######## block 1 ########
Figure 1. Power grid (block 1).
The bar under the picture is 50 µm long. Pins as bars on the die edge.
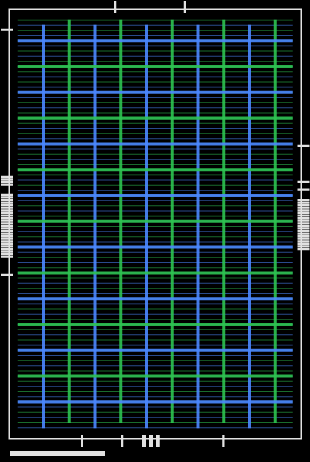

===== src/rtl/param_register_file.sv =====
`default_nettype none
// ============================================================================
// Module      : param_register_file
// Description : Parameterised register file with NUM_RD combinational read
//               ports, one write port and a hardware clear sequencer. The
//               sequencer zeroes one entry per cycle, so no initial block is
//               needed for the array. Optional macro RF_WRITE_BYPASS_EN
//               forwards accepted write data to matching read ports within
//               the same cycle.
// Revision    : 1.0 - initial release
// ============================================================================
module param_register_file #(
    parameter int DATA_W   = 16,
    parameter int ADDR_W   = 4,
    parameter int NUM_RD   = 2,   // must be at least 1
    parameter int ZERO_REG = 0
) (
    input  logic                     clk,
    input  logic                     reset,
    input  logic                     RegWrite,
    input  logic [ADDR_W-1:0]        write_register,
    input  logic [DATA_W-1:0]        write_data,
    input  logic                     clear_req,
    input  logic [NUM_RD*ADDR_W-1:0] read_register,
    output logic [NUM_RD*DATA_W-1:0] read_data,
    output logic                     busy
);

    localparam int                DEPTH       = 2 ** ADDR_W;
    localparam logic [ADDR_W-1:0] C_LAST_ADDR = ADDR_W'(DEPTH - 1);

    typedef enum logic [0:0] {
        ST_IDLE  = 1'b0,
        ST_CLEAR = 1'b1
    } state_t;

    state_t            state_q, state_d;
    logic [ADDR_W-1:0] cnt_q, cnt_d;
    logic [DATA_W-1:0] rf_q [DEPTH];

    logic              w_wr_accept;
    logic              w_rf_we;
    logic [ADDR_W-1:0] w_rf_waddr;
    logic [DATA_W-1:0] w_rf_wdata;

    assign busy = (state_q == ST_CLEAR);

    // A user write is only honoured in IDLE with no clear pending and no reset.
    assign w_wr_accept = RegWrite && (state_q == ST_IDLE) && !clear_req && !reset;

    // Next-state logic: clear_req starts a sweep from 0, the sweep ends on the last address.
    always_comb begin
        state_d = state_q;
        cnt_d   = cnt_q;
        case (state_q)
            ST_IDLE: begin
                if (clear_req) begin
                    state_d = ST_CLEAR;
                    cnt_d   = '0;
                end
            end
            ST_CLEAR: begin
                cnt_d = cnt_q + ADDR_W'(1);
                if (cnt_q == C_LAST_ADDR) begin
                    state_d = ST_IDLE;
                end
            end
            default: begin
                state_d = ST_CLEAR;
                cnt_d   = '0;
            end
        endcase
    end

    // State and sweep counter; reset always (re)starts the sweep at address 0.
    always_ff @(posedge clk) begin
        if (reset) begin
            state_q <= ST_CLEAR;
            cnt_q   <= '0;
        end else begin
            state_q <= state_d;
            cnt_q   <= cnt_d;
        end
    end

    // Array write port arbitration: the clear sweep owns the port while busy.
    always_comb begin
        w_rf_we    = 1'b0;
        w_rf_waddr = write_register;
        w_rf_wdata = write_data;
        if (!reset) begin
            if (state_q == ST_CLEAR) begin
                w_rf_we    = 1'b1;
                w_rf_waddr = cnt_q;
                w_rf_wdata = '0;
            end else if (w_wr_accept && !((ZERO_REG != 0) && (write_register == '0))) begin
                w_rf_we = 1'b1;
            end
        end
    end

    // Storage array; deliberately not reset, the clear sweep initialises it.
    always_ff @(posedge clk) begin
        if (w_rf_we) begin
            rf_q[w_rf_waddr] <= w_rf_wdata;
        end
    end

    for (genvar k = 0; k < NUM_RD; k++) begin : g_rd
        logic [ADDR_W-1:0] w_addr;
        logic [DATA_W-1:0] w_lane;

        assign w_addr = read_register[k*ADDR_W +: ADDR_W];

        // Read lane: array value, optional write forwarding, then busy/zero-reg masking.
        always_comb begin
            w_lane = rf_q[w_addr];
`ifdef RF_WRITE_BYPASS_EN
            if (w_wr_accept && (w_addr == write_register)) begin
                w_lane = write_data;
            end
`endif
            if (busy || ((ZERO_REG != 0) && (w_addr == '0))) begin
                w_lane = '0;
            end
        end

        assign read_data[k*DATA_W +: DATA_W] = w_lane;
    end

endmodule
`default_nettype wire


===== config.mk =====
export PLATFORM = sky130hd
export DESIGN_NAME = param_register_file
export DESIGN_NICKNAME = d
export VERILOG_FILES = /design/src/rtl/param_register_file.sv
export SDC_FILE = /design/constraint.sdc
export NUM_CORES = 1
export LEC_CHECK = 0
export CORE_ASPECT_RATIO = 1.5
export CORE_MARGIN = 4
export CORE_UTILIZATION = 40
export DETAILED_ROUTE_END_ITERATION = 16
export SLEW_MARGIN = 5
export SYNTH_ARGS = -nofsm -noshare
export SYNTH_HDL_FRONTEND = slang
export SYNTH_SLANG_ARGS = --single-unit

===== constraint.sdc =====
create_clock -name clk -period 6.1 [get_ports clk]
set_input_delay 1.22 -clock clk [delete_from_list [all_inputs] [get_ports clk]]
set_output_delay 1.22 -clock clk [all_outputs]
set_load 0.005 [all_outputs]

######## block 2 ########
`src/rtl/sad_chroma8x8.sv`:
```
// rtl/sad_chroma8x8.sv - chroma 8x8 per-mode SAD accumulator feeding the mode saver
//
// Purpose: accumulates the sum of absolute residues over one 8-row chroma block
// for the vertical, horizontal and DC predictions. The result is presented as
// three saturated SADs together with the macroblock number latched at start.
//
// Ports:
//   clk            rising-edge clock
//   reset          asynchronous, active-low (0 = reset)
//   start          begin a macroblock (honoured only when idle)
//   mbnumber_in    macroblock number, latched on an accepted start
//   row_valid      vrow/hrow/dcrow carry a row
//   row_ready      a row is accepted this cycle when row_valid is also high
//   vrow/hrow/dcrow  8 signed residues each, byte k = column k
//   sads           {dc, h, v}, each SAD_W bits, saturating
//   sads_valid     sads/mbnumber_out are valid
//   sads_ready     downstream takes sads this cycle
//   mbnumber_out   macroblock number belonging to sads
//   busy           block is accumulating or holding a result
module sad_chroma8x8 #(
  parameter int SAD_W = 8  // supported range 1..31
) (
  input  logic               clk,
  input  logic               reset,
  input  logic               start,
  input  logic [8:0]         mbnumber_in,
  input  logic               row_valid,
  output logic               row_ready,
  input  logic [63:0]        vrow,
  input  logic [63:0]        hrow,
  input  logic [63:0]        dcrow,
  output logic [3*SAD_W-1:0] sads,
  output logic               sads_valid,
  input  logic               sads_ready,
  output logic [8:0]         mbnumber_out,
  output logic               busy
);

  typedef enum logic [1:0] {
    S_IDLE  = 2'd0,
    S_ACCUM = 2'd1,
    S_OUT   = 2'd2
  } state_t;

  // 8 rows * 8 columns * 128 = 8192 fits in 14 bits without overflow.
  localparam int ACC_W = 14;
  localparam logic [31:0] SAD_MAX = 32'((64'd1 << SAD_W) - 64'd1);

  state_t             state_q, state_d;
  logic [2:0]         cnt_q, cnt_d;
  logic [ACC_W-1:0]   acc_v_q, acc_v_d;
  logic [ACC_W-1:0]   acc_h_q, acc_h_d;
  logic [ACC_W-1:0]   acc_dc_q, acc_dc_d;
  logic [8:0]         mb_q, mb_d;
  logic [3*SAD_W-1:0] sads_q, sads_d;
  logic               row_ready_q, row_ready_d;
  logic               sads_valid_q, sads_valid_d;
  logic               busy_q, busy_d;

  // |x| of an 8-bit two's complement value as 8-bit unsigned: |-128| = 128.
  function automatic logic [10:0] row_abs_sum(input logic [63:0] row);
    logic [10:0] sum;
    logic [7:0]  b;
    logic [7:0]  mag;
    sum = '0;
    for (int k = 0; k < 8; k++) begin
      b   = row[8*k +: 8];
      mag = b[7] ? 8'(~b + 8'd1) : b;
      sum = sum + {3'd0, mag};
    end
    return sum;
  endfunction

  function automatic logic [SAD_W-1:0] sat(input logic [ACC_W-1:0] a);
    logic [31:0] w;
    w = {{(32-ACC_W){1'b0}}, a};
    if (w > SAD_MAX) begin
      return {SAD_W{1'b1}};
    end
    return w[SAD_W-1:0];
  endfunction

  logic row_accept;
  assign row_accept = row_ready_q && row_valid;

  always_comb begin
    state_d      = state_q;
    cnt_d        = cnt_q;
    acc_v_d      = acc_v_q;
    acc_h_d      = acc_h_q;
    acc_dc_d     = acc_dc_q;
    mb_d         = mb_q;
    sads_d       = sads_q;
    row_ready_d  = row_ready_q;
    sads_valid_d = sads_valid_q;
    busy_d       = busy_q;

    case (state_q)
      S_IDLE: begin
        if (start) begin
          acc_v_d     = '0;
          acc_h_d     = '0;
          acc_dc_d    = '0;
          cnt_d       = '0;
          mb_d        = mbnumber_in;
          state_d     = S_ACCUM;
          row_ready_d = 1'b1;
          busy_d      = 1'b1;
        end
      end
      S_ACCUM: begin
        if (row_accept) begin
          acc_v_d  = acc_v_q  + {3'd0, row_abs_sum(vrow)};
          acc_h_d  = acc_h_q  + {3'd0, row_abs_sum(hrow)};
          acc_dc_d = acc_dc_q + {3'd0, row_abs_sum(dcrow)};
          cnt_d    = 3'(cnt_q + 3'd1);
          if (cnt_q == 3'd7) begin
            // Capture the final sums into the output register on the last row.
            state_d      = S_OUT;
            row_ready_d  = 1'b0;
            sads_valid_d = 1'b1;
            sads_d       = {sat(acc_dc_d), sat(acc_h_d), sat(acc_v_d)};
          end
        end
      end
      S_OUT: begin
        if (sads_ready) begin
          state_d      = S_IDLE;
          sads_valid_d = 1'b0;
          busy_d       = 1'b0;
        end
      end
      default: begin
        state_d      = S_IDLE;
        row_ready_d  = 1'b0;
        sads_valid_d = 1'b0;
        busy_d       = 1'b0;
      end
    endcase
  end

  always_ff @(posedge clk or negedge reset) begin
    if (!reset) begin
      state_q      <= S_IDLE;
      cnt_q        <= '0;
      acc_v_q      <= '0;
      acc_h_q      <= '0;
      acc_dc_q     <= '0;
      mb_q         <= '0;
      sads_q       <= '0;
      row_ready_q  <= 1'b0;
      sads_valid_q <= 1'b0;
      busy_q       <= 1'b0;
    end else begin
      state_q      <= state_d;
      cnt_q        <= cnt_d;
      acc_v_q      <= acc_v_d;
      acc_h_q      <= acc_h_d;
      acc_dc_q     <= acc_dc_d;
      mb_q         <= mb_d;
      sads_q       <= sads_d;
      row_ready_q  <= row_ready_d;
      sads_valid_q <= sads_valid_d;
      busy_q       <= busy_d;
    end
  end

  assign row_ready    = row_ready_q;
  assign sads         = sads_q;
  assign sads_valid   = sads_valid_q;
  assign mbnumber_out = mb_q;
  assign busy         = busy_q;

endmodule

```
`config.mk`:
```
export PLATFORM = sky130hd
export DESIGN_NAME = sad_chroma8x8
export DESIGN_NICKNAME = d
export VERILOG_FILES = /design/src/rtl/sad_chroma8x8.sv
export SDC_FILE = /design/constraint.sdc
export NUM_CORES = 1
export LEC_CHECK = 0
export ABC_AREA = 1
export CAP_MARGIN = 40
export CORE_MARGIN = 2
export CORE_UTILIZATION = 45
export DETAILED_ROUTE_END_ITERATION = 16
export GPL_TIMING_DRIVEN = 0
export HOLD_SLACK_MARGIN = 0.08
export PLACE_DENSITY = 0.73
export SETUP_SLACK_MARGIN = 0.2
export SLEW_MARGIN = 20
export SYNTH_ARGS = -nofsm -noshare
export SYNTH_HDL_FRONTEND = slang
export SYNTH_SLANG_ARGS = --single-unit
```
`constraint.sdc`:
```
create_clock -name clk -period 4.5 [get_ports clk]
set_clock_uncertainty 0.1 [all_clocks]
set_input_delay 1.125 -clock clk [delete_from_list [all_inputs] [get_ports clk]]
set_output_delay 1.125 -clock clk [all_outputs]
set_load 0.03 [all_outputs]
```
Figure 2. Power grid (block 2).
The bar under the picture is 50 µm long. Pins as bars on the die edge.
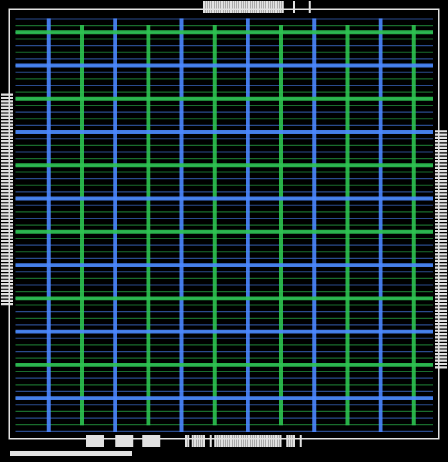
- VDD: green
- VSS: blue
- met5 straps: 12
- met4 straps: 12
- rows: 62
- met1 rails: 63
Chip Height: 175 µm
width of the chip: 175 µm
core outline area: 28800 µm²

==> job_summary.md, block 2 <==
## Synthesis and layout report

| Metric | Value |
|---|---|
| Status | `finished, violations left` |
| Violated checks | `setup timing` |
| Met1 Usage GRT | `between 30% and 40%` |
| Worst setup margin | `-1070 ps` |
| Slew at the pin with the worst max-slew slack | `816 ps` |
| Number of endpoints failing setup at the final stage | `approximately 57` |
| Number of standard cells in the layout, taps in and fillers out | `2508` |
| I/O pin count | `242` |
| Clock latency of the later-clocked register in the worst-skew pair | `340 ps` |
| Top logic cell by instance count in the layout | `sky130_fd_sc_hd__inv_1` |
| Buffers inserted during post-CTS setup optimization | `72` |
| Tool warning count | `29` |
| Pin count of the biggest net entering global routing | `51` |
| Clk buf depth | `2` |
Figure 3. Routing congestion map (block 1).
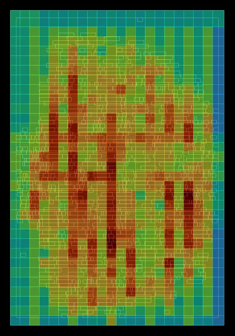
combined global-route utilization of all metal layers: 21.3%
global routing met3 resource utilization: 3.66%
most heavily used metal layer in global routing: met2

About Figure 1:
- VSS: blue
- VDD: green
- rows: 79
- met4 straps: 10
- met1 rails: 80
Chip Height: 226 µm
core outline area: 31100 µm²
width of the chip: 153 µm

==> job_summary.md, block 1 <==
## Synthesis and layout report

| Metric | Value |
|---|---|
| Fraction of final layout cells sized beyond drive strength 1 | `17.1%` |
| Yosys adder share | `0.0991%` |
| Avg Synthesized Cell Area | `15.6 µm²` |
| Top register by number of flip-flops | `rf_q` |
| Met1 Usage GRT | `26.2%` |
| MI comb cells | `483` |
| Antenna Diode Count | `0` |
| Clock latency of the later-clocked register in the worst-skew pair | `approximately 540 ps` |
| Pre-CTS worst setup slack | `1020 ps` |
| Area fraction in compound gates | `7.97%` |
| Detail Placement HPWL | `around 23000 µm` |
| Path type of the worst min-delay path | `reg2reg` |
| Filler cells | `2714` |
| Worst Reg-to-Reg Cells | `5` |
| Fraction of synthesized cell area taken by the top area cell type | `60.9%` |
| Status | `finished, final reports clean` |

######## block 3 ########
==> src/rtl/mm_xcvr_rst_seq_pkg.sv <==
// mm_xcvr_rst_seq_pkg: FPGA target/family decode, per-family transceiver reset timing and sequencer types.
package mm_xcvr_rst_seq_pkg;

    typedef enum logic [2:0] {
        MM_FPGA_XILINX_XC7K325T_2,
        MM_FPGA_XILINX_XCKU040_2,
        MM_FPGA_XILINX_XCVU9P_22L,
        MM_FPGA_INTEL_10AX115_2,
        MM_FPGA_MICROCHIP_M2GL090,
        MM_FPGA_LATTICE_LFE5U_85F
    } mm_fpga_target_t;

    typedef enum logic [2:0] {
        MM_FAMILY_7SERIES,
        MM_FAMILY_ULTRASCALE,
        MM_FAMILY_ULTRASCALEP,
        MM_FAMILY_ARRIA10,
        MM_FAMILY_IGLOO2,
        MM_FAMILY_ECP5
    } mm_fpga_family_t;

    typedef enum logic [2:0] {
        ST_IDLE,
        ST_PLL_RST,
        ST_WAIT_LOCK,
        ST_DP_RST,
        ST_WAIT_DONE,
        ST_RETRY,
        ST_DONE,
        ST_FAULT
    } mm_xcvr_rst_state_t;

    typedef struct packed {
        logic [31:0] pll_us;
        logic [31:0] lock_to_us;
        logic [31:0] dp_us;
        logic [31:0] done_to_us;
    } mm_xcvr_rst_timing_t;

    typedef struct packed {
        logic pll_rst;
        logic datapath_rst;
        logic ready;
        logic fault;
    } mm_xcvr_rst_outs_t;

    function automatic mm_fpga_family_t mm_get_fpga_family(mm_fpga_target_t target);
        case (target)
            MM_FPGA_XILINX_XC7K325T_2: mm_get_fpga_family = MM_FAMILY_7SERIES;
            MM_FPGA_XILINX_XCKU040_2:  mm_get_fpga_family = MM_FAMILY_ULTRASCALE;
            MM_FPGA_XILINX_XCVU9P_22L: mm_get_fpga_family = MM_FAMILY_ULTRASCALEP;
            MM_FPGA_INTEL_10AX115_2:   mm_get_fpga_family = MM_FAMILY_ARRIA10;
            MM_FPGA_MICROCHIP_M2GL090: mm_get_fpga_family = MM_FAMILY_IGLOO2;
            default:                   mm_get_fpga_family = MM_FAMILY_ECP5;
        endcase
    endfunction

    function automatic mm_xcvr_rst_timing_t mm_get_xcvr_rst_timing(mm_fpga_family_t family);
        case (family)
            MM_FAMILY_7SERIES, MM_FAMILY_ULTRASCALE, MM_FAMILY_ULTRASCALEP:
                mm_get_xcvr_rst_timing = '{32'd1, 32'd500, 32'd1, 32'd1000};
            MM_FAMILY_ARRIA10:
                mm_get_xcvr_rst_timing = '{32'd2, 32'd1000, 32'd2, 32'd1000};
            MM_FAMILY_IGLOO2:
                mm_get_xcvr_rst_timing = '{32'd4, 32'd2000, 32'd4, 32'd1000};
            default: begin
                mm_get_xcvr_rst_timing = '0;
                $error("mm_get_xcvr_rst_timing: no reset timing for FPGA family %0d", family);
            end
        endcase
    endfunction

    function automatic mm_xcvr_rst_outs_t mm_xcvr_rst_outs(mm_xcvr_rst_state_t s);
        mm_xcvr_rst_outs = '{
            pll_rst:      s inside {ST_IDLE, ST_PLL_RST, ST_RETRY, ST_FAULT},
            datapath_rst: !(s inside {ST_WAIT_DONE, ST_DONE}),
            ready:        s == ST_DONE,
            fault:        s == ST_FAULT
        };
    endfunction

endpackage

==> src/rtl/mm_rst_timer.sv <==
// mm_rst_timer: loadable down-counter; expired is already valid in the load cycle,
// so loading N-1 makes expired fire on the Nth cycle after the load.
module mm_rst_timer #(
    parameter int W = 16
) (
    input  logic         clk,
    input  logic         rst_n,
    input  logic         load,
    input  logic [W-1:0] value,
    output logic         expired
);
    logic [W-1:0] cnt;

    always_ff @(posedge clk) begin
        if (!rst_n)
            cnt <= '0;
        else if (load)
            cnt <= value == '0 ? '0 : value - W'(1);
        else if (cnt != '0)
            cnt <= cnt - W'(1);
    end

    assign expired = load ? value == '0 : cnt == '0;

endmodule

==> src/rtl/mm_xcvr_rst_seq.sv <==
// mm_xcvr_rst_seq: family-aware PLL/datapath reset sequencer for one transceiver quad with timeout retries.
// Define MM_XCVR_RST_SEQ_LOCK_MONITOR_EN to restart the sequence when PLL lock drops while ready.
module mm_xcvr_rst_seq
    import mm_xcvr_rst_seq_pkg::*;
#(
    parameter mm_fpga_target_t FPGA_TARGET        = MM_FPGA_XILINX_XCVU9P_22L,
    parameter int              CLK_FREQ_MHZ       = 100,
    parameter int              MAX_RETRIES        = 3,
    parameter int              LOCK_STABLE_CYCLES = 8
) (
    input  logic                             clk,
    input  logic                             rst_n,
    input  logic                             start,
    input  logic                             pll_lock,
    input  logic                             reset_done,
    output logic                             pll_rst,
    output logic                             datapath_rst,
    output logic                             ready,
    output logic                             fault,
    output logic [$clog2(MAX_RETRIES+1)-1:0] retry_cnt
);
    localparam mm_xcvr_rst_timing_t TIMING = mm_get_xcvr_rst_timing(mm_get_fpga_family(FPGA_TARGET));
    localparam int PLL_CYC  = CLK_FREQ_MHZ * int'(TIMING.pll_us);
    localparam int LOCK_CYC = CLK_FREQ_MHZ * int'(TIMING.lock_to_us);
    localparam int DP_CYC   = CLK_FREQ_MHZ * int'(TIMING.dp_us);
    localparam int DONE_CYC = CLK_FREQ_MHZ * int'(TIMING.done_to_us);
    localparam int MAX_PD   = PLL_CYC > DP_CYC ? PLL_CYC : DP_CYC;
    localparam int MAX_TO   = LOCK_CYC > DONE_CYC ? LOCK_CYC : DONE_CYC;
    localparam int CW       = $clog2(MAX_PD > MAX_TO ? MAX_PD : MAX_TO);
    localparam int RW       = $clog2(MAX_RETRIES + 1);
    localparam int LW       = $clog2(LOCK_STABLE_CYCLES + 1);
    localparam logic [RW-1:0] RETRY_MAX = RW'(MAX_RETRIES);
    localparam logic [LW-1:0] LOCK_LAST = LW'(LOCK_STABLE_CYCLES - 1);

    if (PLL_CYC <= 0) begin : g_no_timing
        $error("mm_xcvr_rst_seq: FPGA_TARGET %0d has no reset timing entry", FPGA_TARGET);
    end

    mm_xcvr_rst_state_t state, prev_state;
    mm_xcvr_rst_outs_t  outs;
    logic [LW-1:0]      lock_cnt;
    logic [CW-1:0]      tmr_value;
    logic               tmr_exp;

    assign {pll_rst, datapath_rst, ready, fault} = outs;

    // The shared timer reloads with the new state's limit on the first cycle of every state.
    assign tmr_value = state == ST_PLL_RST   ? CW'(PLL_CYC - 1)  :
                       state == ST_WAIT_LOCK ? CW'(LOCK_CYC - 1) :
                       state == ST_DP_RST    ? CW'(DP_CYC - 1)   : CW'(DONE_CYC - 1);

    mm_rst_timer #(.W(CW)) u_timer (
        .clk     (clk),
        .rst_n   (rst_n),
        .load    (state != prev_state),
        .value   (tmr_value),
        .expired (tmr_exp)
    );

    always_ff @(posedge clk) begin
        if (!rst_n) begin
            state      <= ST_IDLE;
            prev_state <= ST_IDLE;
            outs       <= mm_xcvr_rst_outs(ST_IDLE);
            retry_cnt  <= '0;
            lock_cnt   <= '0;
        end else begin
            prev_state <= state;
            case (state)
                ST_IDLE: if (start) begin
                    state     <= ST_PLL_RST;
                    outs      <= mm_xcvr_rst_outs(ST_PLL_RST);
                    retry_cnt <= '0;
                end
                ST_PLL_RST: begin
                    lock_cnt <= '0;
                    if (tmr_exp) begin
                        state <= ST_WAIT_LOCK;
                        outs  <= mm_xcvr_rst_outs(ST_WAIT_LOCK);
                    end
                end
                ST_WAIT_LOCK: begin
                    lock_cnt <= pll_lock ? lock_cnt + LW'(1) : '0;
                    if (pll_lock && lock_cnt == LOCK_LAST) begin
                        state <= ST_DP_RST;
                        outs  <= mm_xcvr_rst_outs(ST_DP_RST);
                    end else if (tmr_exp) begin
                        state <= ST_RETRY;
                        outs  <= mm_xcvr_rst_outs(ST_RETRY);
                    end
                end
                ST_DP_RST: if (tmr_exp) begin
                    state <= ST_WAIT_DONE;
                    outs  <= mm_xcvr_rst_outs(ST_WAIT_DONE);
                end
                ST_WAIT_DONE: if (reset_done) begin
                    state <= ST_DONE;
                    outs  <= mm_xcvr_rst_outs(ST_DONE);
                end else if (tmr_exp) begin
                    state <= ST_RETRY;
                    outs  <= mm_xcvr_rst_outs(ST_RETRY);
                end
                ST_RETRY: if (retry_cnt < RETRY_MAX) begin
                    state     <= ST_PLL_RST;
                    outs      <= mm_xcvr_rst_outs(ST_PLL_RST);
                    retry_cnt <= retry_cnt + RW'(1);
                end else begin
                    state <= ST_FAULT;
                    outs  <= mm_xcvr_rst_outs(ST_FAULT);
                end
`ifdef MM_XCVR_RST_SEQ_LOCK_MONITOR_EN
                ST_DONE: if (!start) begin
                    state <= ST_IDLE;
                    outs  <= mm_xcvr_rst_outs(ST_IDLE);
                end else if (!pll_lock) begin
                    state     <= ST_PLL_RST;
                    outs      <= mm_xcvr_rst_outs(ST_PLL_RST);
                    retry_cnt <= '0;
                end
`else
                ST_DONE: if (!start) begin
                    state <= ST_IDLE;
                    outs  <= mm_xcvr_rst_outs(ST_IDLE);
                end
`endif
                ST_FAULT: if (!start) begin
                    state <= ST_IDLE;
                    outs  <= mm_xcvr_rst_outs(ST_IDLE);
                end
                default: begin
                    state <= ST_IDLE;
                    outs  <= mm_xcvr_rst_outs(ST_IDLE);
                end
            endcase
        end
    end

endmodule

==> config.mk <==
export PLATFORM = sky130hd
export DESIGN_NAME = mm_xcvr_rst_seq
export DESIGN_NICKNAME = d
export VERILOG_FILES = /design/src/rtl/mm_xcvr_rst_seq_pkg.sv /design/src/rtl/mm_rst_timer.sv /design/src/rtl/mm_xcvr_rst_seq.sv
export SDC_FILE = /design/constraint.sdc
export NUM_CORES = 1
export LEC_CHECK = 0
export ABC_AREA = 1
export CAP_MARGIN = 10
export CORE_MARGIN = 2
export CORE_UTILIZATION = 45
export DETAILED_ROUTE_END_ITERATION = 8
export PLACE_DENSITY = 0.64
export SYNTH_ARGS = -nofsm -noshare
export SYNTH_HDL_FRONTEND = slang
export SYNTH_HIERARCHICAL = 1
export SYNTH_SLANG_ARGS = --single-unit
==> constraint.sdc <==
create_clock -name clk -period 5.5 [get_ports clk]
set_input_delay 0.55 -clock clk [delete_from_list [all_inputs] [get_ports clk]]
set_output_delay 0.55 -clock clk [all_outputs]
set_load 0.05 [all_outputs]
######## block 4 ########
File: src/rtl/rlbp_pkg.sv
// rtl/rlbp_pkg.sv - shared types, defaults and helpers for the RLBP phase generator
package rlbp_pkg;

    typedef enum logic {
        IDLE = 1'b0,
        RUN  = 1'b1
    } state_t;

    localparam int NCH_DEF = 7;
    localparam int CW_DEF  = 12;

    // A programmed period of 0 stands for the full 2^w count range.
    function automatic logic [32:0] eff_period(input logic [31:0] p, input int unsigned w);
        if (p == 32'd0) begin
            return 33'd1 << w;
        end
        return {1'b0, p};
    endfunction

endpackage

File: src/rtl/rlbp_phase_chan.sv
// rtl/rlbp_phase_chan.sv - one output channel: shadowed window config, comparator, output flop
module rlbp_phase_chan
    import rlbp_pkg::*;
#(
    parameter int CW = CW_DEF
) (
    input  logic          clk,
    input  logic          reset,
    input  logic          load,
    input  logic          run,
    input  logic [CW-1:0] cnt,
    input  logic [CW-1:0] rise_in,
    input  logic [CW-1:0] fall_in,
    input  logic          pol_in,
    input  logic          en_in,
    output logic          out
);

    logic [CW-1:0] rise_q, rise_d;
    logic [CW-1:0] fall_q, fall_d;
    logic          pol_q, pol_d;
    logic          en_q, en_d;
    logic          out_q, out_d;
    logic          active;

    always_comb begin
        rise_d = rise_q;
        fall_d = fall_q;
        pol_d  = pol_q;
        en_d   = en_q;
        if (load) begin
            rise_d = rise_in;
            fall_d = fall_in;
            pol_d  = pol_in;
            en_d   = en_in;
        end
    end

    // Rise above fall describes a window that wraps through the frame boundary.
    always_comb begin
        active = 1'b0;
        if (rise_q < fall_q) begin
            active = (cnt >= rise_q) && (cnt < fall_q);
        end else if (rise_q > fall_q) begin
            active = (cnt >= rise_q) || (cnt < fall_q);
        end
    end

    always_comb begin
        out_d = pol_in;
        if (run) begin
            out_d = (active & en_q) ^ pol_q;
        end
    end

    always_ff @(posedge clk) begin
        if (reset) begin
            rise_q <= '0;
            fall_q <= '0;
            pol_q  <= 1'b0;
            en_q   <= 1'b0;
            out_q  <= pol_in;
        end else begin
            rise_q <= rise_d;
            fall_q <= fall_d;
            pol_q  <= pol_d;
            en_q   <= en_d;
            out_q  <= out_d;
        end
    end

    assign out = out_q;

endmodule

File: src/rtl/rlbp_phase_gen.sv
// rtl/rlbp_phase_gen.sv - multi-channel frame phase generator; RLBP_BURST_EN adds burst_len/frame_idx
module rlbp_phase_gen
    import rlbp_pkg::*;
#(
    parameter int NCH = NCH_DEF,
    parameter int CW  = CW_DEF
) (
    input  logic              clk,
    input  logic              reset,
    input  logic              start,
    input  logic              stop,
    input  logic              oneshot,
    input  logic [CW-1:0]     period,
    input  logic [NCH*CW-1:0] t_rise,
    input  logic [NCH*CW-1:0] t_fall,
    input  logic [NCH-1:0]    polarity,
    input  logic [NCH-1:0]    chan_en,
    output logic [NCH-1:0]    out,
    output logic [CW-1:0]     count,
    output logic              busy,
    output logic              frame_done
`ifdef RLBP_BURST_EN
    ,
    input  logic [15:0]       burst_len,
    output logic [15:0]       frame_idx
`endif
);

    state_t        state_q, state_d;
    logic [CW-1:0] count_q, count_d;
    logic [CW-1:0] period_q, period_d;
    logic          oneshot_q, oneshot_d;
    logic          stop_pend_q, stop_pend_d;
    logic          frame_done_q, frame_done_d;
    logic          load;
    logic          is_last;
    logic          burst_done;
    logic [CW:0]   eff_per;
    logic [CW:0]   cnt_inc;

    assign eff_per = (CW+1)'(eff_period(32'(period_q), CW));
    assign cnt_inc = {1'b0, count_q} + {{CW{1'b0}}, 1'b1};
    assign is_last = (cnt_inc == eff_per);

`ifdef RLBP_BURST_EN
    logic [15:0] burst_len_q, burst_len_d;
    logic [15:0] frame_idx_q, frame_idx_d;

    assign burst_done = (burst_len_q != 16'd0) &&
                        (({1'b0, frame_idx_q} + 17'd1) >= {1'b0, burst_len_q});

    always_comb begin
        burst_len_d = burst_len_q;
        frame_idx_d = frame_idx_q;
        if (state_q == IDLE) begin
            if (start && !stop) begin
                burst_len_d = burst_len;
                frame_idx_d = 16'd0;
            end
        end else if (is_last && (frame_idx_q != 16'hFFFF)) begin
            frame_idx_d = frame_idx_q + 16'd1;
        end
    end

    always_ff @(posedge clk) begin
        if (reset) begin
            burst_len_q <= 16'd0;
            frame_idx_q <= 16'd0;
        end else begin
            burst_len_q <= burst_len_d;
            frame_idx_q <= frame_idx_d;
        end
    end

    assign frame_idx = frame_idx_q;
`else
    assign burst_done = 1'b0;
`endif

    always_comb begin
        state_d      = state_q;
        count_d      = count_q;
        period_d     = period_q;
        oneshot_d    = oneshot_q;
        stop_pend_d  = stop_pend_q;
        frame_done_d = 1'b0;
        load         = 1'b0;
        case (state_q)
            IDLE: begin
                count_d     = '0;
                stop_pend_d = 1'b0;
                if (start && !stop) begin
                    state_d   = RUN;
                    load      = 1'b1;
                    period_d  = period;
                    oneshot_d = oneshot;
                end
            end
            RUN: begin
                if (stop) begin
                    stop_pend_d = 1'b1;
                end
                if (is_last) begin
                    count_d      = '0;
                    frame_done_d = 1'b1;
                    if (oneshot_q || stop_pend_q || stop || burst_done) begin
                        state_d     = IDLE;
                        stop_pend_d = 1'b0;
                    end else begin
                        // Frame boundary is the only point where live inputs are taken.
                        load      = 1'b1;
                        period_d  = period;
                        oneshot_d = oneshot;
                    end
                end else begin
                    count_d = cnt_inc[CW-1:0];
                end
            end
            default: state_d = IDLE;
        endcase
    end

    always_ff @(posedge clk) begin
        if (reset) begin
            state_q      <= IDLE;
            count_q      <= '0;
            period_q     <= '0;
            oneshot_q    <= 1'b0;
            stop_pend_q  <= 1'b0;
            frame_done_q <= 1'b0;
        end else begin
            state_q      <= state_d;
            count_q      <= count_d;
            period_q     <= period_d;
            oneshot_q    <= oneshot_d;
            stop_pend_q  <= stop_pend_d;
            frame_done_q <= frame_done_d;
        end
    end

    for (genvar i = 0; i < NCH; i++) begin : g_chan
        rlbp_phase_chan #(.CW(CW)) u_chan (
            .clk     (clk),
            .reset   (reset),
            .load    (load),
            .run     (state_q == RUN),
            .cnt     (count_q),
            .rise_in (t_rise[i*CW +: CW]),
            .fall_in (t_fall[i*CW +: CW]),
            .pol_in  (polarity[i]),
            .en_in   (chan_en[i]),
            .out     (out[i])
        );
    end

    assign count      = count_q;
    assign busy       = (state_q == RUN);
    assign frame_done = frame_done_q;

endmodule

File: config.mk
export PLATFORM = sky130hd
export DESIGN_NAME = rlbp_phase_gen
export DESIGN_NICKNAME = d
export VERILOG_FILES = /design/src/rtl/rlbp_pkg.sv /design/src/rtl/rlbp_phase_chan.sv /design/src/rtl/rlbp_phase_gen.sv
export SDC_FILE = /design/constraint.sdc
export NUM_CORES = 1
export LEC_CHECK = 0
export CELL_PAD_IN_SITES_DETAIL_PLACEMENT = 0
export CELL_PAD_IN_SITES_GLOBAL_PLACEMENT = 1
export CORE_MARGIN = 3
export CORE_UTILIZATION = 45
export DETAILED_ROUTE_END_ITERATION = 8
export GPL_TIMING_DRIVEN = 0
export PLACE_DENSITY = 0.95
export SYNTH_ARGS = -nofsm -noshare
export SYNTH_HDL_FRONTEND = slang
export SYNTH_HIERARCHICAL = 1
export SYNTH_SLANG_ARGS = --single-unit
File: constraint.sdc
create_clock -name clk -period 9.82 [get_ports clk]
set_clock_uncertainty 0.05 [all_clocks]
set_input_delay 1.964 -clock clk [delete_from_list [all_inputs] [get_ports clk]]
set_output_delay 1.964 -clock clk [all_outputs]
set_load 0.03 [all_outputs]

==> gallery <==
Power grid.
picture 1
The bar under the picture is 20 µm long. Pins as bars on the die edge.
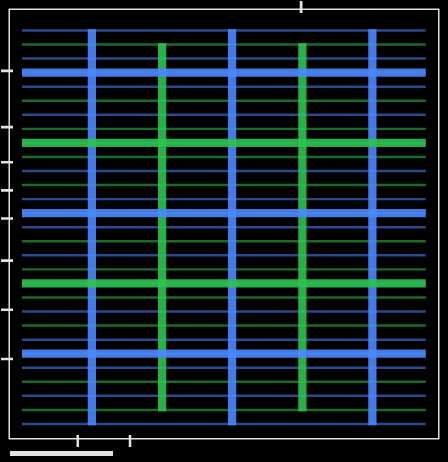
picture 2
The bar under the picture is 50 µm long. Pins as bars on the die edge.
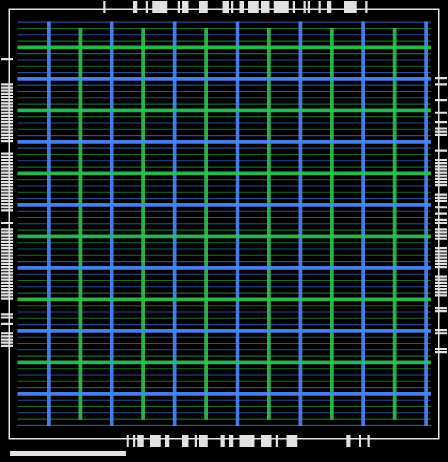
| from | picture |
|---|---|
| block 3 | picture 1 |
| block 4 | picture 2 |
Of these, most pins: picture 2
Of these, largest die: picture 2

Key to picture 1:
- VSS: blue
- VDD: green
- rows: 28
- met4 straps: 5
- met5 straps: 5

Figure 4. Wires at chosen ports, followed through buffers (block 4).
The bar under the picture is 50 µm long.
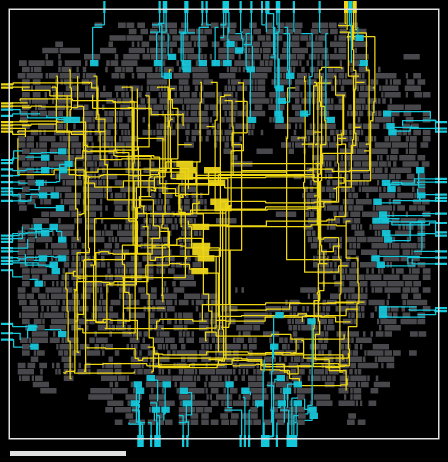
- `t_rise`: cyan (direction input; edge 23 left, 22 top, 22 bottom, 17 right; end cells 84; wire 2210 µm)
- `count`: yellow (direction output; edge 8 left, 4 top; end cells 12; wire 6820 µm)
I/O pin count: 220
Port Buffers: 219

==> job_summary.md, block 4 <==
## Synthesis and layout report

| Metric | Value |
|---|---|
| Worst setup margin | `4900 ps` |
| Wire length on met3 | `1800 µm` |
| Global routing met3 resource utilization | `under 10%` |
| Core outline area | `~31000 µm²` |
| Nonclk buf count | `roughly 270` |
| Yosys cell count | `1624` |
| Antenna Diode Count | `0` |
| Clock network area share | `4.89%` |
| Avg Synthesized Cell Area | `between 8 and 9 µm²` |
| Sequential element share of the synthesized area | `30.2%` |
| Sinks on Clock Net | `217` |
| Capture endpoint of the worst hold path | `stop_pend_q` |
| Net switching power | `0.000637 W` |
| Buffers inserted during post-CTS setup optimization | `0` |
| Cell type of the slowest stage on the worst timing path | `sky130_fd_sc_hd__dfxtp_1` |
| Number of endpoints with negative hold slack in the final report | `0` |
| Biggest power consumer among the groups | `the clock network` |
| Maximum clock frequency | `203 MHz` |
| Number of vias after detailed routing | `around 12000` |
| CTS tree | `done` |
| Initial core utilization | `between 40% and 50%` |
| Leakage power total | `between 7 and 8 nW` |
| Top cells by count | `sky130_fd_sc_hd__ha_1, sky130_fd_sc_hd__nor2_1, sky130_fd_sc_hd__dfxtp_1` |
| Arrival time of data at the critical path endpoint | `around 5300 ps` |
| Worst Reg-to-Reg Cells | `13` |
| Path type of the worst min-delay path | `reg2reg` |
| Status | `finished, final reports clean` |
| Design Area, Final | `18000 µm²` |
| Final design utilization | `between 50% and 60%` |
| Critical register-to-register path startpoint | `count[1]` |
| Most common flop cell mapped by yosys | `sky130_fd_sc_hd__dfxtp_1` |
| Final Wtd Congestion | `0.857` |
| Number of cells on the critical path | `13` |
| R2r setup slk | `about 5000 ps` |
| Width of the chip | `185 µm` |
| Minimum period implied by the final worst setup slack | `4920 ps` |
| Placed insts | `2239` |
Figure 5. Wires at chosen ports, followed through buffers (block 3).
The bar under the picture is 20 µm long.
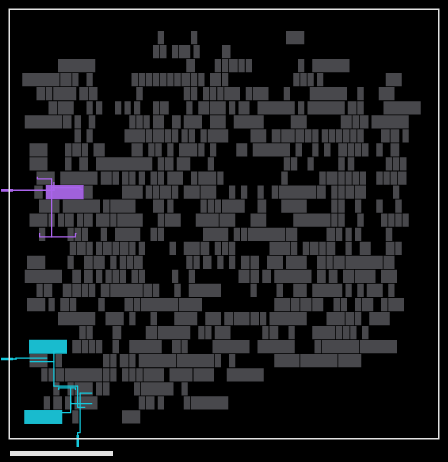
- `retry_cnt`: cyan (direction output; edge 1 bottom, 1 left; end cells 2; wire 56.7 µm)
- `ready`: purple (direction output; edge left; end cells 1; wire 38.6 µm)
Port Buffers: 10
I/O pin count: 11

==> job_summary.md, block 3 <==
## Synthesis and layout report

| Metric | Value |
|---|---|
| Pre-CTS worst setup slack | `2450 ps` |
| Met1 Usage GRT | `24.6%` |
| Main area contributors | `sky130_fd_sc_hd__dfxtp_1, sky130_fd_sc_hd__nand2_1, sky130_fd_sc_hd__nor2_1` |
| Hold Worst Slack | `505 ps` |
| Count of routing violations after the opening detailed-route iteration | `95` |
| Avg Synthesized Cell Area | `6.45 µm²` |
| Top cells by count | `sky130_fd_sc_hd__nand2_1, sky130_fd_sc_hd__nor2_1, sky130_fd_sc_hd__inv_1` |
| Slew at the pin with the worst max-slew slack | `roughly 740 ps` |
| Area taken by flip-flops and latches | `about 660 µm²` |
| Routed length on met1 | `a little under 3000 µm` |
| Most frequent CP cell | `sky130_fd_sc_hd__inv_2` |
| Count of instances resized after the clock tree is built | `0` |
| Minimum period implied by the final worst setup slack | `3050 ps` |
| Number of clock-tree buffers in the layout | `7` |
| Worst Reg-to-Reg Cells | `14` |
| Flip-flop count of the largest register after layout | `17` |
| Largest registers | `u_timer/cnt x17, lock_cnt x4` |
| Launching instance or port of the critical path | `state[0]` |
| Std-Cell Rows | `28` |
| Multiplexer fraction of the synthesized cell area | `0%` |
| Cell area reported after detailed placement | `2970 µm²` |
| Filler cells | `637` |
| Ratio of routed vias to standard cells | `4.92` |
| First-pass GRT wire length | `roughly 11000 µm` |
| Status | `finished, final reports clean` |
| Total Wirelength | `6310 µm` |
| P_int | `just over 0.0008 W` |
| Critical register-to-register path startpoint | `state[0]` |
| Detail Placement HPWL | `4960 µm` |
| Number of endpoints failing setup at the final stage | `0` |
| Switching share of total power | `52.5%` |
| Routed wl met2 | `about 3100 µm` |
| Area fraction in xor and xnor cells | `4.38%` |
| Number of global-route vias before repair | `2482` |
| Initial core utilization | `47.0%` |

######## block 5 ########
Figure 6. Routing congestion map (block 5).
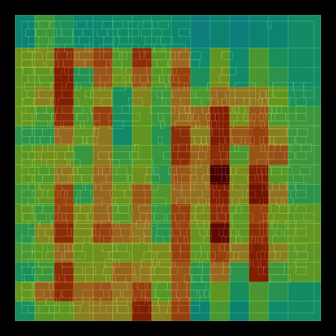

## src/rtl/regfile_wb_arbiter_if.sv

```systemverilog
`default_nettype none
// ============================================================================
// Module  : regfile_wb_arbiter_if
// Purpose : Writeback request, scoreboard and regfile write-port bundle.
// Rev     : 1.0  initial release
// ============================================================================
interface regfile_wb_arbiter_if #(
  parameter int NREQ = 3,
  parameter int IDW  = 2
);
  logic [NREQ-1:0]    req_valid;
  logic [5*NREQ-1:0]  req_regn;
  logic [32*NREQ-1:0] req_data;
  logic [NREQ-1:0]    req_ready;
  logic               stall;
  logic               rsv_en;
  logic [4:0]         rsv_regn;
  logic [31:0]        busy;
  logic               wen;
  logic [4:0]         wregn;
  logic [31:0]        wdata;
  logic [IDW-1:0]     gnt_id;

  modport master (
    output req_valid, req_regn, req_data, stall, rsv_en, rsv_regn,
    input  req_ready, busy, wen, wregn, wdata, gnt_id
  );

  modport slave (
    input  req_valid, req_regn, req_data, stall, rsv_en, rsv_regn,
    output req_ready, busy, wen, wregn, wdata, gnt_id
  );
endinterface
`default_nettype wire

```

## src/rtl/regfile_wb_arbiter.sv

```systemverilog
`default_nettype none
// ============================================================================
// Module  : regfile_wb_arbiter
// Purpose : Arbitrates NREQ writeback sources onto one registered regfile
//           write port and tracks pending writes in a 32-entry scoreboard.
//           Define WB_ARB_RR_EN for round-robin; default is fixed priority.
// Rev     : 1.0  initial release
// ============================================================================
module regfile_wb_arbiter #(
  parameter int NREQ = 3,
  parameter int IDW  = 2
) (
  input  logic                clk,
  input  logic                reset,
  regfile_wb_arbiter_if.slave bus
);

  logic [4:0]     regn_a [NREQ];
  logic [31:0]    data_a [NREQ];
  logic [IDW-1:0] win;
  logic           xfer;
  logic [4:0]     sel_regn;
  logic [31:0]    sel_data;

  logic           wen_q;
  logic [4:0]     wregn_q;
  logic [31:0]    wdata_q;
  logic [IDW-1:0] gnt_q;
  logic [31:0]    busy_q, busy_d;

  for (genvar i = 0; i < NREQ; i++) begin : g_unpack
    assign regn_a[i] = bus.req_regn[5*i +: 5];
    assign data_a[i] = bus.req_data[32*i +: 32];
  end

`ifdef WB_ARB_RR_EN
  logic [IDW-1:0] rr_ptr_q, rr_ptr_d;
  int             idx;

  // Descending scan so the lowest offset from rr_ptr is assigned last and wins.
  always_comb begin
    win = '0;
    idx = 0;
    for (int k = NREQ - 1; k >= 0; k--) begin
      idx = int'(rr_ptr_q) + k;
      if (idx >= NREQ) idx = idx - NREQ;
      if (bus.req_valid[idx]) win = IDW'(idx);
    end
  end

  always_comb begin
    rr_ptr_d = rr_ptr_q;
    if (xfer) rr_ptr_d = (win == IDW'(NREQ - 1)) ? '0 : win + 1'b1;
  end

  always_ff @(posedge clk) begin
    if (reset) rr_ptr_q <= '0;
    else       rr_ptr_q <= rr_ptr_d;
  end
`else
  always_comb begin
    win = '0;
    for (int k = NREQ - 1; k >= 0; k--) begin
      if (bus.req_valid[k]) win = IDW'(k);
    end
  end
`endif

  assign xfer     = (|bus.req_valid) && !bus.stall && !reset;
  assign sel_regn = regn_a[win];
  assign sel_data = data_a[win];

  always_comb begin
    bus.req_ready      = '0;
    bus.req_ready[win] = xfer;
  end

  // A same-cycle reservation overrides the clear from a completing write.
  always_comb begin
    busy_d = busy_q;
    if (xfer)       busy_d[sel_regn]     = 1'b0;
    if (bus.rsv_en) busy_d[bus.rsv_regn] = 1'b1;
    busy_d[0] = 1'b0;
  end

  always_ff @(posedge clk) begin
    if (reset) begin
      wen_q   <= 1'b0;
      wregn_q <= '0;
      wdata_q <= '0;
      gnt_q   <= '0;
      busy_q  <= '0;
    end else begin
      wen_q  <= xfer && (sel_regn != 5'd0);
      busy_q <= busy_d;
      if (xfer) begin
        wregn_q <= sel_regn;
        wdata_q <= sel_data;
        gnt_q   <= win;
      end
    end
  end

  assign bus.wen    = wen_q;
  assign bus.wregn  = wregn_q;
  assign bus.wdata  = wdata_q;
  assign bus.gnt_id = gnt_q;
  assign bus.busy   = busy_q;

endmodule
`default_nettype wire

```

## src/flat_wrapper.sv

```systemverilog
// flat-port wrapper written by rule: the top's interface ports become plain ports
module regfile_wb_arbiter_flat 
#(
  parameter int NREQ = 3,
  parameter int IDW  = 2
)
  (clk, reset, bus_req_valid, bus_req_regn, bus_req_data, bus_stall, bus_rsv_en, bus_rsv_regn, bus_req_ready, bus_busy, bus_wen, bus_wregn, bus_wdata, bus_gnt_id);
  regfile_wb_arbiter_if #(.NREQ(NREQ), .IDW(IDW)) bus_i ();
  input  logic clk;
  input  logic reset;
  input wire logic [$bits(bus_i.req_valid)-1:0] bus_req_valid;
  input wire logic [$bits(bus_i.req_regn)-1:0] bus_req_regn;
  input wire logic [$bits(bus_i.req_data)-1:0] bus_req_data;
  input wire logic [$bits(bus_i.stall)-1:0] bus_stall;
  input wire logic [$bits(bus_i.rsv_en)-1:0] bus_rsv_en;
  input wire logic [$bits(bus_i.rsv_regn)-1:0] bus_rsv_regn;
  output wire logic [$bits(bus_i.req_ready)-1:0] bus_req_ready;
  output wire logic [$bits(bus_i.busy)-1:0] bus_busy;
  output wire logic [$bits(bus_i.wen)-1:0] bus_wen;
  output wire logic [$bits(bus_i.wregn)-1:0] bus_wregn;
  output wire logic [$bits(bus_i.wdata)-1:0] bus_wdata;
  output wire logic [$bits(bus_i.gnt_id)-1:0] bus_gnt_id;
  assign bus_i.req_valid = bus_req_valid;
  assign bus_i.req_regn = bus_req_regn;
  assign bus_i.req_data = bus_req_data;
  assign bus_i.stall = bus_stall;
  assign bus_i.rsv_en = bus_rsv_en;
  assign bus_i.rsv_regn = bus_rsv_regn;
  assign bus_req_ready = bus_i.req_ready;
  assign bus_busy = bus_i.busy;
  assign bus_wen = bus_i.wen;
  assign bus_wregn = bus_i.wregn;
  assign bus_wdata = bus_i.wdata;
  assign bus_gnt_id = bus_i.gnt_id;
  regfile_wb_arbiter #(.NREQ(NREQ), .IDW(IDW)) u_core (.clk(clk), .reset(reset), .bus(bus_i));
endmodule
```

## config.mk

```make
export PLATFORM = sky130hd
export DESIGN_NAME = regfile_wb_arbiter_flat
export DESIGN_NICKNAME = d
export VERILOG_FILES = /design/src/rtl/regfile_wb_arbiter_if.sv /design/src/rtl/regfile_wb_arbiter.sv /design/src/flat_wrapper.sv
export SDC_FILE = /design/constraint.sdc
export NUM_CORES = 1
export LEC_CHECK = 0
export CORE_MARGIN = 2
export CORE_UTILIZATION = 35
export DETAILED_ROUTE_END_ITERATION = 8
export HOLD_SLACK_MARGIN = 0.1
export PLACE_DENSITY = 0.72
export SETUP_SLACK_MARGIN = 0.15
export SLEW_MARGIN = 20
export SYNTH_ARGS = -nofsm -noshare
export SYNTH_HDL_FRONTEND = slang
export SYNTH_SLANG_ARGS = --single-unit
```

## constraint.sdc

```tcl
create_clock -name clk -period 2.2 [get_ports clk]
set_input_delay 0.22 -clock clk [delete_from_list [all_inputs] [get_ports clk]]
set_output_delay 0.22 -clock clk [all_outputs]
set_load 0.02 [all_outputs]
```

######## block 6 ########
<file path="config.mk">
export PLATFORM = sky130hd
export DESIGN_NAME = cdb_broadcaster_flat
export DESIGN_NICKNAME = d
export VERILOG_FILES = /design/src/rtl/cdb_broadcaster_if.sv /design/src/rtl/cdb_broadcaster.sv /design/src/flat_wrapper.sv
export SDC_FILE = /design/constraint.sdc
export NUM_CORES = 1
export LEC_CHECK = 0
export CAP_MARGIN = 40
export CORE_MARGIN = 5
export CORE_UTILIZATION = 50
export DETAILED_ROUTE_END_ITERATION = 16
export GPL_TIMING_DRIVEN = 0
export PLACE_DENSITY = 0.83
export SLEW_MARGIN = 30
export SYNTH_ARGS = -nofsm -noshare
export SYNTH_HDL_FRONTEND = slang
export SYNTH_SLANG_ARGS = --single-unit
</file>
<file path="constraint.sdc">
create_clock -name clock -period 6.8 [get_ports clock]
set_input_delay 1.36 -clock clock [delete_from_list [all_inputs] [get_ports clock]]
set_output_delay 1.36 -clock clock [all_outputs]
set_load 0.01 [all_outputs]
</file>
<file path="src/rtl/cdb_broadcaster_if.sv">
// FU completion ports and the CDB broadcast bus of cdb_broadcaster.
// slave = broadcaster side, master = FU writeback / bus consumer side.
interface cdb_broadcaster_if #(
    parameter int NUM_FU = 5,
    parameter int TAG_W  = 6,
    parameter int DATA_W = 32
);
    localparam int FU_W = (NUM_FU > 1) ? $clog2(NUM_FU) : 1;

    logic [NUM_FU-1:0]        fu_req;
    logic [NUM_FU*TAG_W-1:0]  fu_tag;
    logic [NUM_FU*DATA_W-1:0] fu_data;
    logic [NUM_FU-1:0]        fu_ready;
    logic                     cdb_valid;
    logic [TAG_W-1:0]         cdb_tag;
    logic [DATA_W-1:0]        cdb_data;
    logic [FU_W-1:0]          cdb_fu;

    modport slave (
        input  fu_req, fu_tag, fu_data,
        output fu_ready, cdb_valid, cdb_tag, cdb_data, cdb_fu
    );

    modport master (
        output fu_req, fu_tag, fu_data,
        input  fu_ready, cdb_valid, cdb_tag, cdb_data, cdb_fu
    );
endinterface

</file>
<file path="src/rtl/cdb_broadcaster.sv">
// Common Data Bus transmitter: per-FU completion FIFOs, round-robin arbiter, registered CDB.
// Optional CDB_BYPASS_EN: an FU with an empty FIFO competes with its live result.
module cdb_broadcaster #(
    parameter int NUM_FU     = 5,
    parameter int TAG_W      = 6,
    parameter int DATA_W     = 32,
    parameter int FIFO_DEPTH = 2
) (
    input  logic                  clock,
    input  logic                  reset,
    input  logic                  squash,
    cdb_broadcaster_if.slave      bus
);
    localparam int FU_W  = (NUM_FU > 1) ? $clog2(NUM_FU) : 1;
    localparam int PTR_W = (FIFO_DEPTH > 1) ? $clog2(FIFO_DEPTH) : 1;
    localparam int CNT_W = $clog2(FIFO_DEPTH + 1);

    typedef struct packed {
        logic [TAG_W-1:0]  tag;
        logic [DATA_W-1:0] data;
    } entry_t;

    entry_t            mem    [NUM_FU][FIFO_DEPTH];
    logic [PTR_W-1:0]  rd_ptr [NUM_FU];
    logic [PTR_W-1:0]  wr_ptr [NUM_FU];
    logic [CNT_W-1:0]  count  [NUM_FU];
    entry_t            head   [NUM_FU];
    entry_t            live   [NUM_FU];
    logic [FU_W-1:0]   rr_ptr;
    logic [NUM_FU-1:0] fu_ready;
    logic [NUM_FU-1:0] cand;
    logic [NUM_FU-1:0] push;
    logic [NUM_FU-1:0] pop;
    int                arb_idx;

    logic              vld_p0;
    logic [FU_W-1:0]   win_fu_p0;
    entry_t            win_p0;

    logic              cdb_valid_q;
    logic [FU_W-1:0]   cdb_fu_q;
    entry_t            cdb_q;

    function automatic logic [PTR_W-1:0] ptr_inc(input logic [PTR_W-1:0] p);
        return (p == PTR_W'(FIFO_DEPTH - 1)) ? '0 : p + 1'b1;
    endfunction

    always_comb begin
        for (int i = 0; i < NUM_FU; i++) begin
            fu_ready[i] = count[i] < CNT_W'(FIFO_DEPTH);
            head[i]     = mem[i][rd_ptr[i]];
            live[i]     = {bus.fu_tag[i*TAG_W +: TAG_W], bus.fu_data[i*DATA_W +: DATA_W]};
`ifdef CDB_BYPASS_EN
            cand[i]     = (count[i] != '0) || bus.fu_req[i];
`else
            cand[i]     = (count[i] != '0);
`endif
        end
    end

    // Stage p0: round-robin pick, first candidate at or after rr_ptr
    always_comb begin
        vld_p0    = 1'b0;
        win_fu_p0 = '0;
        arb_idx   = 0;
        for (int k = 0; k < NUM_FU; k++) begin
            arb_idx = int'(rr_ptr) + k;
            if (arb_idx >= NUM_FU) arb_idx = arb_idx - NUM_FU;
            if (!vld_p0 && cand[arb_idx]) begin
                vld_p0    = 1'b1;
                win_fu_p0 = FU_W'(arb_idx);
            end
        end
`ifdef CDB_BYPASS_EN
        win_p0 = (count[win_fu_p0] == '0) ? live[win_fu_p0] : head[win_fu_p0];
`else
        win_p0 = head[win_fu_p0];
`endif
    end

    // A winning FU with an empty FIFO is a bypass; its result must not also be queued.
    always_comb begin
        for (int i = 0; i < NUM_FU; i++) begin
            pop[i]  = vld_p0 && (win_fu_p0 == FU_W'(i)) && (count[i] != '0);
            push[i] = bus.fu_req[i] && fu_ready[i] &&
                      !(vld_p0 && (win_fu_p0 == FU_W'(i)) && (count[i] == '0));
        end
    end

    always_ff @(posedge clock or negedge reset) begin
        if (!reset) begin
            rr_ptr <= '0;
            for (int i = 0; i < NUM_FU; i++) begin
                count[i]  <= '0;
                rd_ptr[i] <= '0;
                wr_ptr[i] <= '0;
            end
        end else if (squash) begin
            rr_ptr <= '0;
            for (int i = 0; i < NUM_FU; i++) begin
                count[i]  <= '0;
                rd_ptr[i] <= '0;
                wr_ptr[i] <= '0;
            end
        end else begin
            if (vld_p0)
                rr_ptr <= (win_fu_p0 == FU_W'(NUM_FU - 1)) ? '0 : win_fu_p0 + 1'b1;
            for (int i = 0; i < NUM_FU; i++) begin
                if (push[i]) wr_ptr[i] <= ptr_inc(wr_ptr[i]);
                if (pop[i])  rd_ptr[i] <= ptr_inc(rd_ptr[i]);
                count[i] <= count[i] + CNT_W'(push[i]) - CNT_W'(pop[i]);
            end
        end
    end

    always_ff @(posedge clock) begin
        for (int i = 0; i < NUM_FU; i++)
            if (push[i] && !squash) mem[i][wr_ptr[i]] <= live[i];
    end

    // Stage p1: registered CDB driver
    always_ff @(posedge clock or negedge reset) begin
        if (!reset) begin
            cdb_valid_q <= 1'b0;
            cdb_fu_q    <= '0;
            cdb_q       <= '0;
        end else if (squash) begin
            cdb_valid_q <= 1'b0;
        end else begin
            cdb_valid_q <= vld_p0;
            if (vld_p0) begin
                cdb_fu_q <= win_fu_p0;
                cdb_q    <= win_p0;
            end
        end
    end

    assign bus.fu_ready  = fu_ready;
    assign bus.cdb_valid = cdb_valid_q;
    assign bus.cdb_tag   = cdb_q.tag;
    assign bus.cdb_data  = cdb_q.data;
    assign bus.cdb_fu    = cdb_fu_q;

    always @(posedge clock) begin
        if (reset && !squash)
            for (int i = 0; i < NUM_FU; i++)
                assert (!(bus.fu_req[i] && !fu_ready[i]))
                else $warning("cdb_broadcaster: FU %0d result dropped, completion FIFO full", i);
    end
endmodule

</file>
<file path="src/flat_wrapper.sv">
// flat-port wrapper written by rule: the top's interface ports become plain ports
module cdb_broadcaster_flat 
#(
    parameter int NUM_FU     = 5,
    parameter int TAG_W      = 6,
    parameter int DATA_W     = 32,
    parameter int FIFO_DEPTH = 2
)
  (clock, reset, squash, bus_fu_req, bus_fu_tag, bus_fu_data, bus_fu_ready, bus_cdb_valid, bus_cdb_tag, bus_cdb_data, bus_cdb_fu);
  cdb_broadcaster_if #(.NUM_FU(NUM_FU), .TAG_W(TAG_W), .DATA_W(DATA_W)) bus_i ();
  input  logic clock;
  input  logic reset;
  input  logic squash;
  input wire logic [$bits(bus_i.fu_req)-1:0] bus_fu_req;
  input wire logic [$bits(bus_i.fu_tag)-1:0] bus_fu_tag;
  input wire logic [$bits(bus_i.fu_data)-1:0] bus_fu_data;
  output wire logic [$bits(bus_i.fu_ready)-1:0] bus_fu_ready;
  output wire logic [$bits(bus_i.cdb_valid)-1:0] bus_cdb_valid;
  output wire logic [$bits(bus_i.cdb_tag)-1:0] bus_cdb_tag;
  output wire logic [$bits(bus_i.cdb_data)-1:0] bus_cdb_data;
  output wire logic [$bits(bus_i.cdb_fu)-1:0] bus_cdb_fu;
  assign bus_i.fu_req = bus_fu_req;
  assign bus_i.fu_tag = bus_fu_tag;
  assign bus_i.fu_data = bus_fu_data;
  assign bus_fu_ready = bus_i.fu_ready;
  assign bus_cdb_valid = bus_i.cdb_valid;
  assign bus_cdb_tag = bus_i.cdb_tag;
  assign bus_cdb_data = bus_i.cdb_data;
  assign bus_cdb_fu = bus_i.cdb_fu;
  cdb_broadcaster #(.NUM_FU(NUM_FU), .TAG_W(TAG_W), .DATA_W(DATA_W), .FIFO_DEPTH(FIFO_DEPTH)) u_core (.clock(clock), .reset(reset), .squash(squash), .bus(bus_i));
endmodule
</file>
######## block 7 ########
===== config.mk =====
export PLATFORM = sky130hd
export DESIGN_NAME = log_install_sched
export DESIGN_NICKNAME = d
export VERILOG_FILES = /design/src/rtl/log_install_sched_pkg.sv /design/src/rtl/log_install_sched_rr_arb_2.sv /design/src/rtl/log_install_sched.sv
export SDC_FILE = /design/constraint.sdc
export NUM_CORES = 1
export LEC_CHECK = 0
export ABC_CLOCK_PERIOD_IN_PS = 2900
export CAP_MARGIN = 20
export CORE_AREA = 2 2 685 687
export CTS_BUF_LIST = sky130_fd_sc_hd__clkbuf_4 sky130_fd_sc_hd__clkbuf_8
export DETAILED_ROUTE_END_ITERATION = 10
export DIE_AREA = 0 0 687 689
export GPL_TIMING_DRIVEN = 0
export REMOVE_ABC_BUFFERS = 1
export SYNTH_ARGS = -nofsm -noshare
export SYNTH_HDL_FRONTEND = slang
export SYNTH_SLANG_ARGS = --single-unit

===== constraint.sdc =====
create_clock -name i_clk -period 2.9 [get_ports i_clk]
set_input_delay 0.29 -clock i_clk [delete_from_list [all_inputs] [get_ports i_clk]]
set_output_delay 0.29 -clock i_clk [all_outputs]
set_load 0.05 [all_outputs]

===== src/rtl/log_install_sched_pkg.sv =====
// Shared types and constants for the log install scheduler.
package log_install_sched_pkg;

    localparam int NUM_INSTALL_REQ = 2;
    localparam int INT_W           = 32;
    localparam int LOG_HDR_DEPTH_W = 10;
    localparam int TAIL_W          = LOG_HDR_DEPTH_W + 1;

    typedef enum logic [2:0] {
        ST_IDLE      = 3'd0,
        ST_START     = 3'd1,
        ST_STREAM    = 3'd2,
        ST_WAIT_DONE = 3'd3,
        ST_RESP      = 3'd4
    } sched_state_e;

    typedef struct packed {
        logic [INT_W-1:0]  first_log_op;
        logic [INT_W-1:0]  last_commit;
        logic [TAIL_W-1:0] hdr_log_tail;
        logic [TAIL_W-1:0] data_log_tail;
    } install_result_struct;

    // One-hot vector for a requester index.
    function automatic logic [NUM_INSTALL_REQ-1:0] onehot_of(input logic idx);
        return idx ? 2'b10 : 2'b01;
    endfunction

endpackage


===== src/rtl/log_install_sched_rr_arb_2.sv =====
// Two-input round-robin picker: combinational pick, pointer advanced past the served requester.
module rr_arb_2 (
    input  logic       i_clk,
    input  logic       i_rst_n,
    input  logic [1:0] i_req,
    input  logic       i_ptr_upd,
    input  logic       i_served,
    output logic       o_any,
    output logic       o_pick
);

    logic r_rr_ptr;

    // Pointer moves to the requester that was not just served once its message completes.
    always_ff @(posedge i_clk or negedge i_rst_n) begin
        if (!i_rst_n) begin
            r_rr_ptr <= 1'b0;
        end else if (i_ptr_upd) begin
            r_rr_ptr <= ~i_served;
        end
    end

    // Prefer the pointer's requester, fall back to the other one.
    always_comb begin
        o_any  = |i_req;
        o_pick = r_rr_ptr;
        if (!i_req[r_rr_ptr]) begin
            o_pick = ~r_rr_ptr;
        end
    end

endmodule


===== src/rtl/log_install_sched.sv =====
// Shares the log install datapath between the start-view and recovery handlers,
// locking the grant for a whole message and returning latched install results.
module log_install_sched
    import log_install_sched_pkg::*;
#(
    parameter int NOC_DATA_W     = 512,
    parameter int NOC_PADBYTES_W = 6
) (
    input  logic                        i_clk,
    input  logic                        i_rst_n,
    input  logic [1:0]                  i_req_start,
    output logic [1:0]                  o_req_grant,
    input  logic [1:0]                  i_req_data_val,
    input  logic [2*NOC_DATA_W-1:0]     i_req_data,
    input  logic [1:0]                  i_req_data_last,
    input  logic [2*NOC_PADBYTES_W-1:0] i_req_data_padbytes,
    output logic [1:0]                  o_req_data_rdy,
    output logic                        o_start_log_install,
    output logic                        o_install_req_val,
    output logic [NOC_DATA_W-1:0]       o_install_req,
    output logic                        o_install_req_last,
    output logic [NOC_PADBYTES_W-1:0]   o_install_req_padbytes,
    input  logic                        i_install_req_rdy,
    input  logic                        i_log_install_rdy,
    input  logic [INT_W-1:0]            i_first_log_op_in,
    input  logic [INT_W-1:0]            i_last_commit_in,
    input  logic [TAIL_W-1:0]           i_hdr_log_tail_in,
    input  logic [TAIL_W-1:0]           i_data_log_tail_in,
    output logic [1:0]                  o_done_val,
    input  logic [1:0]                  i_done_rdy,
    output logic [INT_W-1:0]            o_done_first_log_op,
    output logic [INT_W-1:0]            o_done_last_commit,
    output logic [TAIL_W-1:0]           o_done_hdr_log_tail,
    output logic [TAIL_W-1:0]           o_done_data_log_tail
);

    sched_state_e         r_state;
    sched_state_e         w_next_state;
    logic                 r_winner;
    logic [1:0]           r_grant;
    logic                 r_wait_armed;
    install_result_struct r_result;

    logic w_any;
    logic w_pick;
    logic w_ptr_upd;
    logic w_beat_fire;

    rr_arb_2 u_arb (
        .i_clk     (i_clk),
        .i_rst_n   (i_rst_n),
        .i_req     (i_req_start),
        .i_ptr_upd (w_ptr_upd),
        .i_served  (r_winner),
        .o_any     (w_any),
        .o_pick    (w_pick)
    );

    assign w_beat_fire = (r_state == ST_STREAM) && i_req_data_val[r_winner] && i_install_req_rdy;

    // Next-state logic; the pointer only advances on the completion handshake.
    always_comb begin
        w_next_state = r_state;
        w_ptr_upd    = 1'b0;
        case (r_state)
            ST_IDLE: begin
                if (w_any) begin
                    w_next_state = ST_START;
                end
            end
            ST_START: begin
                w_next_state = ST_STREAM;
            end
            ST_STREAM: begin
                if (w_beat_fire && i_req_data_last[r_winner]) begin
                    w_next_state = ST_WAIT_DONE;
                end
            end
            ST_WAIT_DONE: begin
                if (r_wait_armed && i_log_install_rdy) begin
                    w_next_state = ST_RESP;
                end
            end
            ST_RESP: begin
                if (i_done_rdy[r_winner]) begin
                    w_next_state = ST_IDLE;
                    w_ptr_upd    = 1'b1;
                end
            end
            default: begin
                w_next_state = ST_IDLE;
            end
        endcase
    end

    // State, grant lock and result capture; the first WAIT_DONE cycle ignores a stale ready.
    always_ff @(posedge i_clk or negedge i_rst_n) begin
        if (!i_rst_n) begin
            r_state      <= ST_IDLE;
            r_winner     <= 1'b0;
            r_grant      <= 2'b00;
            r_wait_armed <= 1'b0;
            r_result     <= '0;
        end else begin
            r_state      <= w_next_state;
            r_wait_armed <= (r_state == ST_WAIT_DONE);
            case (r_state)
                ST_IDLE: begin
                    if (w_any) begin
                        r_winner <= w_pick;
                        r_grant  <= onehot_of(w_pick);
                    end
                end
                ST_WAIT_DONE: begin
                    if (r_wait_armed && i_log_install_rdy) begin
                        r_result.first_log_op  <= i_first_log_op_in;
                        r_result.last_commit   <= i_last_commit_in;
                        r_result.hdr_log_tail  <= i_hdr_log_tail_in;
                        r_result.data_log_tail <= i_data_log_tail_in;
                    end
                end
                ST_RESP: begin
                    if (i_done_rdy[r_winner]) begin
                        r_grant <= 2'b00;
                    end
                end
                default: begin
                end
            endcase
        end
    end

    // Output decode: start pulse, winner stream steering and done valid.
    always_comb begin
        o_req_grant            = r_grant;
        o_start_log_install    = (r_state == ST_START);
        o_install_req_val      = 1'b0;
        o_install_req          = '0;
        o_install_req_last     = 1'b0;
        o_install_req_padbytes = '0;
        o_req_data_rdy         = 2'b00;
        o_done_val             = 2'b00;
        if (r_state == ST_STREAM) begin
            o_install_req_val  = i_req_data_val[r_winner];
            o_install_req_last = i_req_data_last[r_winner];
            o_req_data_rdy     = onehot_of(r_winner) & {2{i_install_req_rdy}};
            if (r_winner) begin
                o_install_req          = i_req_data[2*NOC_DATA_W-1:NOC_DATA_W];
                o_install_req_padbytes = i_req_data_padbytes[2*NOC_PADBYTES_W-1:NOC_PADBYTES_W];
            end else begin
                o_install_req          = i_req_data[NOC_DATA_W-1:0];
                o_install_req_padbytes = i_req_data_padbytes[NOC_PADBYTES_W-1:0];
            end
        end
        if (r_state == ST_RESP) begin
            o_done_val = onehot_of(r_winner);
        end
    end

    assign o_done_first_log_op  = r_result.first_log_op;
    assign o_done_last_commit   = r_result.last_commit;
    assign o_done_hdr_log_tail  = r_result.hdr_log_tail;
    assign o_done_data_log_tail = r_result.data_log_tail;

endmodule


######## block 8 ########
===== config.mk =====
export PLATFORM = sky130hd
export DESIGN_NAME = approx_mult_pipe
export DESIGN_NICKNAME = d
export VERILOG_FILES = /design/src/rtl/approx_mult_pipe.sv
export SDC_FILE = /design/constraint.sdc
export NUM_CORES = 1
export LEC_CHECK = 0
export CAP_MARGIN = 0
export CORE_MARGIN = 3
export CORE_UTILIZATION = 50
export CTS_CLUSTER_SIZE = 16
export DETAILED_ROUTE_END_ITERATION = 12
export GPL_ROUTABILITY_DRIVEN = 1
export PLACE_DENSITY_LB_ADDON = 0.15
export SLEW_MARGIN = 10
export SYNTH_ARGS = -nofsm -noshare
export SYNTH_HDL_FRONTEND = slang
export SYNTH_SLANG_ARGS = --single-unit

===== constraint.sdc =====
create_clock -name clk -period 8.5 [get_ports clk]
set_input_delay 1.7 -clock clk [delete_from_list [all_inputs] [get_ports clk]]
set_output_delay 1.7 -clock clk [all_outputs]
set_load 0.01 [all_outputs]

===== src/rtl/approx_mult_pipe.sv =====
// approx_mult_pipe
//   Pipelined unsigned approximate multiplier with a per-transaction
//   exact/approximate mode. In approximate mode the partial-product bits
//   that fall in columns 0..APPROX_L-1 are dropped. A constant of half the
//   dropped range is added back to centre the error. Every result carries
//   its signed error (exact product minus delivered product).
//
// Parameters
//   WIDTH       operand width (4..16)
//   APPROX_L    number of low partial-product columns dropped (0..2*WIDTH-1)
//   PIPE_STAGES register slices from input to output, equal to the latency (1..4)
//
// Ports
//   clk, rst     rising-edge clock, synchronous active-high reset
//   in_valid     operands valid; in_ready: a transfer happens when both are 1
//   in_x, in_y   unsigned operands; in_approx selects approximate (1) / exact (0)
//   out_valid    result valid; out_ready: downstream accepts the result
//   out_z        product; out_approx: mode bit of this result
//   out_err      signed error, exact product minus out_z
//   out_count    saturating count of delivered results
module approx_mult_pipe #(
  parameter int WIDTH       = 8,
  parameter int APPROX_L    = 6,
  parameter int PIPE_STAGES = 2
) (
  input  logic                 clk,
  input  logic                 rst,
  input  logic                 in_valid,
  output logic                 in_ready,
  input  logic [WIDTH-1:0]     in_x,
  input  logic [WIDTH-1:0]     in_y,
  input  logic                 in_approx,
  output logic                 out_valid,
  input  logic                 out_ready,
  output logic [2*WIDTH-1:0]   out_z,
  output logic                 out_approx,
  output logic [2*WIDTH-1:0]   out_err,
  output logic [15:0]          out_count
);

  localparam int PW   = 2 * WIDTH;
  localparam int C_SH = (APPROX_L > 0) ? APPROX_L - 1 : 0;
  localparam logic [PW-1:0] C_VAL = (APPROX_L > 0) ? (PW'(1) << C_SH) : '0;

  // One pipeline slice. The product is carried exact together with the
  // error term; the delivered value is formed as prod - err at the output.
  // This keeps the correction subtractor off the first stage and gives
  // out_err and out_z from the same registers.
  typedef struct packed {
    logic          approx;
    logic [PW-1:0] prod;
    logic [PW-1:0] err;
  } slice_t;

  slice_t                 slc_q [PIPE_STAGES];
  logic [PIPE_STAGES-1:0] vld_q;
  slice_t                 slc_in;
  logic [PW-1:0]          drop_sum;
  logic [PW-1:0]          prod_full;
  logic                   nonzero;
  logic                   adv;

  // Global stall: the whole pipe advances whenever the output slot is free
  // or is being drained this cycle.
  assign adv       = !out_valid || out_ready;
  assign in_ready  = adv;
  assign out_valid = vld_q[PIPE_STAGES-1];

  // Sum of the dropped partial-product bits (columns below APPROX_L).
  always_comb begin
    drop_sum = '0;
    for (int unsigned j = 0; j < unsigned'(WIDTH); j++) begin
      for (int unsigned i = 0; i < unsigned'(WIDTH); i++) begin
        if ((i + j) < unsigned'(APPROX_L)) begin
          drop_sum = drop_sum + (PW'(in_x[i] & in_y[j]) << (i + j));
        end
      end
    end
  end

  always_comb begin
    prod_full     = {{WIDTH{1'b0}}, in_x} * {{WIDTH{1'b0}}, in_y};
    nonzero       = (|in_x) && (|in_y);
    slc_in        = '0;
    slc_in.approx = in_approx;
    slc_in.prod   = prod_full;
    // A zero operand forces both product and error to zero, so the
    // rounding constant must not leak into the result.
    slc_in.err    = (in_approx && nonzero) ? (drop_sum - C_VAL) : '0;
  end

  always_ff @(posedge clk) begin
    if (rst) begin
      vld_q <= '0;
      for (int unsigned s = 0; s < unsigned'(PIPE_STAGES); s++) begin
        slc_q[s] <= '0;
      end
    end else if (adv) begin
      vld_q[0] <= in_valid;
      if (in_valid) begin
        slc_q[0] <= slc_in;
      end
      for (int unsigned s = 1; s < unsigned'(PIPE_STAGES); s++) begin
        vld_q[s] <= vld_q[s-1];
        slc_q[s] <= slc_q[s-1];
      end
    end
  end

  always_ff @(posedge clk) begin
    if (rst) begin
      out_count <= '0;
    end else if (out_valid && out_ready && (out_count != '1)) begin
      out_count <= out_count + 16'd1;
    end
  end

  assign out_z      = slc_q[PIPE_STAGES-1].prod - slc_q[PIPE_STAGES-1].err;
  assign out_err    = slc_q[PIPE_STAGES-1].err;
  assign out_approx = slc_q[PIPE_STAGES-1].approx;

endmodule


Figure 7. Wires at chosen ports, followed through buffers (block 8).
The bar under the picture is 20 µm long.
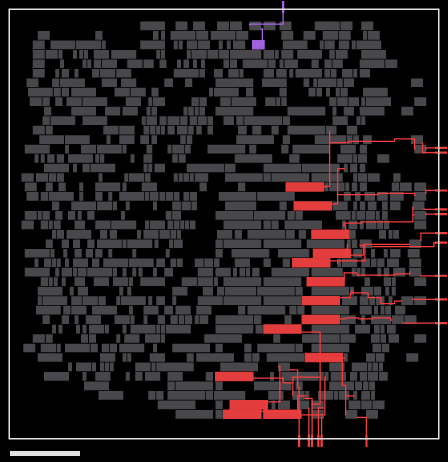
- `out_ready`: purple (direction input; edge top; end cells 2; wire 20.5 µm)
- `out_err`: red (direction output; edge 10 right, 6 bottom; end cells 14; wire 490 µm)
Port Buffers: 71
I/O pin count: 72

Figure 8. Cells coloured by class (block 8).
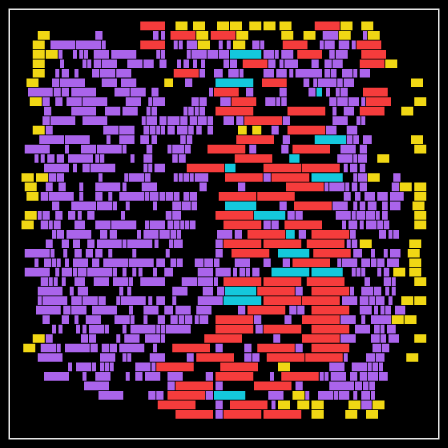
- remaining logic cells: purple (cells 586; share of their area 57%)
- remaining buffers and delay cells: yellow (cells 74; share of their area 9.5%)
- registers: red (cells 80; share of their area 29%)
- clock drivers and dummy loads: cyan (cells 16; share of their area 4.5%)
sequential fraction of total cell area: 28.0%
Std-Cell Rows: 42

==> job_summary.md, block 8 <==
## Synthesis and layout report

| Metric | Value |
|---|---|
| End of the worst register-to-register path | `slc_q[0][0]` |
| Number of standard cells in the layout, taps in and fillers out | `between 900 and 1000` |
| Most common flop cell mapped by yosys | `sky130_fd_sc_hd__edfxtp_1` |
| Number of endpoints failing setup at the final stage | `0` |
| Number of clock-tree buffers in the layout | `9` |
| Final count of pins violating max slew | `0` |
| Count of routing violations after the opening detailed-route iteration | `359` |
| Fraction of synthesized cell area taken by the top area cell type | `a little over a quarter` |
| Clock Skew | `6.57 ps` |
| Gate count of the mapped netlist | `697` |
| Pre-antenna DRT Iters | `4` |
| Status | `finished, final reports clean` |
| Critical register-to-register path startpoint | `vld_q[1]` |
| Clk buf depth | `2` |
| Minimum period implied by the final worst setup slack | `6120 ps` |
| Initial core utilization | `between 50 and 60%` |
| Critical path's largest stage delay | `between 600 and 700 ps` |
| Sequence of cells on the critical path | `clkdlybuf4s50_1, nand2_1, xor2_1, ha_1, o21bai_1, fa_1, inv_1, fa_1, fa_1, inv_1, ha_1, o21ai_0, o21a_1, or2_2, a21oi_1, mux2_2` |
| CTS tree | `done` |
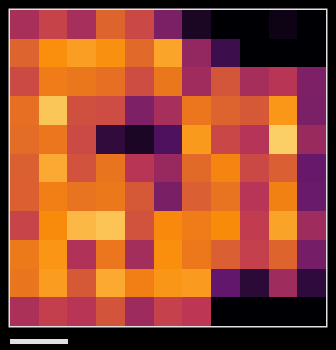
Figure 9: block 5, cell area per tile.
The bar under the picture is 20 µm long. 11 x 11 tiles, from black (low) to pale yellow (high), 0 to 100% covered.
- nearly empty tiles: 8.3%
- emptiest ninth of the die: top right
- fullest tile: 90%
- mean over tiles: 52%
initial core utilization: 35.5%
core outline area: 10700 µm²
final design utilization: 58.2%

About Figure 6:
average wire per standard cell: 17.2 µm
met1 Usage GRT: 24.3%
combined global-route utilization of all metal layers: 22.0%
global routing met2 resource utilization: 40.3%
most heavily used metal layer in global routing: met2

==> job_summary.md, block 5 <==
## Synthesis and layout report

| Metric | Value |
|---|---|
| Status | `finished, final reports clean` |
| Clock latency of the later-clocked register in the worst-skew pair | `about 350 ps` |
| Maximum VDD drop | `0.000364 V` |
| CP Data Required Time | `between 1500 and 2000 ps` |
| Number of vias after detailed routing | `4140` |
| Relative contribution of sequential cells to total power | `around two fifths` |
| Highest-count cells in the layout ignoring fill and taps | `sky130_fd_sc_hd__clkdlybuf4s50_1, sky130_fd_sc_hd__nor2_1, sky130_fd_sc_hd__dfxtp_1` |
| Chip Height | `108 µm` |
| Flip-flop count of the largest register after layout | `32` |
| Most common cell in the netlist | `sky130_fd_sc_hd__nor2_1` |
| Power Dens Cells | `approximately 530 nW/µm²` |
| Clock network area share | `3.30%` |
| Type of element capturing the critical path | `output port` |
| YS warnings | `0` |
| H-Tree Level Count | `3` |
| Number of buffers added to fix hold violations after cts | `0` |
| Area growth from synthesis to layout | `63.9%` |
| P_int | `0.00237 W` |
| R2r setup slk | `1330 ps` |
| Number of flops mapped to enable cells by yosys | `0` |
| Sinks on Clock Net | `71` |
| Count of routing violations after the opening detailed-route iteration | `247` |
| Most area-hungry cell class in the final design | `buffers` |
| Worst setup SP type | `input pin` |
| Leakage power total | `2.34 nW` |
| Multiplexer fraction of the synthesized cell area | `11.7%` |
| Number of distinct standard cells referenced by the synthesized netlist | `51` |
| Basic Gates by Area | `20.7%` |
| Antenna Nets Post-Route | `0` |
| Fraction of synthesized cell area taken by the top area cell type | `37.4%` |
| Main area contributors | `sky130_fd_sc_hd__dfxtp_1, sky130_fd_sc_hd__mux2_4, sky130_fd_sc_hd__nor2_1` |
| Slew at the pin with the worst max-slew slack | `roughly 790 ps` |
| Count of instances resized after the clock tree is built | `2` |
| Std-Cell Rows | `38` |
| Design Area, Final | `6220 µm²` |
| Nonclk buf count | `226` |
| Worst Path Max Fanout | `7` |
| Post-synth top area cell | `sky130_fd_sc_hd__dfxtp_1` |
| Avg Synthesized Cell Area | `9.28 µm²` |
| Buffers inserted during post-CTS setup optimization | `0` |
| Sequential fraction of total cell area | `22.8%` |
| Pre-antenna DRT Iters | `5` |
| Max Cap Violations | `0` |
| Yosys cell count | `409` |
| Grt ovf | `0` |
Figure 10. Routing congestion map (block 6).
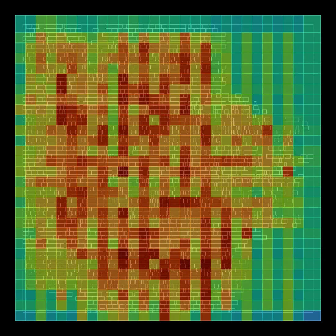
final design utilization: 63.8%
met1 Usage GRT: 34.4%
global routing met2 resource utilization: 42.9%
most heavily used metal layer in global routing: met2

Figure 11. Power grid (block 6).
The bar under the picture is 50 µm long. Pins as bars on the die edge.
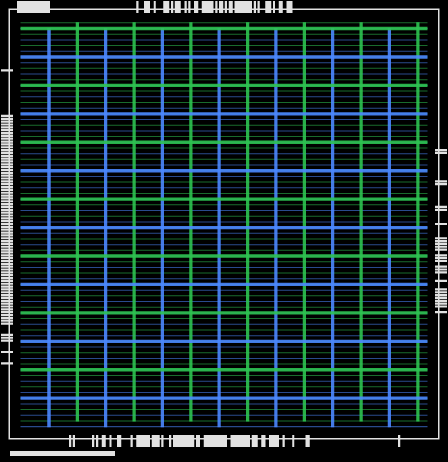
- VDD: green
- VSS: blue
- met5 straps: 14
- met1 rails: 72
- signal pins: 245
- rows: 71
- met4 straps: 14
width of the chip: 205 µm
Chip Height: 205 µm
core outline area: 37600 µm²
maximum VDD drop: 0.000463 V

==> job_summary.md, block 6 <==
## Synthesis and layout report

| Metric | Value |
|---|---|
| Status | `finished, final reports clean` |
| Placed insts | `2070` |
| Fraction of area in multi-input gates | `22.8%` |
| Number of cells on the critical path | `19` |
| Critical register-to-register path startpoint | `u_core.rr_ptr[1]` |
| Post-synth top area cell | `sky130_fd_sc_hd__edfxtp_1` |
| Routed wl met2 | `around 27000 µm` |
| Worst setup path class | `reg2reg` |
| Most common cell in the netlist | `sky130_fd_sc_hd__edfxtp_1` |
| Net Count, Synth | `1499` |
| H-Tree Level Count | `2` |
| Yosys cell count | `1278` |
| Gate count of the mapped netlist | `1278` |
| End of the worst register-to-register path | `u_core.mem[3][47]` |
| Power Dens Cells | `about 560 nW/µm²` |
| Main kind of combinational logic by area | `AND-OR/OR-AND gates` |
| Nonclk inv count | `36` |
| Arrival time of data at the critical path endpoint | `around 6600 ps` |
| Std-Cell Rows | `around 71` |
| Most area-hungry cell class in the final design | `registers` |
| Area growth from synthesis to layout | `26.5%` |
| Sinks on Clock Net | `445` |
| Area fraction in compound gates | `about an eighth` |
| Initial core utilization | `just over 50%` |
Figure 12. Power grid (block 7).
The bar under the picture is 200 µm long. Pins as bars on the die edge.
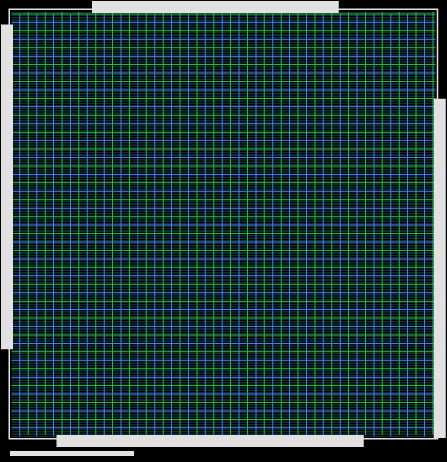
- VDD: green
- VSS: blue
- met4 straps: 50
- met1 rails: 252
- rows: 251
maximum VDD drop: 0.000743 V
Chip Height: 689 µm
width of the chip: 687 µm
core outline area: 466000 µm²

==> job_summary.md, block 7 <==
## Synthesis and layout report

| Metric | Value |
|---|---|
| Logic gate share of total power | `93.3%` |
| Most heavily used metal layer in global routing | `met2` |
| Top cells by count | `sky130_fd_sc_hd__nor2_1, sky130_fd_sc_hd__mux2i_1, sky130_fd_sc_hd__buf_2` |
| Fraction of synthesized cell area taken by the top area cell type | `a little under half` |
| Seq_cells | `~94` |
| Power Dens Cells | `1270 nW/µm²` |
| Sequence of cells on the critical path | `nor2_4, nand2_8, buf_16, buf_16, buf_16, nor2_1, clkdlybuf4s15_2` |
| Tap Count | `6198` |
| Routed length on met1 | `~160000 µm` |
| Violated checks | `setup timing` |
| Global routing met2 resource utilization | `around 29%` |
| First-pass GRT wire length | `483000 µm` |
| Endpoint of the most critical setup path | `o_install_req[48]` |
| Count of routing violations after the opening detailed-route iteration | `1306` |
| Most common cell in the netlist | `sky130_fd_sc_hd__nor2_1` |
| Clock Skew | `16.8 ps` |
| Worst setup margin | `-50.9 ps` |
| Net switching power | `0.0342 W` |
| Launching instance or port of the critical path | `r_state[0]` |
| Basic Gates by Area | `18.3%` |
| Main area contributors | `sky130_fd_sc_hd__mux2i_1, sky130_fd_sc_hd__dfrtp_1, sky130_fd_sc_hd__nor2_1` |
| H-Tree Level Count | `3` |
| Biggest power consumer among the groups | `combinational cells` |
| Most common flop cell mapped by yosys | `sky130_fd_sc_hd__dfrtp_1` |
| Nonclk inv count | `3` |
| Detail Placement HPWL | `412000 µm` |
| Main kind of combinational logic by area | `multiplexers` |
| Arrival time of data at the critical path endpoint | `2660 ps` |
| Gate count of the mapped netlist | `approximately 1400` |
| Combined global-route utilization of all metal layers | `17.9%` |
| Status | `finished, violations left` |
| Worst Reg-to-Reg Cells | `5` |
| Pre-CTS worst setup slack | `-1240 ps` |
| Number of endpoints failing setup at the final stage | `6` |
| Area fraction in xor and xnor cells | `0%` |

######## block 9 ########
Figure 13. Cell area per tile (block 9).
The bar under the picture is 20 µm long. 11 x 11 tiles, from black (low) to pale yellow (high), 0 to 100% covered.
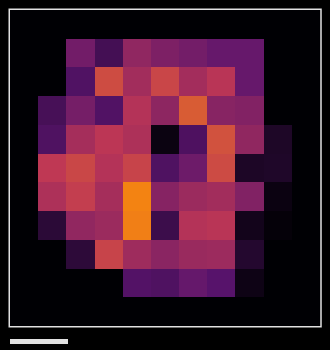

[src/rtl/piso_serializer.sv]
// Parallel-in/serial-out serializer: accepts a WIDTH-bit word over valid/ready and shifts it out MSB first.
// Define SER_PARITY_EN to append an even-parity bit after bit 0 (frames become WIDTH+1 bits).
module piso_serializer #(
    parameter int WIDTH = 32
) (
    input  logic             clk_in,
    input  logic             rst_in,
    input  logic             clk_en,
    input  logic [WIDTH-1:0] par_data_in,
    input  logic             par_valid_in,
    output logic             par_ready_out,
    output logic             serial_out,
    output logic             serial_valid_out,
    output logic             busy_out
);

    localparam int CNT_W = $clog2(WIDTH);
    localparam logic [CNT_W-1:0] CNT_LAST = CNT_W'(WIDTH - 1);

    typedef enum logic [1:0] {
        IDLE   = 2'd0,
`ifdef SER_PARITY_EN
        SHIFT  = 2'd1,
        PARITY = 2'd2
`else
        SHIFT  = 2'd1
`endif
    } state_t;

    state_t             state_reg, state_next;
    logic [WIDTH-1:0]   sreg_reg, sreg_next;
    logic [CNT_W-1:0]   cnt_reg, cnt_next;
    logic               serial_out_reg, serial_out_next;
    logic               serial_valid_reg, serial_valid_next;
`ifdef SER_PARITY_EN
    logic               parity_reg, parity_next;
`endif

    logic               last_bit;
    logic               ready_state;
    logic               transfer;

    assign last_bit = (state_reg == SHIFT) && (cnt_reg == CNT_LAST);

    // States in which a new word may be taken on the next enabled edge.
    always_comb begin
        ready_state = 1'b0;
        case (state_reg)
            IDLE:    ready_state = 1'b1;
`ifdef SER_PARITY_EN
            PARITY:  ready_state = 1'b1;
`else
            SHIFT:   ready_state = last_bit;
`endif
            default: ready_state = 1'b0;
        endcase
    end

    assign par_ready_out = clk_en & ~rst_in & ready_state;
    assign transfer      = par_valid_in & par_ready_out;
    assign busy_out      = (state_reg != IDLE);

    always_comb begin
        state_next = state_reg;
        sreg_next  = sreg_reg;
        cnt_next   = cnt_reg;
`ifdef SER_PARITY_EN
        parity_next = parity_reg;
`endif
        if (clk_en) begin
            case (state_reg)
                IDLE: begin
                    if (transfer) begin
                        state_next = SHIFT;
                        sreg_next  = par_data_in;
                        cnt_next   = '0;
`ifdef SER_PARITY_EN
                        parity_next = ^par_data_in;
`endif
                    end
                end
                SHIFT: begin
                    if (cnt_reg == CNT_LAST) begin
                        sreg_next = sreg_reg << 1;
                        cnt_next  = '0;
`ifdef SER_PARITY_EN
                        state_next = PARITY;
`else
                        if (transfer) begin
                            state_next = SHIFT;
                            sreg_next  = par_data_in;
                        end else begin
                            state_next = IDLE;
                        end
`endif
                    end else begin
                        sreg_next = sreg_reg << 1;
                        cnt_next  = cnt_reg + CNT_W'(1);
                    end
                end
`ifdef SER_PARITY_EN
                PARITY: begin
                    if (transfer) begin
                        state_next  = SHIFT;
                        sreg_next   = par_data_in;
                        cnt_next    = '0;
                        parity_next = ^par_data_in;
                    end else begin
                        state_next = IDLE;
                    end
                end
`endif
                default: begin
                    state_next = IDLE;
                    cnt_next   = '0;
                end
            endcase
        end
    end

    // Output registers track the bit that the next state will present.
    always_comb begin
        serial_out_next   = 1'b0;
        serial_valid_next = 1'b0;
        case (state_next)
            SHIFT: begin
                serial_out_next   = sreg_next[WIDTH-1];
                serial_valid_next = 1'b1;
            end
`ifdef SER_PARITY_EN
            PARITY: begin
                serial_out_next   = parity_next;
                serial_valid_next = 1'b1;
            end
`endif
            default: begin
                serial_out_next   = 1'b0;
                serial_valid_next = 1'b0;
            end
        endcase
    end

    always_ff @(posedge clk_in or posedge rst_in) begin
        if (rst_in) begin
            state_reg        <= IDLE;
            sreg_reg         <= '0;
            cnt_reg          <= '0;
            serial_out_reg   <= 1'b0;
            serial_valid_reg <= 1'b0;
        end else if (clk_en) begin
            state_reg        <= state_next;
            sreg_reg         <= sreg_next;
            cnt_reg          <= cnt_next;
            serial_out_reg   <= serial_out_next;
            serial_valid_reg <= serial_valid_next;
        end
    end

`ifdef SER_PARITY_EN
    always_ff @(posedge clk_in or posedge rst_in) begin
        if (rst_in) begin
            parity_reg <= 1'b0;
        end else if (clk_en) begin
            parity_reg <= parity_next;
        end
    end
`endif

    assign serial_out       = serial_out_reg;
    assign serial_valid_out = serial_valid_reg;

endmodule
[config.mk]
export PLATFORM = sky130hd
export DESIGN_NAME = piso_serializer
export DESIGN_NICKNAME = d
export VERILOG_FILES = /design/src/rtl/piso_serializer.sv
export SDC_FILE = /design/constraint.sdc
export NUM_CORES = 1
export LEC_CHECK = 0
export CAP_MARGIN = 30
export CORE_AREA = 10 10 97 99
export CTS_CLUSTER_SIZE = 10
export DETAILED_ROUTE_END_ITERATION = 10
export DIE_AREA = 0 0 107 109
export PLACE_DENSITY = 0.49
export RECOVER_POWER = 50
export SYNTH_ARGS = -nofsm -noshare
export SYNTH_HDL_FRONTEND = slang
export SYNTH_SLANG_ARGS = --single-unit
[constraint.sdc]
create_clock -name clk_in -period 3.15 [get_ports clk_in]
set_input_delay 0.7875 -clock clk_in [delete_from_list [all_inputs] [get_ports clk_in]]
set_output_delay 0.7875 -clock clk_in [all_outputs]
set_load 0.03 [all_outputs]
######## block 10 ########
**src/rtl/onehot_count_accumulator.sv**
```systemverilog
`default_nettype none
// ============================================================================
//  Module      : onehot_count_accumulator
//  Description : Windowed accumulator for the one-hot outputs of the 4-input
//                population-count stage. It decodes each accepted sample
//                (v=0, w=1, x=2, y=3, z=4) and sums the values with
//                saturation. The sum is published after WINDOW samples with a
//                one-cycle valid pulse. Any accepted sample that is not
//                strictly one-hot sets a sticky error flag.
//  Revision    : 1.0  initial release
// ----------------------------------------------------------------------------
//  Parameters
//    WINDOW      samples per window, 1..255
//    SUM_W       width of sum; 2**SUM_W-1 >= 4*WINDOW for a lossless total
//  Ports
//    clk         rising-edge clock
//    reset       synchronous active-high reset, priority over start/ena
//    ena         sample-accept enable (honoured in ACCUM only)
//    start       open a new window (honoured in IDLE only)
//    v,w,x,y,z   one-hot count inputs representing 0..4
//    sum         last completed window total (registered)
//    sum_valid   one-cycle pulse in the cycle after sum is updated
//    busy        high while a window is running or being published
//    onehot_err  sticky flag: a non-one-hot sample was accepted
//    sample_cnt  samples accepted in the current/last window
// ============================================================================
module onehot_count_accumulator #(
  parameter int WINDOW = 16,
  parameter int SUM_W  = 8
) (
  input  logic             clk,
  input  logic             reset,
  input  logic             ena,
  input  logic             start,
  input  logic             v,
  input  logic             w,
  input  logic             x,
  input  logic             y,
  input  logic             z,
  output logic [SUM_W-1:0] sum,
  output logic             sum_valid,
  output logic             busy,
  output logic             onehot_err,
  output logic [7:0]       sample_cnt
);

  typedef enum logic [1:0] {
    ST_IDLE  = 2'd0,
    ST_ACCUM = 2'd1,
    ST_DONE  = 2'd2
  } state_t;

  localparam logic [7:0]       WIN_C   = 8'(WINDOW);
  localparam logic [SUM_W-1:0] SAT_MAX = '1;

  state_t           state_q, state_d;
  logic [SUM_W-1:0] acc_q,   acc_d;
  logic [SUM_W-1:0] sum_q,   sum_d;
  logic [7:0]       cnt_q,   cnt_d;
  logic             err_q,   err_d;

  logic [4:0]       w_pat;
  logic [2:0]       w_val;
  logic             w_onehot;
  logic [SUM_W:0]   w_acc_wide;
  logic [SUM_W-1:0] w_acc_next;
  logic [7:0]       w_cnt_inc;

  assign w_pat = {z, y, x, w, v};

  // Decode: only the five strictly one-hot patterns carry a value; every
  // other pattern (none or several bits set) counts as 0 and is flagged.
  always_comb begin
    w_val    = 3'd0;
    w_onehot = 1'b1;
    unique case (w_pat)
      5'b00001: w_val = 3'd0;
      5'b00010: w_val = 3'd1;
      5'b00100: w_val = 3'd2;
      5'b01000: w_val = 3'd3;
      5'b10000: w_val = 3'd4;
      default: begin
        w_val    = 3'd0;
        w_onehot = 1'b0;
      end
    endcase
  end

  // One extra bit catches the carry out; on carry the total clamps to all-ones.
  // Any legal SUM_W is at least 3, so the value fits the zero extension.
  assign w_acc_wide = {1'b0, acc_q} + {{(SUM_W - 2){1'b0}}, w_val};
  assign w_acc_next = w_acc_wide[SUM_W] ? SAT_MAX : w_acc_wide[SUM_W-1:0];
  assign w_cnt_inc  = cnt_q + 8'd1;

  always_comb begin
    state_d = state_q;
    acc_d   = acc_q;
    sum_d   = sum_q;
    cnt_d   = cnt_q;
    err_d   = err_q;
    unique case (state_q)
      ST_IDLE: begin
        // sum deliberately survives a new start; only the window state clears.
        if (start) begin
          state_d = ST_ACCUM;
          acc_d   = '0;
          cnt_d   = 8'd0;
          err_d   = 1'b0;
        end
      end
      ST_ACCUM: begin
        if (ena) begin
          acc_d = w_acc_next;
          cnt_d = w_cnt_inc;
          if (!w_onehot) begin
            err_d = 1'b1;
          end
          // The closing sample is folded in before publishing.
          if (w_cnt_inc == WIN_C) begin
            sum_d   = w_acc_next;
            state_d = ST_DONE;
          end
        end
      end
      ST_DONE: begin
        state_d = ST_IDLE;
      end
      default: begin
        state_d = ST_IDLE;
      end
    endcase
  end

  always_ff @(posedge clk) begin
    if (reset) begin
      state_q <= ST_IDLE;
      acc_q   <= '0;
      sum_q   <= '0;
      cnt_q   <= 8'd0;
      err_q   <= 1'b0;
    end else begin
      state_q <= state_d;
      acc_q   <= acc_d;
      sum_q   <= sum_d;
      cnt_q   <= cnt_d;
      err_q   <= err_d;
    end
  end

  // Every output comes straight from registers or from decoded state.
  assign sum        = sum_q;
  assign sum_valid  = (state_q == ST_DONE);
  assign busy       = (state_q != ST_IDLE);
  assign onehot_err = err_q;
  assign sample_cnt = cnt_q;

endmodule
`default_nettype wire

```
**config.mk**
```make
export PLATFORM = sky130hd
export DESIGN_NAME = onehot_count_accumulator
export DESIGN_NICKNAME = d
export VERILOG_FILES = /design/src/rtl/onehot_count_accumulator.sv
export SDC_FILE = /design/constraint.sdc
export NUM_CORES = 1
export LEC_CHECK = 0
export CORE_MARGIN = 2
export CORE_UTILIZATION = 35
export CTS_CLUSTER_SIZE = 12
export DETAILED_ROUTE_END_ITERATION = 12
export REMOVE_ABC_BUFFERS = 1
export SYNTH_ARGS = -nofsm -noshare
export SYNTH_HDL_FRONTEND = slang
export SYNTH_SLANG_ARGS = --single-unit
```
**constraint.sdc**
```tcl
create_clock -name clk -period 3.4 [get_ports clk]
set_clock_uncertainty 0.1 [all_clocks]
set_input_delay 0.85 -clock clk [delete_from_list [all_inputs] [get_ports clk]]
set_output_delay 0.85 -clock clk [all_outputs]
set_load 0.05 [all_outputs]
```
######## block 11 ########
### config.mk
export PLATFORM = sky130hd
export DESIGN_NAME = cpu_controller
export DESIGN_NICKNAME = d
export VERILOG_FILES = /design/src/rtl/cpu_pkg.sv /design/src/rtl/cpu_controller_classify.sv /design/src/rtl/cpu_controller.sv
export SDC_FILE = /design/constraint.sdc
export NUM_CORES = 1
export LEC_CHECK = 0
export ABC_AREA = 1
export ABC_CLOCK_PERIOD_IN_PS = 2100
export CORE_MARGIN = 5
export CORE_UTILIZATION = 41
export DETAILED_ROUTE_END_ITERATION = 10
export GPL_TIMING_DRIVEN = 0
export PLACE_DENSITY_LB_ADDON = 0.05
export SLEW_MARGIN = 20
export SYNTH_ARGS = -nofsm -noshare
export SYNTH_HDL_FRONTEND = slang
export SYNTH_SLANG_ARGS = --single-unit
### constraint.sdc
create_clock -name clk -period 2.1 [get_ports clk]
set_input_delay 0.42 -clock clk [delete_from_list [all_inputs] [get_ports clk]]
set_output_delay 0.42 -clock clk [all_outputs]
set_load 0.005 [all_outputs]
### src/rtl/cpu_pkg.sv
// Shared types and encodings for the SimpleRISC instruction-sequencing controller.
package cpu_pkg;

   typedef enum logic [4:0] {
      S_RST, S_IF1, S_IF2, S_UPDATE_PC, S_DECODE, S_DECODE_NOP,
      S_WR_IMM, S_GET_A, S_GET_B, S_ALU_C0, S_ALU_C1, S_CMP_S, S_WR_RD,
      S_ADDR_C, S_LD_ADDR, S_MEM_RD, S_MEM_WB, S_GET_D, S_STR_C, S_MEM_WR,
      S_HALT, S_TRAP
   } state_t;

   localparam logic [1:0] MNONE  = 2'b00;
   localparam logic [1:0] MREAD  = 2'b01;
   localparam logic [1:0] MWRITE = 2'b10;

   localparam logic [2:0] NSEL_NONE = 3'b000;
   localparam logic [2:0] NSEL_RN   = 3'b001;
   localparam logic [2:0] NSEL_RD   = 3'b010;
   localparam logic [2:0] NSEL_RM   = 3'b100;

   localparam logic [1:0] VSEL_C     = 2'b00;
   localparam logic [1:0] VSEL_PC8   = 2'b01;
   localparam logic [1:0] VSEL_IMM   = 2'b10;
   localparam logic [1:0] VSEL_MDATA = 2'b11;

   localparam logic [2:0] OPC_LDR  = 3'b011;
   localparam logic [2:0] OPC_STR  = 3'b100;
   localparam logic [2:0] OPC_ALU  = 3'b101;
   localparam logic [2:0] OPC_MOV  = 3'b110;
   localparam logic [2:0] OPC_HALT = 3'b111;

   localparam logic [1:0] OP_MOVR = 2'b00;
   localparam logic [1:0] OP_MOVI = 2'b10;
   localparam logic [1:0] OP_ADD  = 2'b00;
   localparam logic [1:0] OP_CMP  = 2'b01;
   localparam logic [1:0] OP_AND  = 2'b10;
   localparam logic [1:0] OP_MVN  = 2'b11;
   localparam logic [1:0] OP_MEM  = 2'b00;
   localparam logic [1:0] OP_HALT = 2'b00;

   typedef enum logic [3:0] {
      C_MOVI, C_MOVR, C_ALU, C_CMP, C_MVN, C_LDR, C_STR, C_HALT, C_ILLEGAL
   } cls_t;

   typedef struct packed {
      logic       load_pc;
      logic       reset_pc;
      logic       addr_sel;
      logic       load_ir;
      logic       load_addr;
      logic [1:0] mem_cmd;
      logic [2:0] nsel;
      logic [1:0] vsel;
      logic       loada;
      logic       loadb;
      logic       loadc;
      logic       loads;
      logic       asel;
      logic       bsel;
      logic       write;
      logic       retire;
      logic       halted;
   } ctrl_t;

   // Moore output table: every control as a pure function of the state.
   function automatic ctrl_t ctrl_decode(input state_t s);
      ctrl_t c;
      c = '0;
      case (s)
         S_RST:        begin c.reset_pc = 1'b1; c.load_pc = 1'b1; end
         S_IF1:        begin c.addr_sel = 1'b1; c.mem_cmd = MREAD; end
         S_IF2:        begin c.addr_sel = 1'b1; c.mem_cmd = MREAD; c.load_ir = 1'b1; end
         S_UPDATE_PC:  c.load_pc = 1'b1;
         S_DECODE_NOP: c.retire = 1'b1;
         S_WR_IMM:     begin c.nsel = NSEL_RN; c.vsel = VSEL_IMM; c.write = 1'b1; c.retire = 1'b1; end
         S_GET_A:      begin c.nsel = NSEL_RN; c.loada = 1'b1; end
         S_GET_B:      begin c.nsel = NSEL_RM; c.loadb = 1'b1; end
         S_ALU_C0:     c.loadc = 1'b1;
         S_ALU_C1:     begin c.loadc = 1'b1; c.asel = 1'b1; end
         S_CMP_S:      begin c.loads = 1'b1; c.retire = 1'b1; end
         S_WR_RD:      begin c.nsel = NSEL_RD; c.vsel = VSEL_C; c.write = 1'b1; c.retire = 1'b1; end
         S_ADDR_C:     begin c.bsel = 1'b1; c.loadc = 1'b1; end
         S_LD_ADDR:    c.load_addr = 1'b1;
         S_MEM_RD:     c.mem_cmd = MREAD;
         S_MEM_WB:     begin
            c.mem_cmd = MREAD; c.nsel = NSEL_RD; c.vsel = VSEL_MDATA;
            c.write = 1'b1; c.retire = 1'b1;
         end
         S_GET_D:      begin c.nsel = NSEL_RD; c.loadb = 1'b1; end
         S_STR_C:      begin c.asel = 1'b1; c.loadc = 1'b1; end
         S_MEM_WR:     begin c.mem_cmd = MWRITE; c.retire = 1'b1; end
         S_HALT,
         S_TRAP:       c.halted = 1'b1;
         default:      c = '0;
      endcase
      return c;
   endfunction

endpackage

### src/rtl/cpu_controller_classify.sv
// Maps the IR opcode/op fields to an instruction class.
module cpu_controller_classify
   import cpu_pkg::*;
(
   input  logic [2:0] i_opcode,
   input  logic [1:0] i_op,
   output cls_t       o_cls
);

   always_comb begin
      o_cls = C_ILLEGAL;
      case ({i_opcode, i_op})
         {OPC_MOV,  OP_MOVI}: o_cls = C_MOVI;
         {OPC_MOV,  OP_MOVR}: o_cls = C_MOVR;
         {OPC_ALU,  OP_MVN }: o_cls = C_MVN;
         {OPC_ALU,  OP_ADD },
         {OPC_ALU,  OP_AND }: o_cls = C_ALU;
         {OPC_ALU,  OP_CMP }: o_cls = C_CMP;
         {OPC_LDR,  OP_MEM }: o_cls = C_LDR;
         {OPC_STR,  OP_MEM }: o_cls = C_STR;
         {OPC_HALT, OP_HALT}: o_cls = C_HALT;
         default:             o_cls = C_ILLEGAL;
      endcase
   end

endmodule

### src/rtl/cpu_controller.sv
// SimpleRISC instruction-sequencing FSM with registered Moore outputs.
// Optional CPU_CONTROLLER_TRAP_EN: undefined encodings trap instead of executing as NOPs.
module cpu_controller
   import cpu_pkg::*;
(
   input  logic       clk,
   input  logic       reset_n,
   input  logic [2:0] opcode,
   input  logic [1:0] op,
   output logic       load_pc,
   output logic       reset_pc,
   output logic       addr_sel,
   output logic       load_ir,
   output logic       load_addr,
   output logic [1:0] mem_cmd,
   output logic [2:0] nsel,
   output logic [1:0] vsel,
   output logic       loada,
   output logic       loadb,
   output logic       loadc,
   output logic       loads,
   output logic       asel,
   output logic       bsel,
   output logic       write,
   output logic       retire,
   output logic       halted,
   output logic       trap
);

   state_t r_state;
   state_t w_next;
   ctrl_t  r_ctrl;
   cls_t   w_cls;

   cpu_controller_classify u_classify (
      .i_opcode (opcode),
      .i_op     (op),
      .o_cls    (w_cls)
   );

   always_comb begin
      w_next = r_state;
      case (r_state)
         S_RST:       w_next = S_IF1;
         S_IF1:       w_next = S_IF2;
         S_IF2:       w_next = S_UPDATE_PC;
`ifdef CPU_CONTROLLER_TRAP_EN
         S_UPDATE_PC: w_next = S_DECODE;
`else
         // The IR is already loaded here, so an illegal encoding is steered
         // into a retiring decode state to keep retire a pure state output.
         S_UPDATE_PC: w_next = (w_cls == C_ILLEGAL) ? S_DECODE_NOP : S_DECODE;
`endif
         S_DECODE: begin
            case (w_cls)
               C_MOVI:                     w_next = S_WR_IMM;
               C_MOVR, C_MVN:              w_next = S_GET_B;
               C_ALU, C_CMP, C_LDR, C_STR: w_next = S_GET_A;
               C_HALT:                     w_next = S_HALT;
`ifdef CPU_CONTROLLER_TRAP_EN
               default:                    w_next = S_TRAP;
`else
               default:                    w_next = S_IF1;
`endif
            endcase
         end
         S_DECODE_NOP: w_next = S_IF1;
         S_WR_IMM:     w_next = S_IF1;
         S_GET_A:      w_next = (w_cls == C_LDR || w_cls == C_STR) ? S_ADDR_C : S_GET_B;
         S_GET_B: begin
            case (w_cls)
               C_CMP:         w_next = S_CMP_S;
               C_MOVR, C_MVN: w_next = S_ALU_C1;
               default:       w_next = S_ALU_C0;
            endcase
         end
         S_ALU_C0, S_ALU_C1: w_next = S_WR_RD;
         S_CMP_S:   w_next = S_IF1;
         S_WR_RD:   w_next = S_IF1;
         S_ADDR_C:  w_next = S_LD_ADDR;
         S_LD_ADDR: w_next = (w_cls == C_STR) ? S_GET_D : S_MEM_RD;
         S_MEM_RD:  w_next = S_MEM_WB;
         S_MEM_WB:  w_next = S_IF1;
         S_GET_D:   w_next = S_STR_C;
         S_STR_C:   w_next = S_MEM_WR;
         S_MEM_WR:  w_next = S_IF1;
         S_HALT:    w_next = S_HALT;
         S_TRAP:    w_next = S_TRAP;
         default:   w_next = S_RST;
      endcase
   end

`ifdef CPU_CONTROLLER_TRAP_EN
   logic r_trap;
`endif

   // Outputs are registered from the next state so they line up with r_state.
   always_ff @(posedge clk or negedge reset_n) begin
      if (!reset_n) begin
         r_state <= S_RST;
         r_ctrl  <= ctrl_decode(S_RST);
`ifdef CPU_CONTROLLER_TRAP_EN
         r_trap  <= 1'b0;
`endif
      end else begin
         r_state <= w_next;
         r_ctrl  <= ctrl_decode(w_next);
`ifdef CPU_CONTROLLER_TRAP_EN
         r_trap  <= (w_next == S_TRAP);
`endif
      end
   end

   assign load_pc   = r_ctrl.load_pc;
   assign reset_pc  = r_ctrl.reset_pc;
   assign addr_sel  = r_ctrl.addr_sel;
   assign load_ir   = r_ctrl.load_ir;
   assign load_addr = r_ctrl.load_addr;
   assign mem_cmd   = r_ctrl.mem_cmd;
   assign nsel      = r_ctrl.nsel;
   assign vsel      = r_ctrl.vsel;
   assign loada     = r_ctrl.loada;
   assign loadb     = r_ctrl.loadb;
   assign loadc     = r_ctrl.loadc;
   assign loads     = r_ctrl.loads;
   assign asel      = r_ctrl.asel;
   assign bsel      = r_ctrl.bsel;
   assign write     = r_ctrl.write;
   assign retire    = r_ctrl.retire;
   assign halted    = r_ctrl.halted;
`ifdef CPU_CONTROLLER_TRAP_EN
   assign trap      = r_trap;
`else
   assign trap      = 1'b0;
`endif

endmodule

Figure 14. Routing congestion map (block 10).
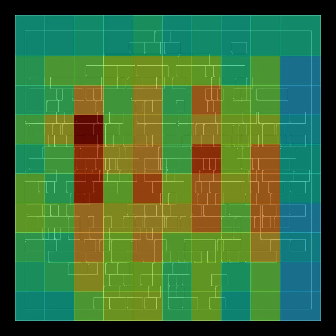
global routing met3 resource utilization: 3.52%
average wire per standard cell: 13.8 µm
combined global-route utilization of all metal layers: 15.9%
most heavily used metal layer in global routing: met2

Figure 15. Wires at chosen ports, followed through buffers (block 10).
The bar under the picture is 20 µm long.
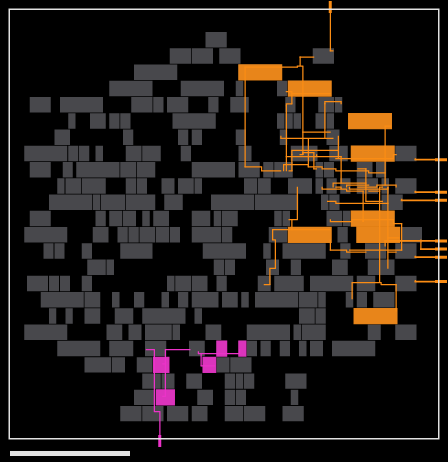
- `sample_cnt`: orange (direction output; edge 7 right, 1 top; end cells 8; wire 391 µm)
- `w`: magenta (direction input; edge bottom; end cells 5; wire 41.9 µm)
I/O pin count: 28
Port Buffers: 27

==> job_summary.md, block 10 <==
## Synthesis and layout report

| Metric | Value |
|---|---|
| Status | `finished, final reports clean` |
| Switching share of total power | `roughly a quarter` |
| Highest metal layer with signal wires | `met4` |
| Design Power | `0.000582 W` |
| Total cell area reported by yosys after synthesis | `1600 µm²` |
| Most common cell in the netlist | `sky130_fd_sc_hd__dfxtp_1` |
| Nonclk buf count | `37` |
| Layout buffering overhead excluding clock cells | `17.2%` |
| Worst Hold Depth | `2` |
| Post-Syn Area | `about 1600 µm²` |
| Count of routing violations after the opening detailed-route iteration | `56` |
| Yosys cell count | `just under 200` |
| Leakage power total | `0.701 nW` |
| Type of element capturing the critical path | `flop` |
| CP Data Required Time | `between 3000 and 4000 ps` |
| Global routing met2 resource utilization | `27.3%` |
| Flops after synth | `27` |
| Number of cells on the critical path | `10` |
| Max Cap Violations | `0` |
| Buffers inserted during post-CTS setup optimization | `0` |
| Worst Reg-to-Reg Cells | `6` |
| Clk pwr | `0.000186 W` |
| Sequential element share of the synthesized area | `33.8%` |
| YS warnings | `0` |
| Tool warning count | `25` |
| Maximum VDD drop | `0.000203 V` |
| Final design utilization | `approximately 46%` |
| Clock network area share | `2.31%` |
| R2r setup slk | `1210 ps` |
| Number of vias after detailed routing | `1508` |
| Number of endpoints failing setup at the final stage | `0` |
| Max-slew headroom at the worst pin | `between 40% and 50%` |
| Logic gate share of total power | `between 10% and 20%` |
| Cell type of the slowest stage on the worst timing path | `sky130_fd_sc_hd__clkdlybuf4s50_1` |
| Family with the most delay on the worst path | `simple AND/OR/NAND/NOR gates` |
| First-pass GRT wire length | `6510 µm` |
| Clk buf depth | `2` |
| Area fraction in compound gates | `24.4%` |
| Power Dens Cells | `291 nW/µm²` |
| Number of global-route vias before repair | `1405` |
Figure 16. Cell area per tile (block 11).
The bar under the picture is 20 µm long. 7 x 7 tiles, from black (low) to pale yellow (high), 0 to 100% covered.
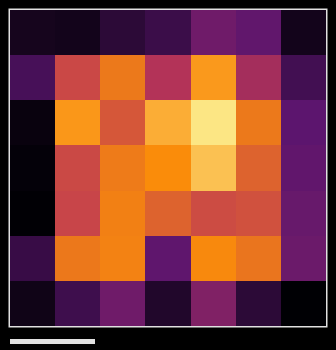
- fullest tile: 95%
- densest ninth of the die: middle
- mean over tiles: 41%
- nearly empty tiles: 6.1%
- tiles over 75% full: 10%
initial core utilization: 42.3%
core outline area: 4000 µm²
final design utilization: 58.2%

Figure 17. Power grid (block 11).
The bar under the picture is 20 µm long. Pins as bars on the die edge.
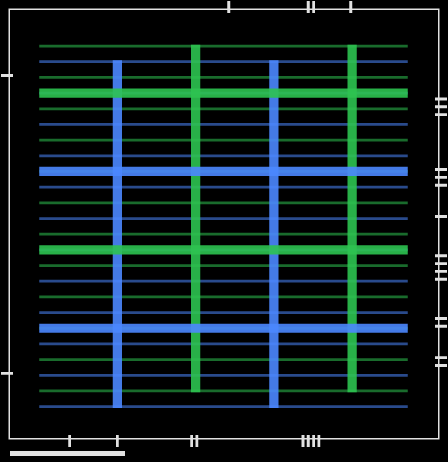
- VSS: blue
- VDD: green
- met5 straps: 4
- met1 rails: 24
maximum VDD drop: 0.000552 V
width of the chip: 74.3 µm
Chip Height: 74.3 µm

==> job_summary.md, block 11 <==
## Synthesis and layout report

| Metric | Value |
|---|---|
| Top logic cell by instance count in the layout | `sky130_fd_sc_hd__nand2_1` |
| Number of distinct standard cells referenced by the synthesized netlist | `30` |
| Share of flip-flops with an asynchronous set or reset | `100%` |
| Arrival time of data at the critical path endpoint | `2190 ps` |
| Number of standard cells in the layout, taps in and fillers out | `approximately 320` |
| Worst setup margin | `112 ps` |
| Logic gate share of total power | `60.9%` |
| Post-layout net count | `between 200 and 300` |
| Total CTS buffers | `3` |
| Slew at the pin with the worst max-slew slack | `532 ps` |
| Tap Count | `around 50` |
| Switching share of total power | `42.9%` |
| Maximum clock frequency | `503 MHz` |
| Multi-input logic area | `1040 µm²` |
| Biggest power consumer among the groups | `combinational cells` |
| Total Wirelength | `3860 µm` |
| Clock Tree Root | `sky130_fd_sc_hd__clkbuf_8` |
| YS warnings | `0` |
| Clk buf depth | `2` |
| Std-Cell Rows | `23` |
| Met1 Usage GRT | `18.8%` |
| Basic Gates by Area | `43.6%` |
| Status | `finished, final reports clean` |
| MI comb cells | `167` |
| Max Cap Violations | `0` |
| Pre-CTS worst setup slack | `-869 ps` |
| Flip-flop count of the largest register after layout | `5` |
| Nonclk inv count | `34` |
| Main area contributors | `sky130_fd_sc_hd__dfrtp_1, sky130_fd_sc_hd__nand2_1, sky130_fd_sc_hd__nor2_1` |
| Routed wl met2 | `1920 µm` |
| Detail Placement HPWL | `approximately 2900 µm` |
Figure 18. Power grid (block 9).
The bar under the picture is 20 µm long. Pins as bars on the die edge.
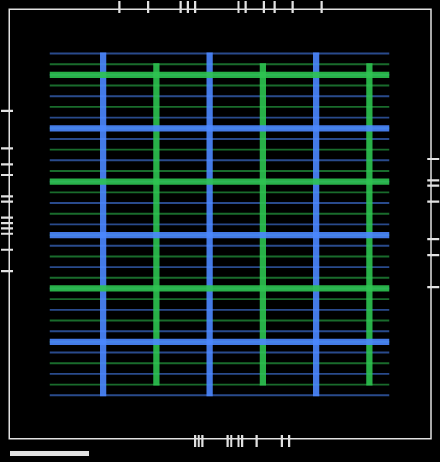
- VDD: green
- VSS: blue
- met1 rails: 33
- rows: 32
maximum VDD drop: 0.000173 V
width of the chip: 107 µm

About Figure 13:
- densest ninth of the die: middle
- fullest tile: 72%
- emptiest ninth of the die: bottom right
initial core utilization: 24.4%
final design utilization: 32.6%
core outline area: 7530 µm²

==> job_summary.md, block 9 <==
## Synthesis and layout report

| Metric | Value |
|---|---|
| Total Wirelength | `4750 µm` |
| Routed length on met1 | `2290 µm` |
| Number of endpoints with negative hold slack in the final report | `0` |
| Biggest power consumer among the groups | `sequential cells` |
| Std-Cell Rows | `32` |
| Fraction of area in multi-input gates | `31.6%` |
| Most heavily used metal layer in global routing | `met2` |
| Multi-input logic area | `approximately 780 µm²` |
| Sinks on Clock Net | `roughly 40` |
| Sequential power | `0.000609 W` |
| Average wire per standard cell | `between 10 and 15 µm` |
| Net switching power | `0.000344 W` |
| Family with the most delay on the worst path | `buffers and inverters` |
| Seq_cells | `40` |
| CP Data Required Time | `2360 ps` |
| Post-Syn Area | `1840 µm²` |
| Area fraction in xor and xnor cells | `0%` |
| Status | `finished, final reports clean` |
| Power dissipated in combinational cells | `0.000231 W` |
| Sequential fraction of total cell area | `40.8%` |
| Fraction of final layout cells sized beyond drive strength 1 | `7.46%` |
| P_int | `0.000869 W` |
| Gate count of the mapped netlist | `189` |
| Clock-pin slew on the worst setup and hold paths | `~70 ps` |
| Share of flip-flops with an asynchronous set or reset | `100%` |
| Worst setup margin | `between 200 and 300 ps` |
| Remaining routing DRC violations | `0` |
| Logic gate share of total power | `between 10% and 20%` |
| Area taken by flip-flops and latches | `1000 µm²` |
| Clk buf depth | `2` |
| Number of flops mapped to enable cells by yosys | `0` |
| Global routing met2 resource utilization | `12.9%` |
| Worst Path Max Fanout | `8` |
| Buffers inserted during post-CTS setup optimization | `0` |
| Grt ovf | `0` |
| Design Power | `0.00121 W` |
| Highest metal layer with signal wires | `met4` |
| Clock latency of the later-clocked register in the worst-skew pair | `290 ps` |
| Pre-CTS worst setup slack | `364 ps` |
| Top cells by count | `sky130_fd_sc_hd__dfrtp_1, sky130_fd_sc_hd__nand2_1, sky130_fd_sc_hd__a22oi_1` |

######## block 12 ########
Figure 19. Cells coloured by class (block 12).
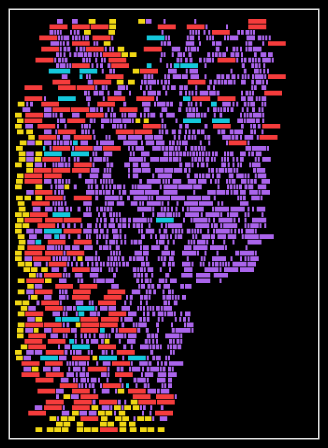
Figure 20. Routing congestion map (block 12).
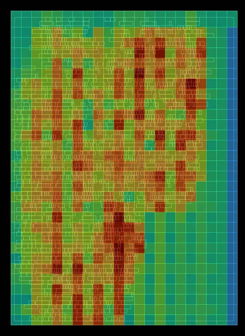
Figure 21. Power grid (block 12).
The bar under the picture is 50 µm long. Pins as bars on the die edge.
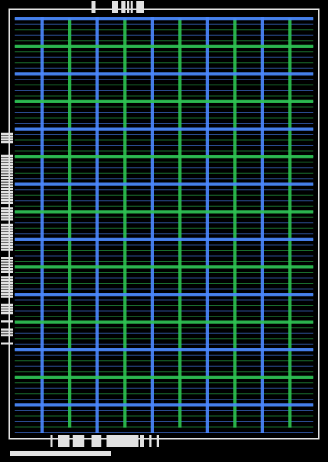
$ cat src/rtl/ghost_collision_scheduler.sv
// ghost_collision_scheduler: per-frame Pac-Man/ghost collision scan sharing one squarer across four ghosts,
// with crash debouncing through an invulnerability window counted in completed scans.
module ghost_collision_scheduler #(
  parameter logic [20:0] THRESH = 21'd2048,
  parameter logic [7:0] INVUL_SCANS = 8'd60
) (
  input  logic       clk,
  input  logic       rst,
  input  logic       Start,
  input  logic [9:0] PacX,
  input  logic [8:0] PacY,
  input  logic [9:0] Ghost1X,
  input  logic [9:0] Ghost2X,
  input  logic [9:0] Ghost3X,
  input  logic [9:0] Ghost4X,
  input  logic [8:0] Ghost1Y,
  input  logic [8:0] Ghost2Y,
  input  logic [8:0] Ghost3Y,
  input  logic [8:0] Ghost4Y,
  input  logic [3:0] GhostEn,
  output logic       Busy,
  output logic       Done,
  output logic [3:0] HitVec,
  output logic       Crash,
  output logic [1:0] CrashIdx,
  output logic       Invul
);
  typedef enum logic [1:0] {IDLE, SQX, SQY, CMP} state_t;
  state_t state_q, state_d;
  logic [1:0] g_q, g_d, idx_q, idx_d;
  logic [9:0] px_q, px_d;
  logic [8:0] py_q, py_d;
  logic [3:0][9:0] gx_q, gx_d;
  logic [3:0][8:0] gy_q, gy_d;
  logic [3:0] en_q, en_d, hit_q, hit_d, hv_q, hv_d, hit_all;
  logic [20:0] acc_q, acc_d;
  logic [7:0] cnt_q, cnt_d;
  logic done_q, done_d, crash_q, crash_d, hit_g, last, accept;
  logic [9:0] gxs, dx, mul_a;
  logic [8:0] gys, dy;
  logic [19:0] prod;
  assign gxs = gx_q[g_q];
  assign gys = gy_q[g_q];
  assign dx = px_q >= gxs ? px_q - gxs : gxs - px_q;
  assign dy = py_q >= gys ? py_q - gys : gys - py_q;
  // Single squarer: fed dx in SQX and zero-extended dy in SQY
  assign mul_a = state_q == SQX ? dx : {1'b0, dy};
  assign prod = {10'd0, mul_a} * {10'd0, mul_a};
  assign hit_g = en_q[g_q] & (acc_q < THRESH);
  assign hit_all = hit_q | ({3'b0, hit_g} << g_q);
  assign last = state_q == CMP && g_q == 2'd3;
  assign accept = last && |hit_all && cnt_q == 8'd0;
  always_comb begin
    state_d = state_q;
    g_d = g_q;
    px_d = px_q;
    py_d = py_q;
    gx_d = gx_q;
    gy_d = gy_q;
    en_d = en_q;
    hit_d = hit_q;
    acc_d = acc_q;
    hv_d = hv_q;
    idx_d = idx_q;
    cnt_d = cnt_q;
    done_d = 1'b0;
    crash_d = 1'b0;
    case (state_q)
      IDLE: if (Start) begin
        px_d = PacX;
        py_d = PacY;
        gx_d = {Ghost4X, Ghost3X, Ghost2X, Ghost1X};
        gy_d = {Ghost4Y, Ghost3Y, Ghost2Y, Ghost1Y};
        en_d = GhostEn;
        hit_d = 4'd0;
        g_d = 2'd0;
        state_d = SQX;
      end
      SQX: begin
        acc_d = {1'b0, prod};
        state_d = SQY;
      end
      SQY: begin
        acc_d = acc_q + {1'b0, prod};
        state_d = CMP;
      end
      CMP: begin
        hit_d = hit_all;
        g_d = g_q + 2'd1;
        state_d = last ? IDLE : SQX;
        hv_d = last ? hit_all : hv_q;
        done_d = last;
        crash_d = accept;
        idx_d = !accept ? idx_q : hit_all[0] ? 2'd0 : hit_all[1] ? 2'd1 : hit_all[2] ? 2'd2 : 2'd3;
        cnt_d = accept ? INVUL_SCANS : (last && cnt_q != 8'd0) ? cnt_q - 8'd1 : cnt_q;
      end
    endcase
  end
  always_ff @(posedge clk or posedge rst) begin
    if (rst) begin
      state_q <= IDLE;
      g_q <= '0;
      px_q <= '0;
      py_q <= '0;
      gx_q <= '0;
      gy_q <= '0;
      en_q <= '0;
      hit_q <= '0;
      acc_q <= '0;
      hv_q <= '0;
      idx_q <= '0;
      cnt_q <= '0;
      done_q <= 1'b0;
      crash_q <= 1'b0;
    end else begin
      state_q <= state_d;
      g_q <= g_d;
      px_q <= px_d;
      py_q <= py_d;
      gx_q <= gx_d;
      gy_q <= gy_d;
      en_q <= en_d;
      hit_q <= hit_d;
      acc_q <= acc_d;
      hv_q <= hv_d;
      idx_q <= idx_d;
      cnt_q <= cnt_d;
      done_q <= done_d;
      crash_q <= crash_d;
    end
  end
  assign Busy = state_q != IDLE;
  assign Done = done_q;
  assign HitVec = hv_q;
  assign Crash = crash_q;
  assign CrashIdx = idx_q;
  assign Invul = |cnt_q;
endmodule

$ cat config.mk
export PLATFORM = sky130hd
export DESIGN_NAME = ghost_collision_scheduler
export DESIGN_NICKNAME = d
export VERILOG_FILES = /design/src/rtl/ghost_collision_scheduler.sv
export SDC_FILE = /design/constraint.sdc
export NUM_CORES = 1
export LEC_CHECK = 0
export ABC_AREA = 1
export CORE_ASPECT_RATIO = 1.4
export CORE_MARGIN = 2
export CORE_UTILIZATION = 40
export DETAILED_ROUTE_END_ITERATION = 12
export PLACE_DENSITY = 0.7
export SLEW_MARGIN = 20
export SYNTH_ARGS = -nofsm -noshare
export SYNTH_HDL_FRONTEND = slang
export SYNTH_SLANG_ARGS = --single-unit
$ cat constraint.sdc
create_clock -name clk -period 10.7 [get_ports clk]
set_input_delay 2.14 -clock clk [delete_from_list [all_inputs] [get_ports clk]]
set_output_delay 2.14 -clock clk [all_outputs]
set_load 0.005 [all_outputs]
==> job_summary.md <==
## Synthesis and layout report

| Metric | Value |
|---|---|
| Cell area reported after detailed placement | `13700 µm²` |
| Final count of pins violating max slew | `0` |
| Clock network area share | `around 3.9%` |
| Nonclk inv count | `258` |
| Share of flip-flops with an asynchronous set or reset | `100%` |
| Max Cap Violations | `0` |
| Area taken by flip-flops and latches | `around 3600 µm²` |
| Number of vias after detailed routing | `around 10000` |
| Fraction of area in multi-input gates | `52.5%` |
| Status | `finished, final reports clean` |
| Yosys adder share | `20.3%` |
| Sequential element share of the synthesized area | `between 20% and 30%` |
| Most frequent CP cell | `sky130_fd_sc_hd__inv_1` |
| Fraction of final layout cells sized beyond drive strength 1 | `10.5%` |
| Clock Tree Root | `sky130_fd_sc_hd__clkbuf_16` |
| Total CTS buffers | `17` |
About Figure 19:
- clock drivers and dummy loads: cyan (cells 32; share of their area 4.1%)
- registers: red (cells 144; share of their area 26%)
- remaining logic cells: purple (cells 1356; share of their area 61%)
- remaining buffers and delay cells: yellow (cells 119; share of their area 8.5%)
core outline area: 30000 µm²
Std-Cell Rows: 75

About Figure 20:
average wire per standard cell: 14.7 µm
most heavily used metal layer in global routing: met2
met1 Usage GRT: 22.5%
global routing met2 resource utilization: 35.5%

About Figure 21:
- VSS: blue
- VDD: green
- met1 rails: 76
- rows: 75
- signal pins: 112
- met5 straps: 15
- met4 straps: 10
width of the chip: 152 µm
Chip Height: 211 µm



==> screenshots <==
Power grid.
The bar under the picture is 20 µm long. Pins as bars on the die edge.
image #1
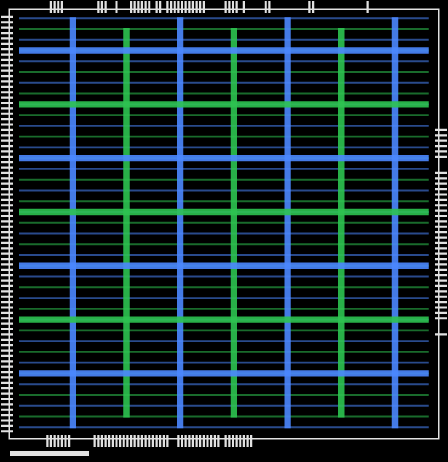
image #2
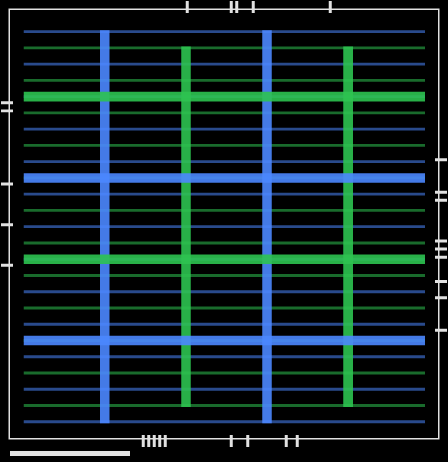
image #3
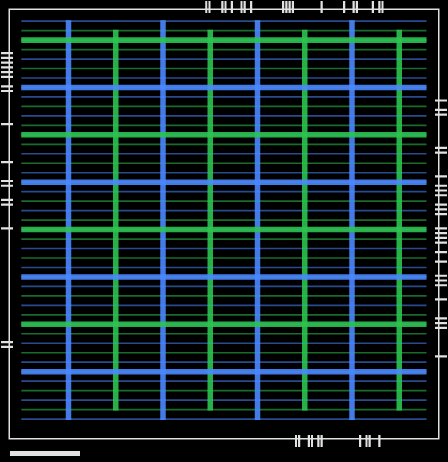
For block 5, see image #1.
For block 10, see image #2.
For block 8, see image #3.
- fewest pins: image #2
- largest die: image #3

Key to image #2:
- VSS: blue
- VDD: green
- signal pins: 28
- met4 straps: 4
- rows: 24
- met1 rails: 25


## Gallery

Cells coloured by class.
(a)
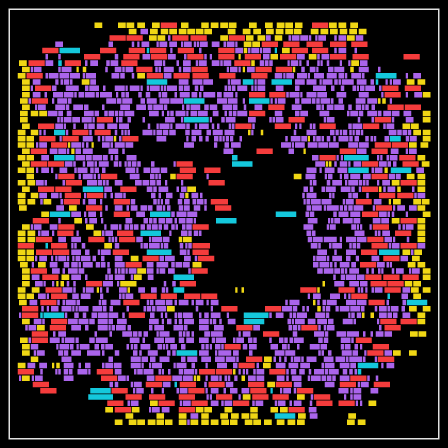
(b)
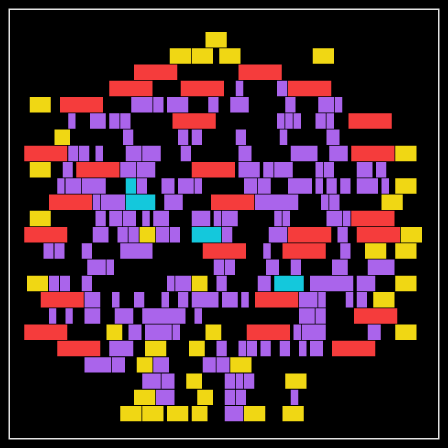
(c)
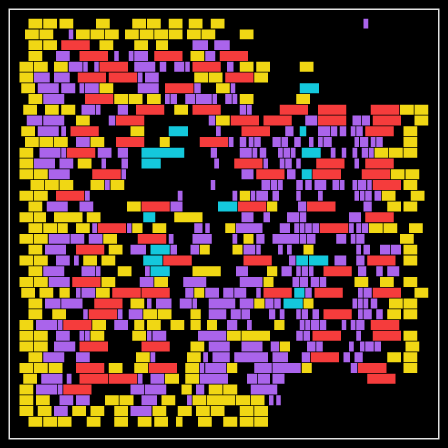
(d)
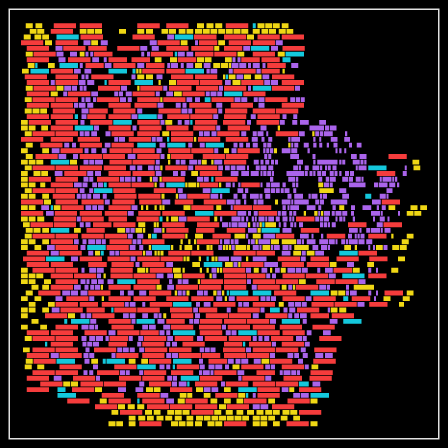
(e)
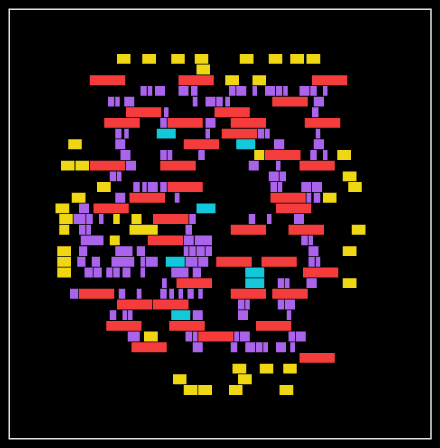
(f)
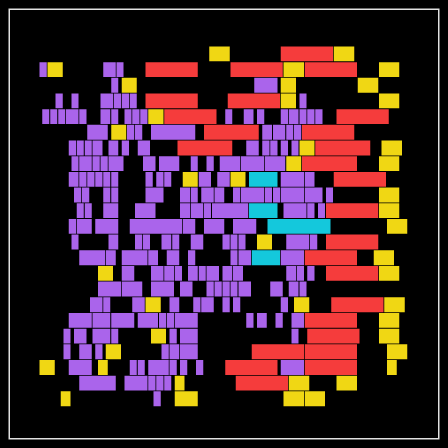
Of these, fewest cells: (b)
Of these, most sequential cells: (d)
(d) -> block 6
(e) -> block 9
(b) -> block 10
(a) -> block 4
(f) -> block 11
(c) -> block 5

Key to (b):
- remaining logic cells: purple (cells 157; share of their area 52%)
- clock drivers and dummy loads: cyan (cells 4; share of their area 2.4%)
- remaining buffers and delay cells: yellow (cells 37; share of their area 18%)
- registers: red (cells 27; share of their area 28%)

No activity file was given, so power comes from the tool's default toggle rates.
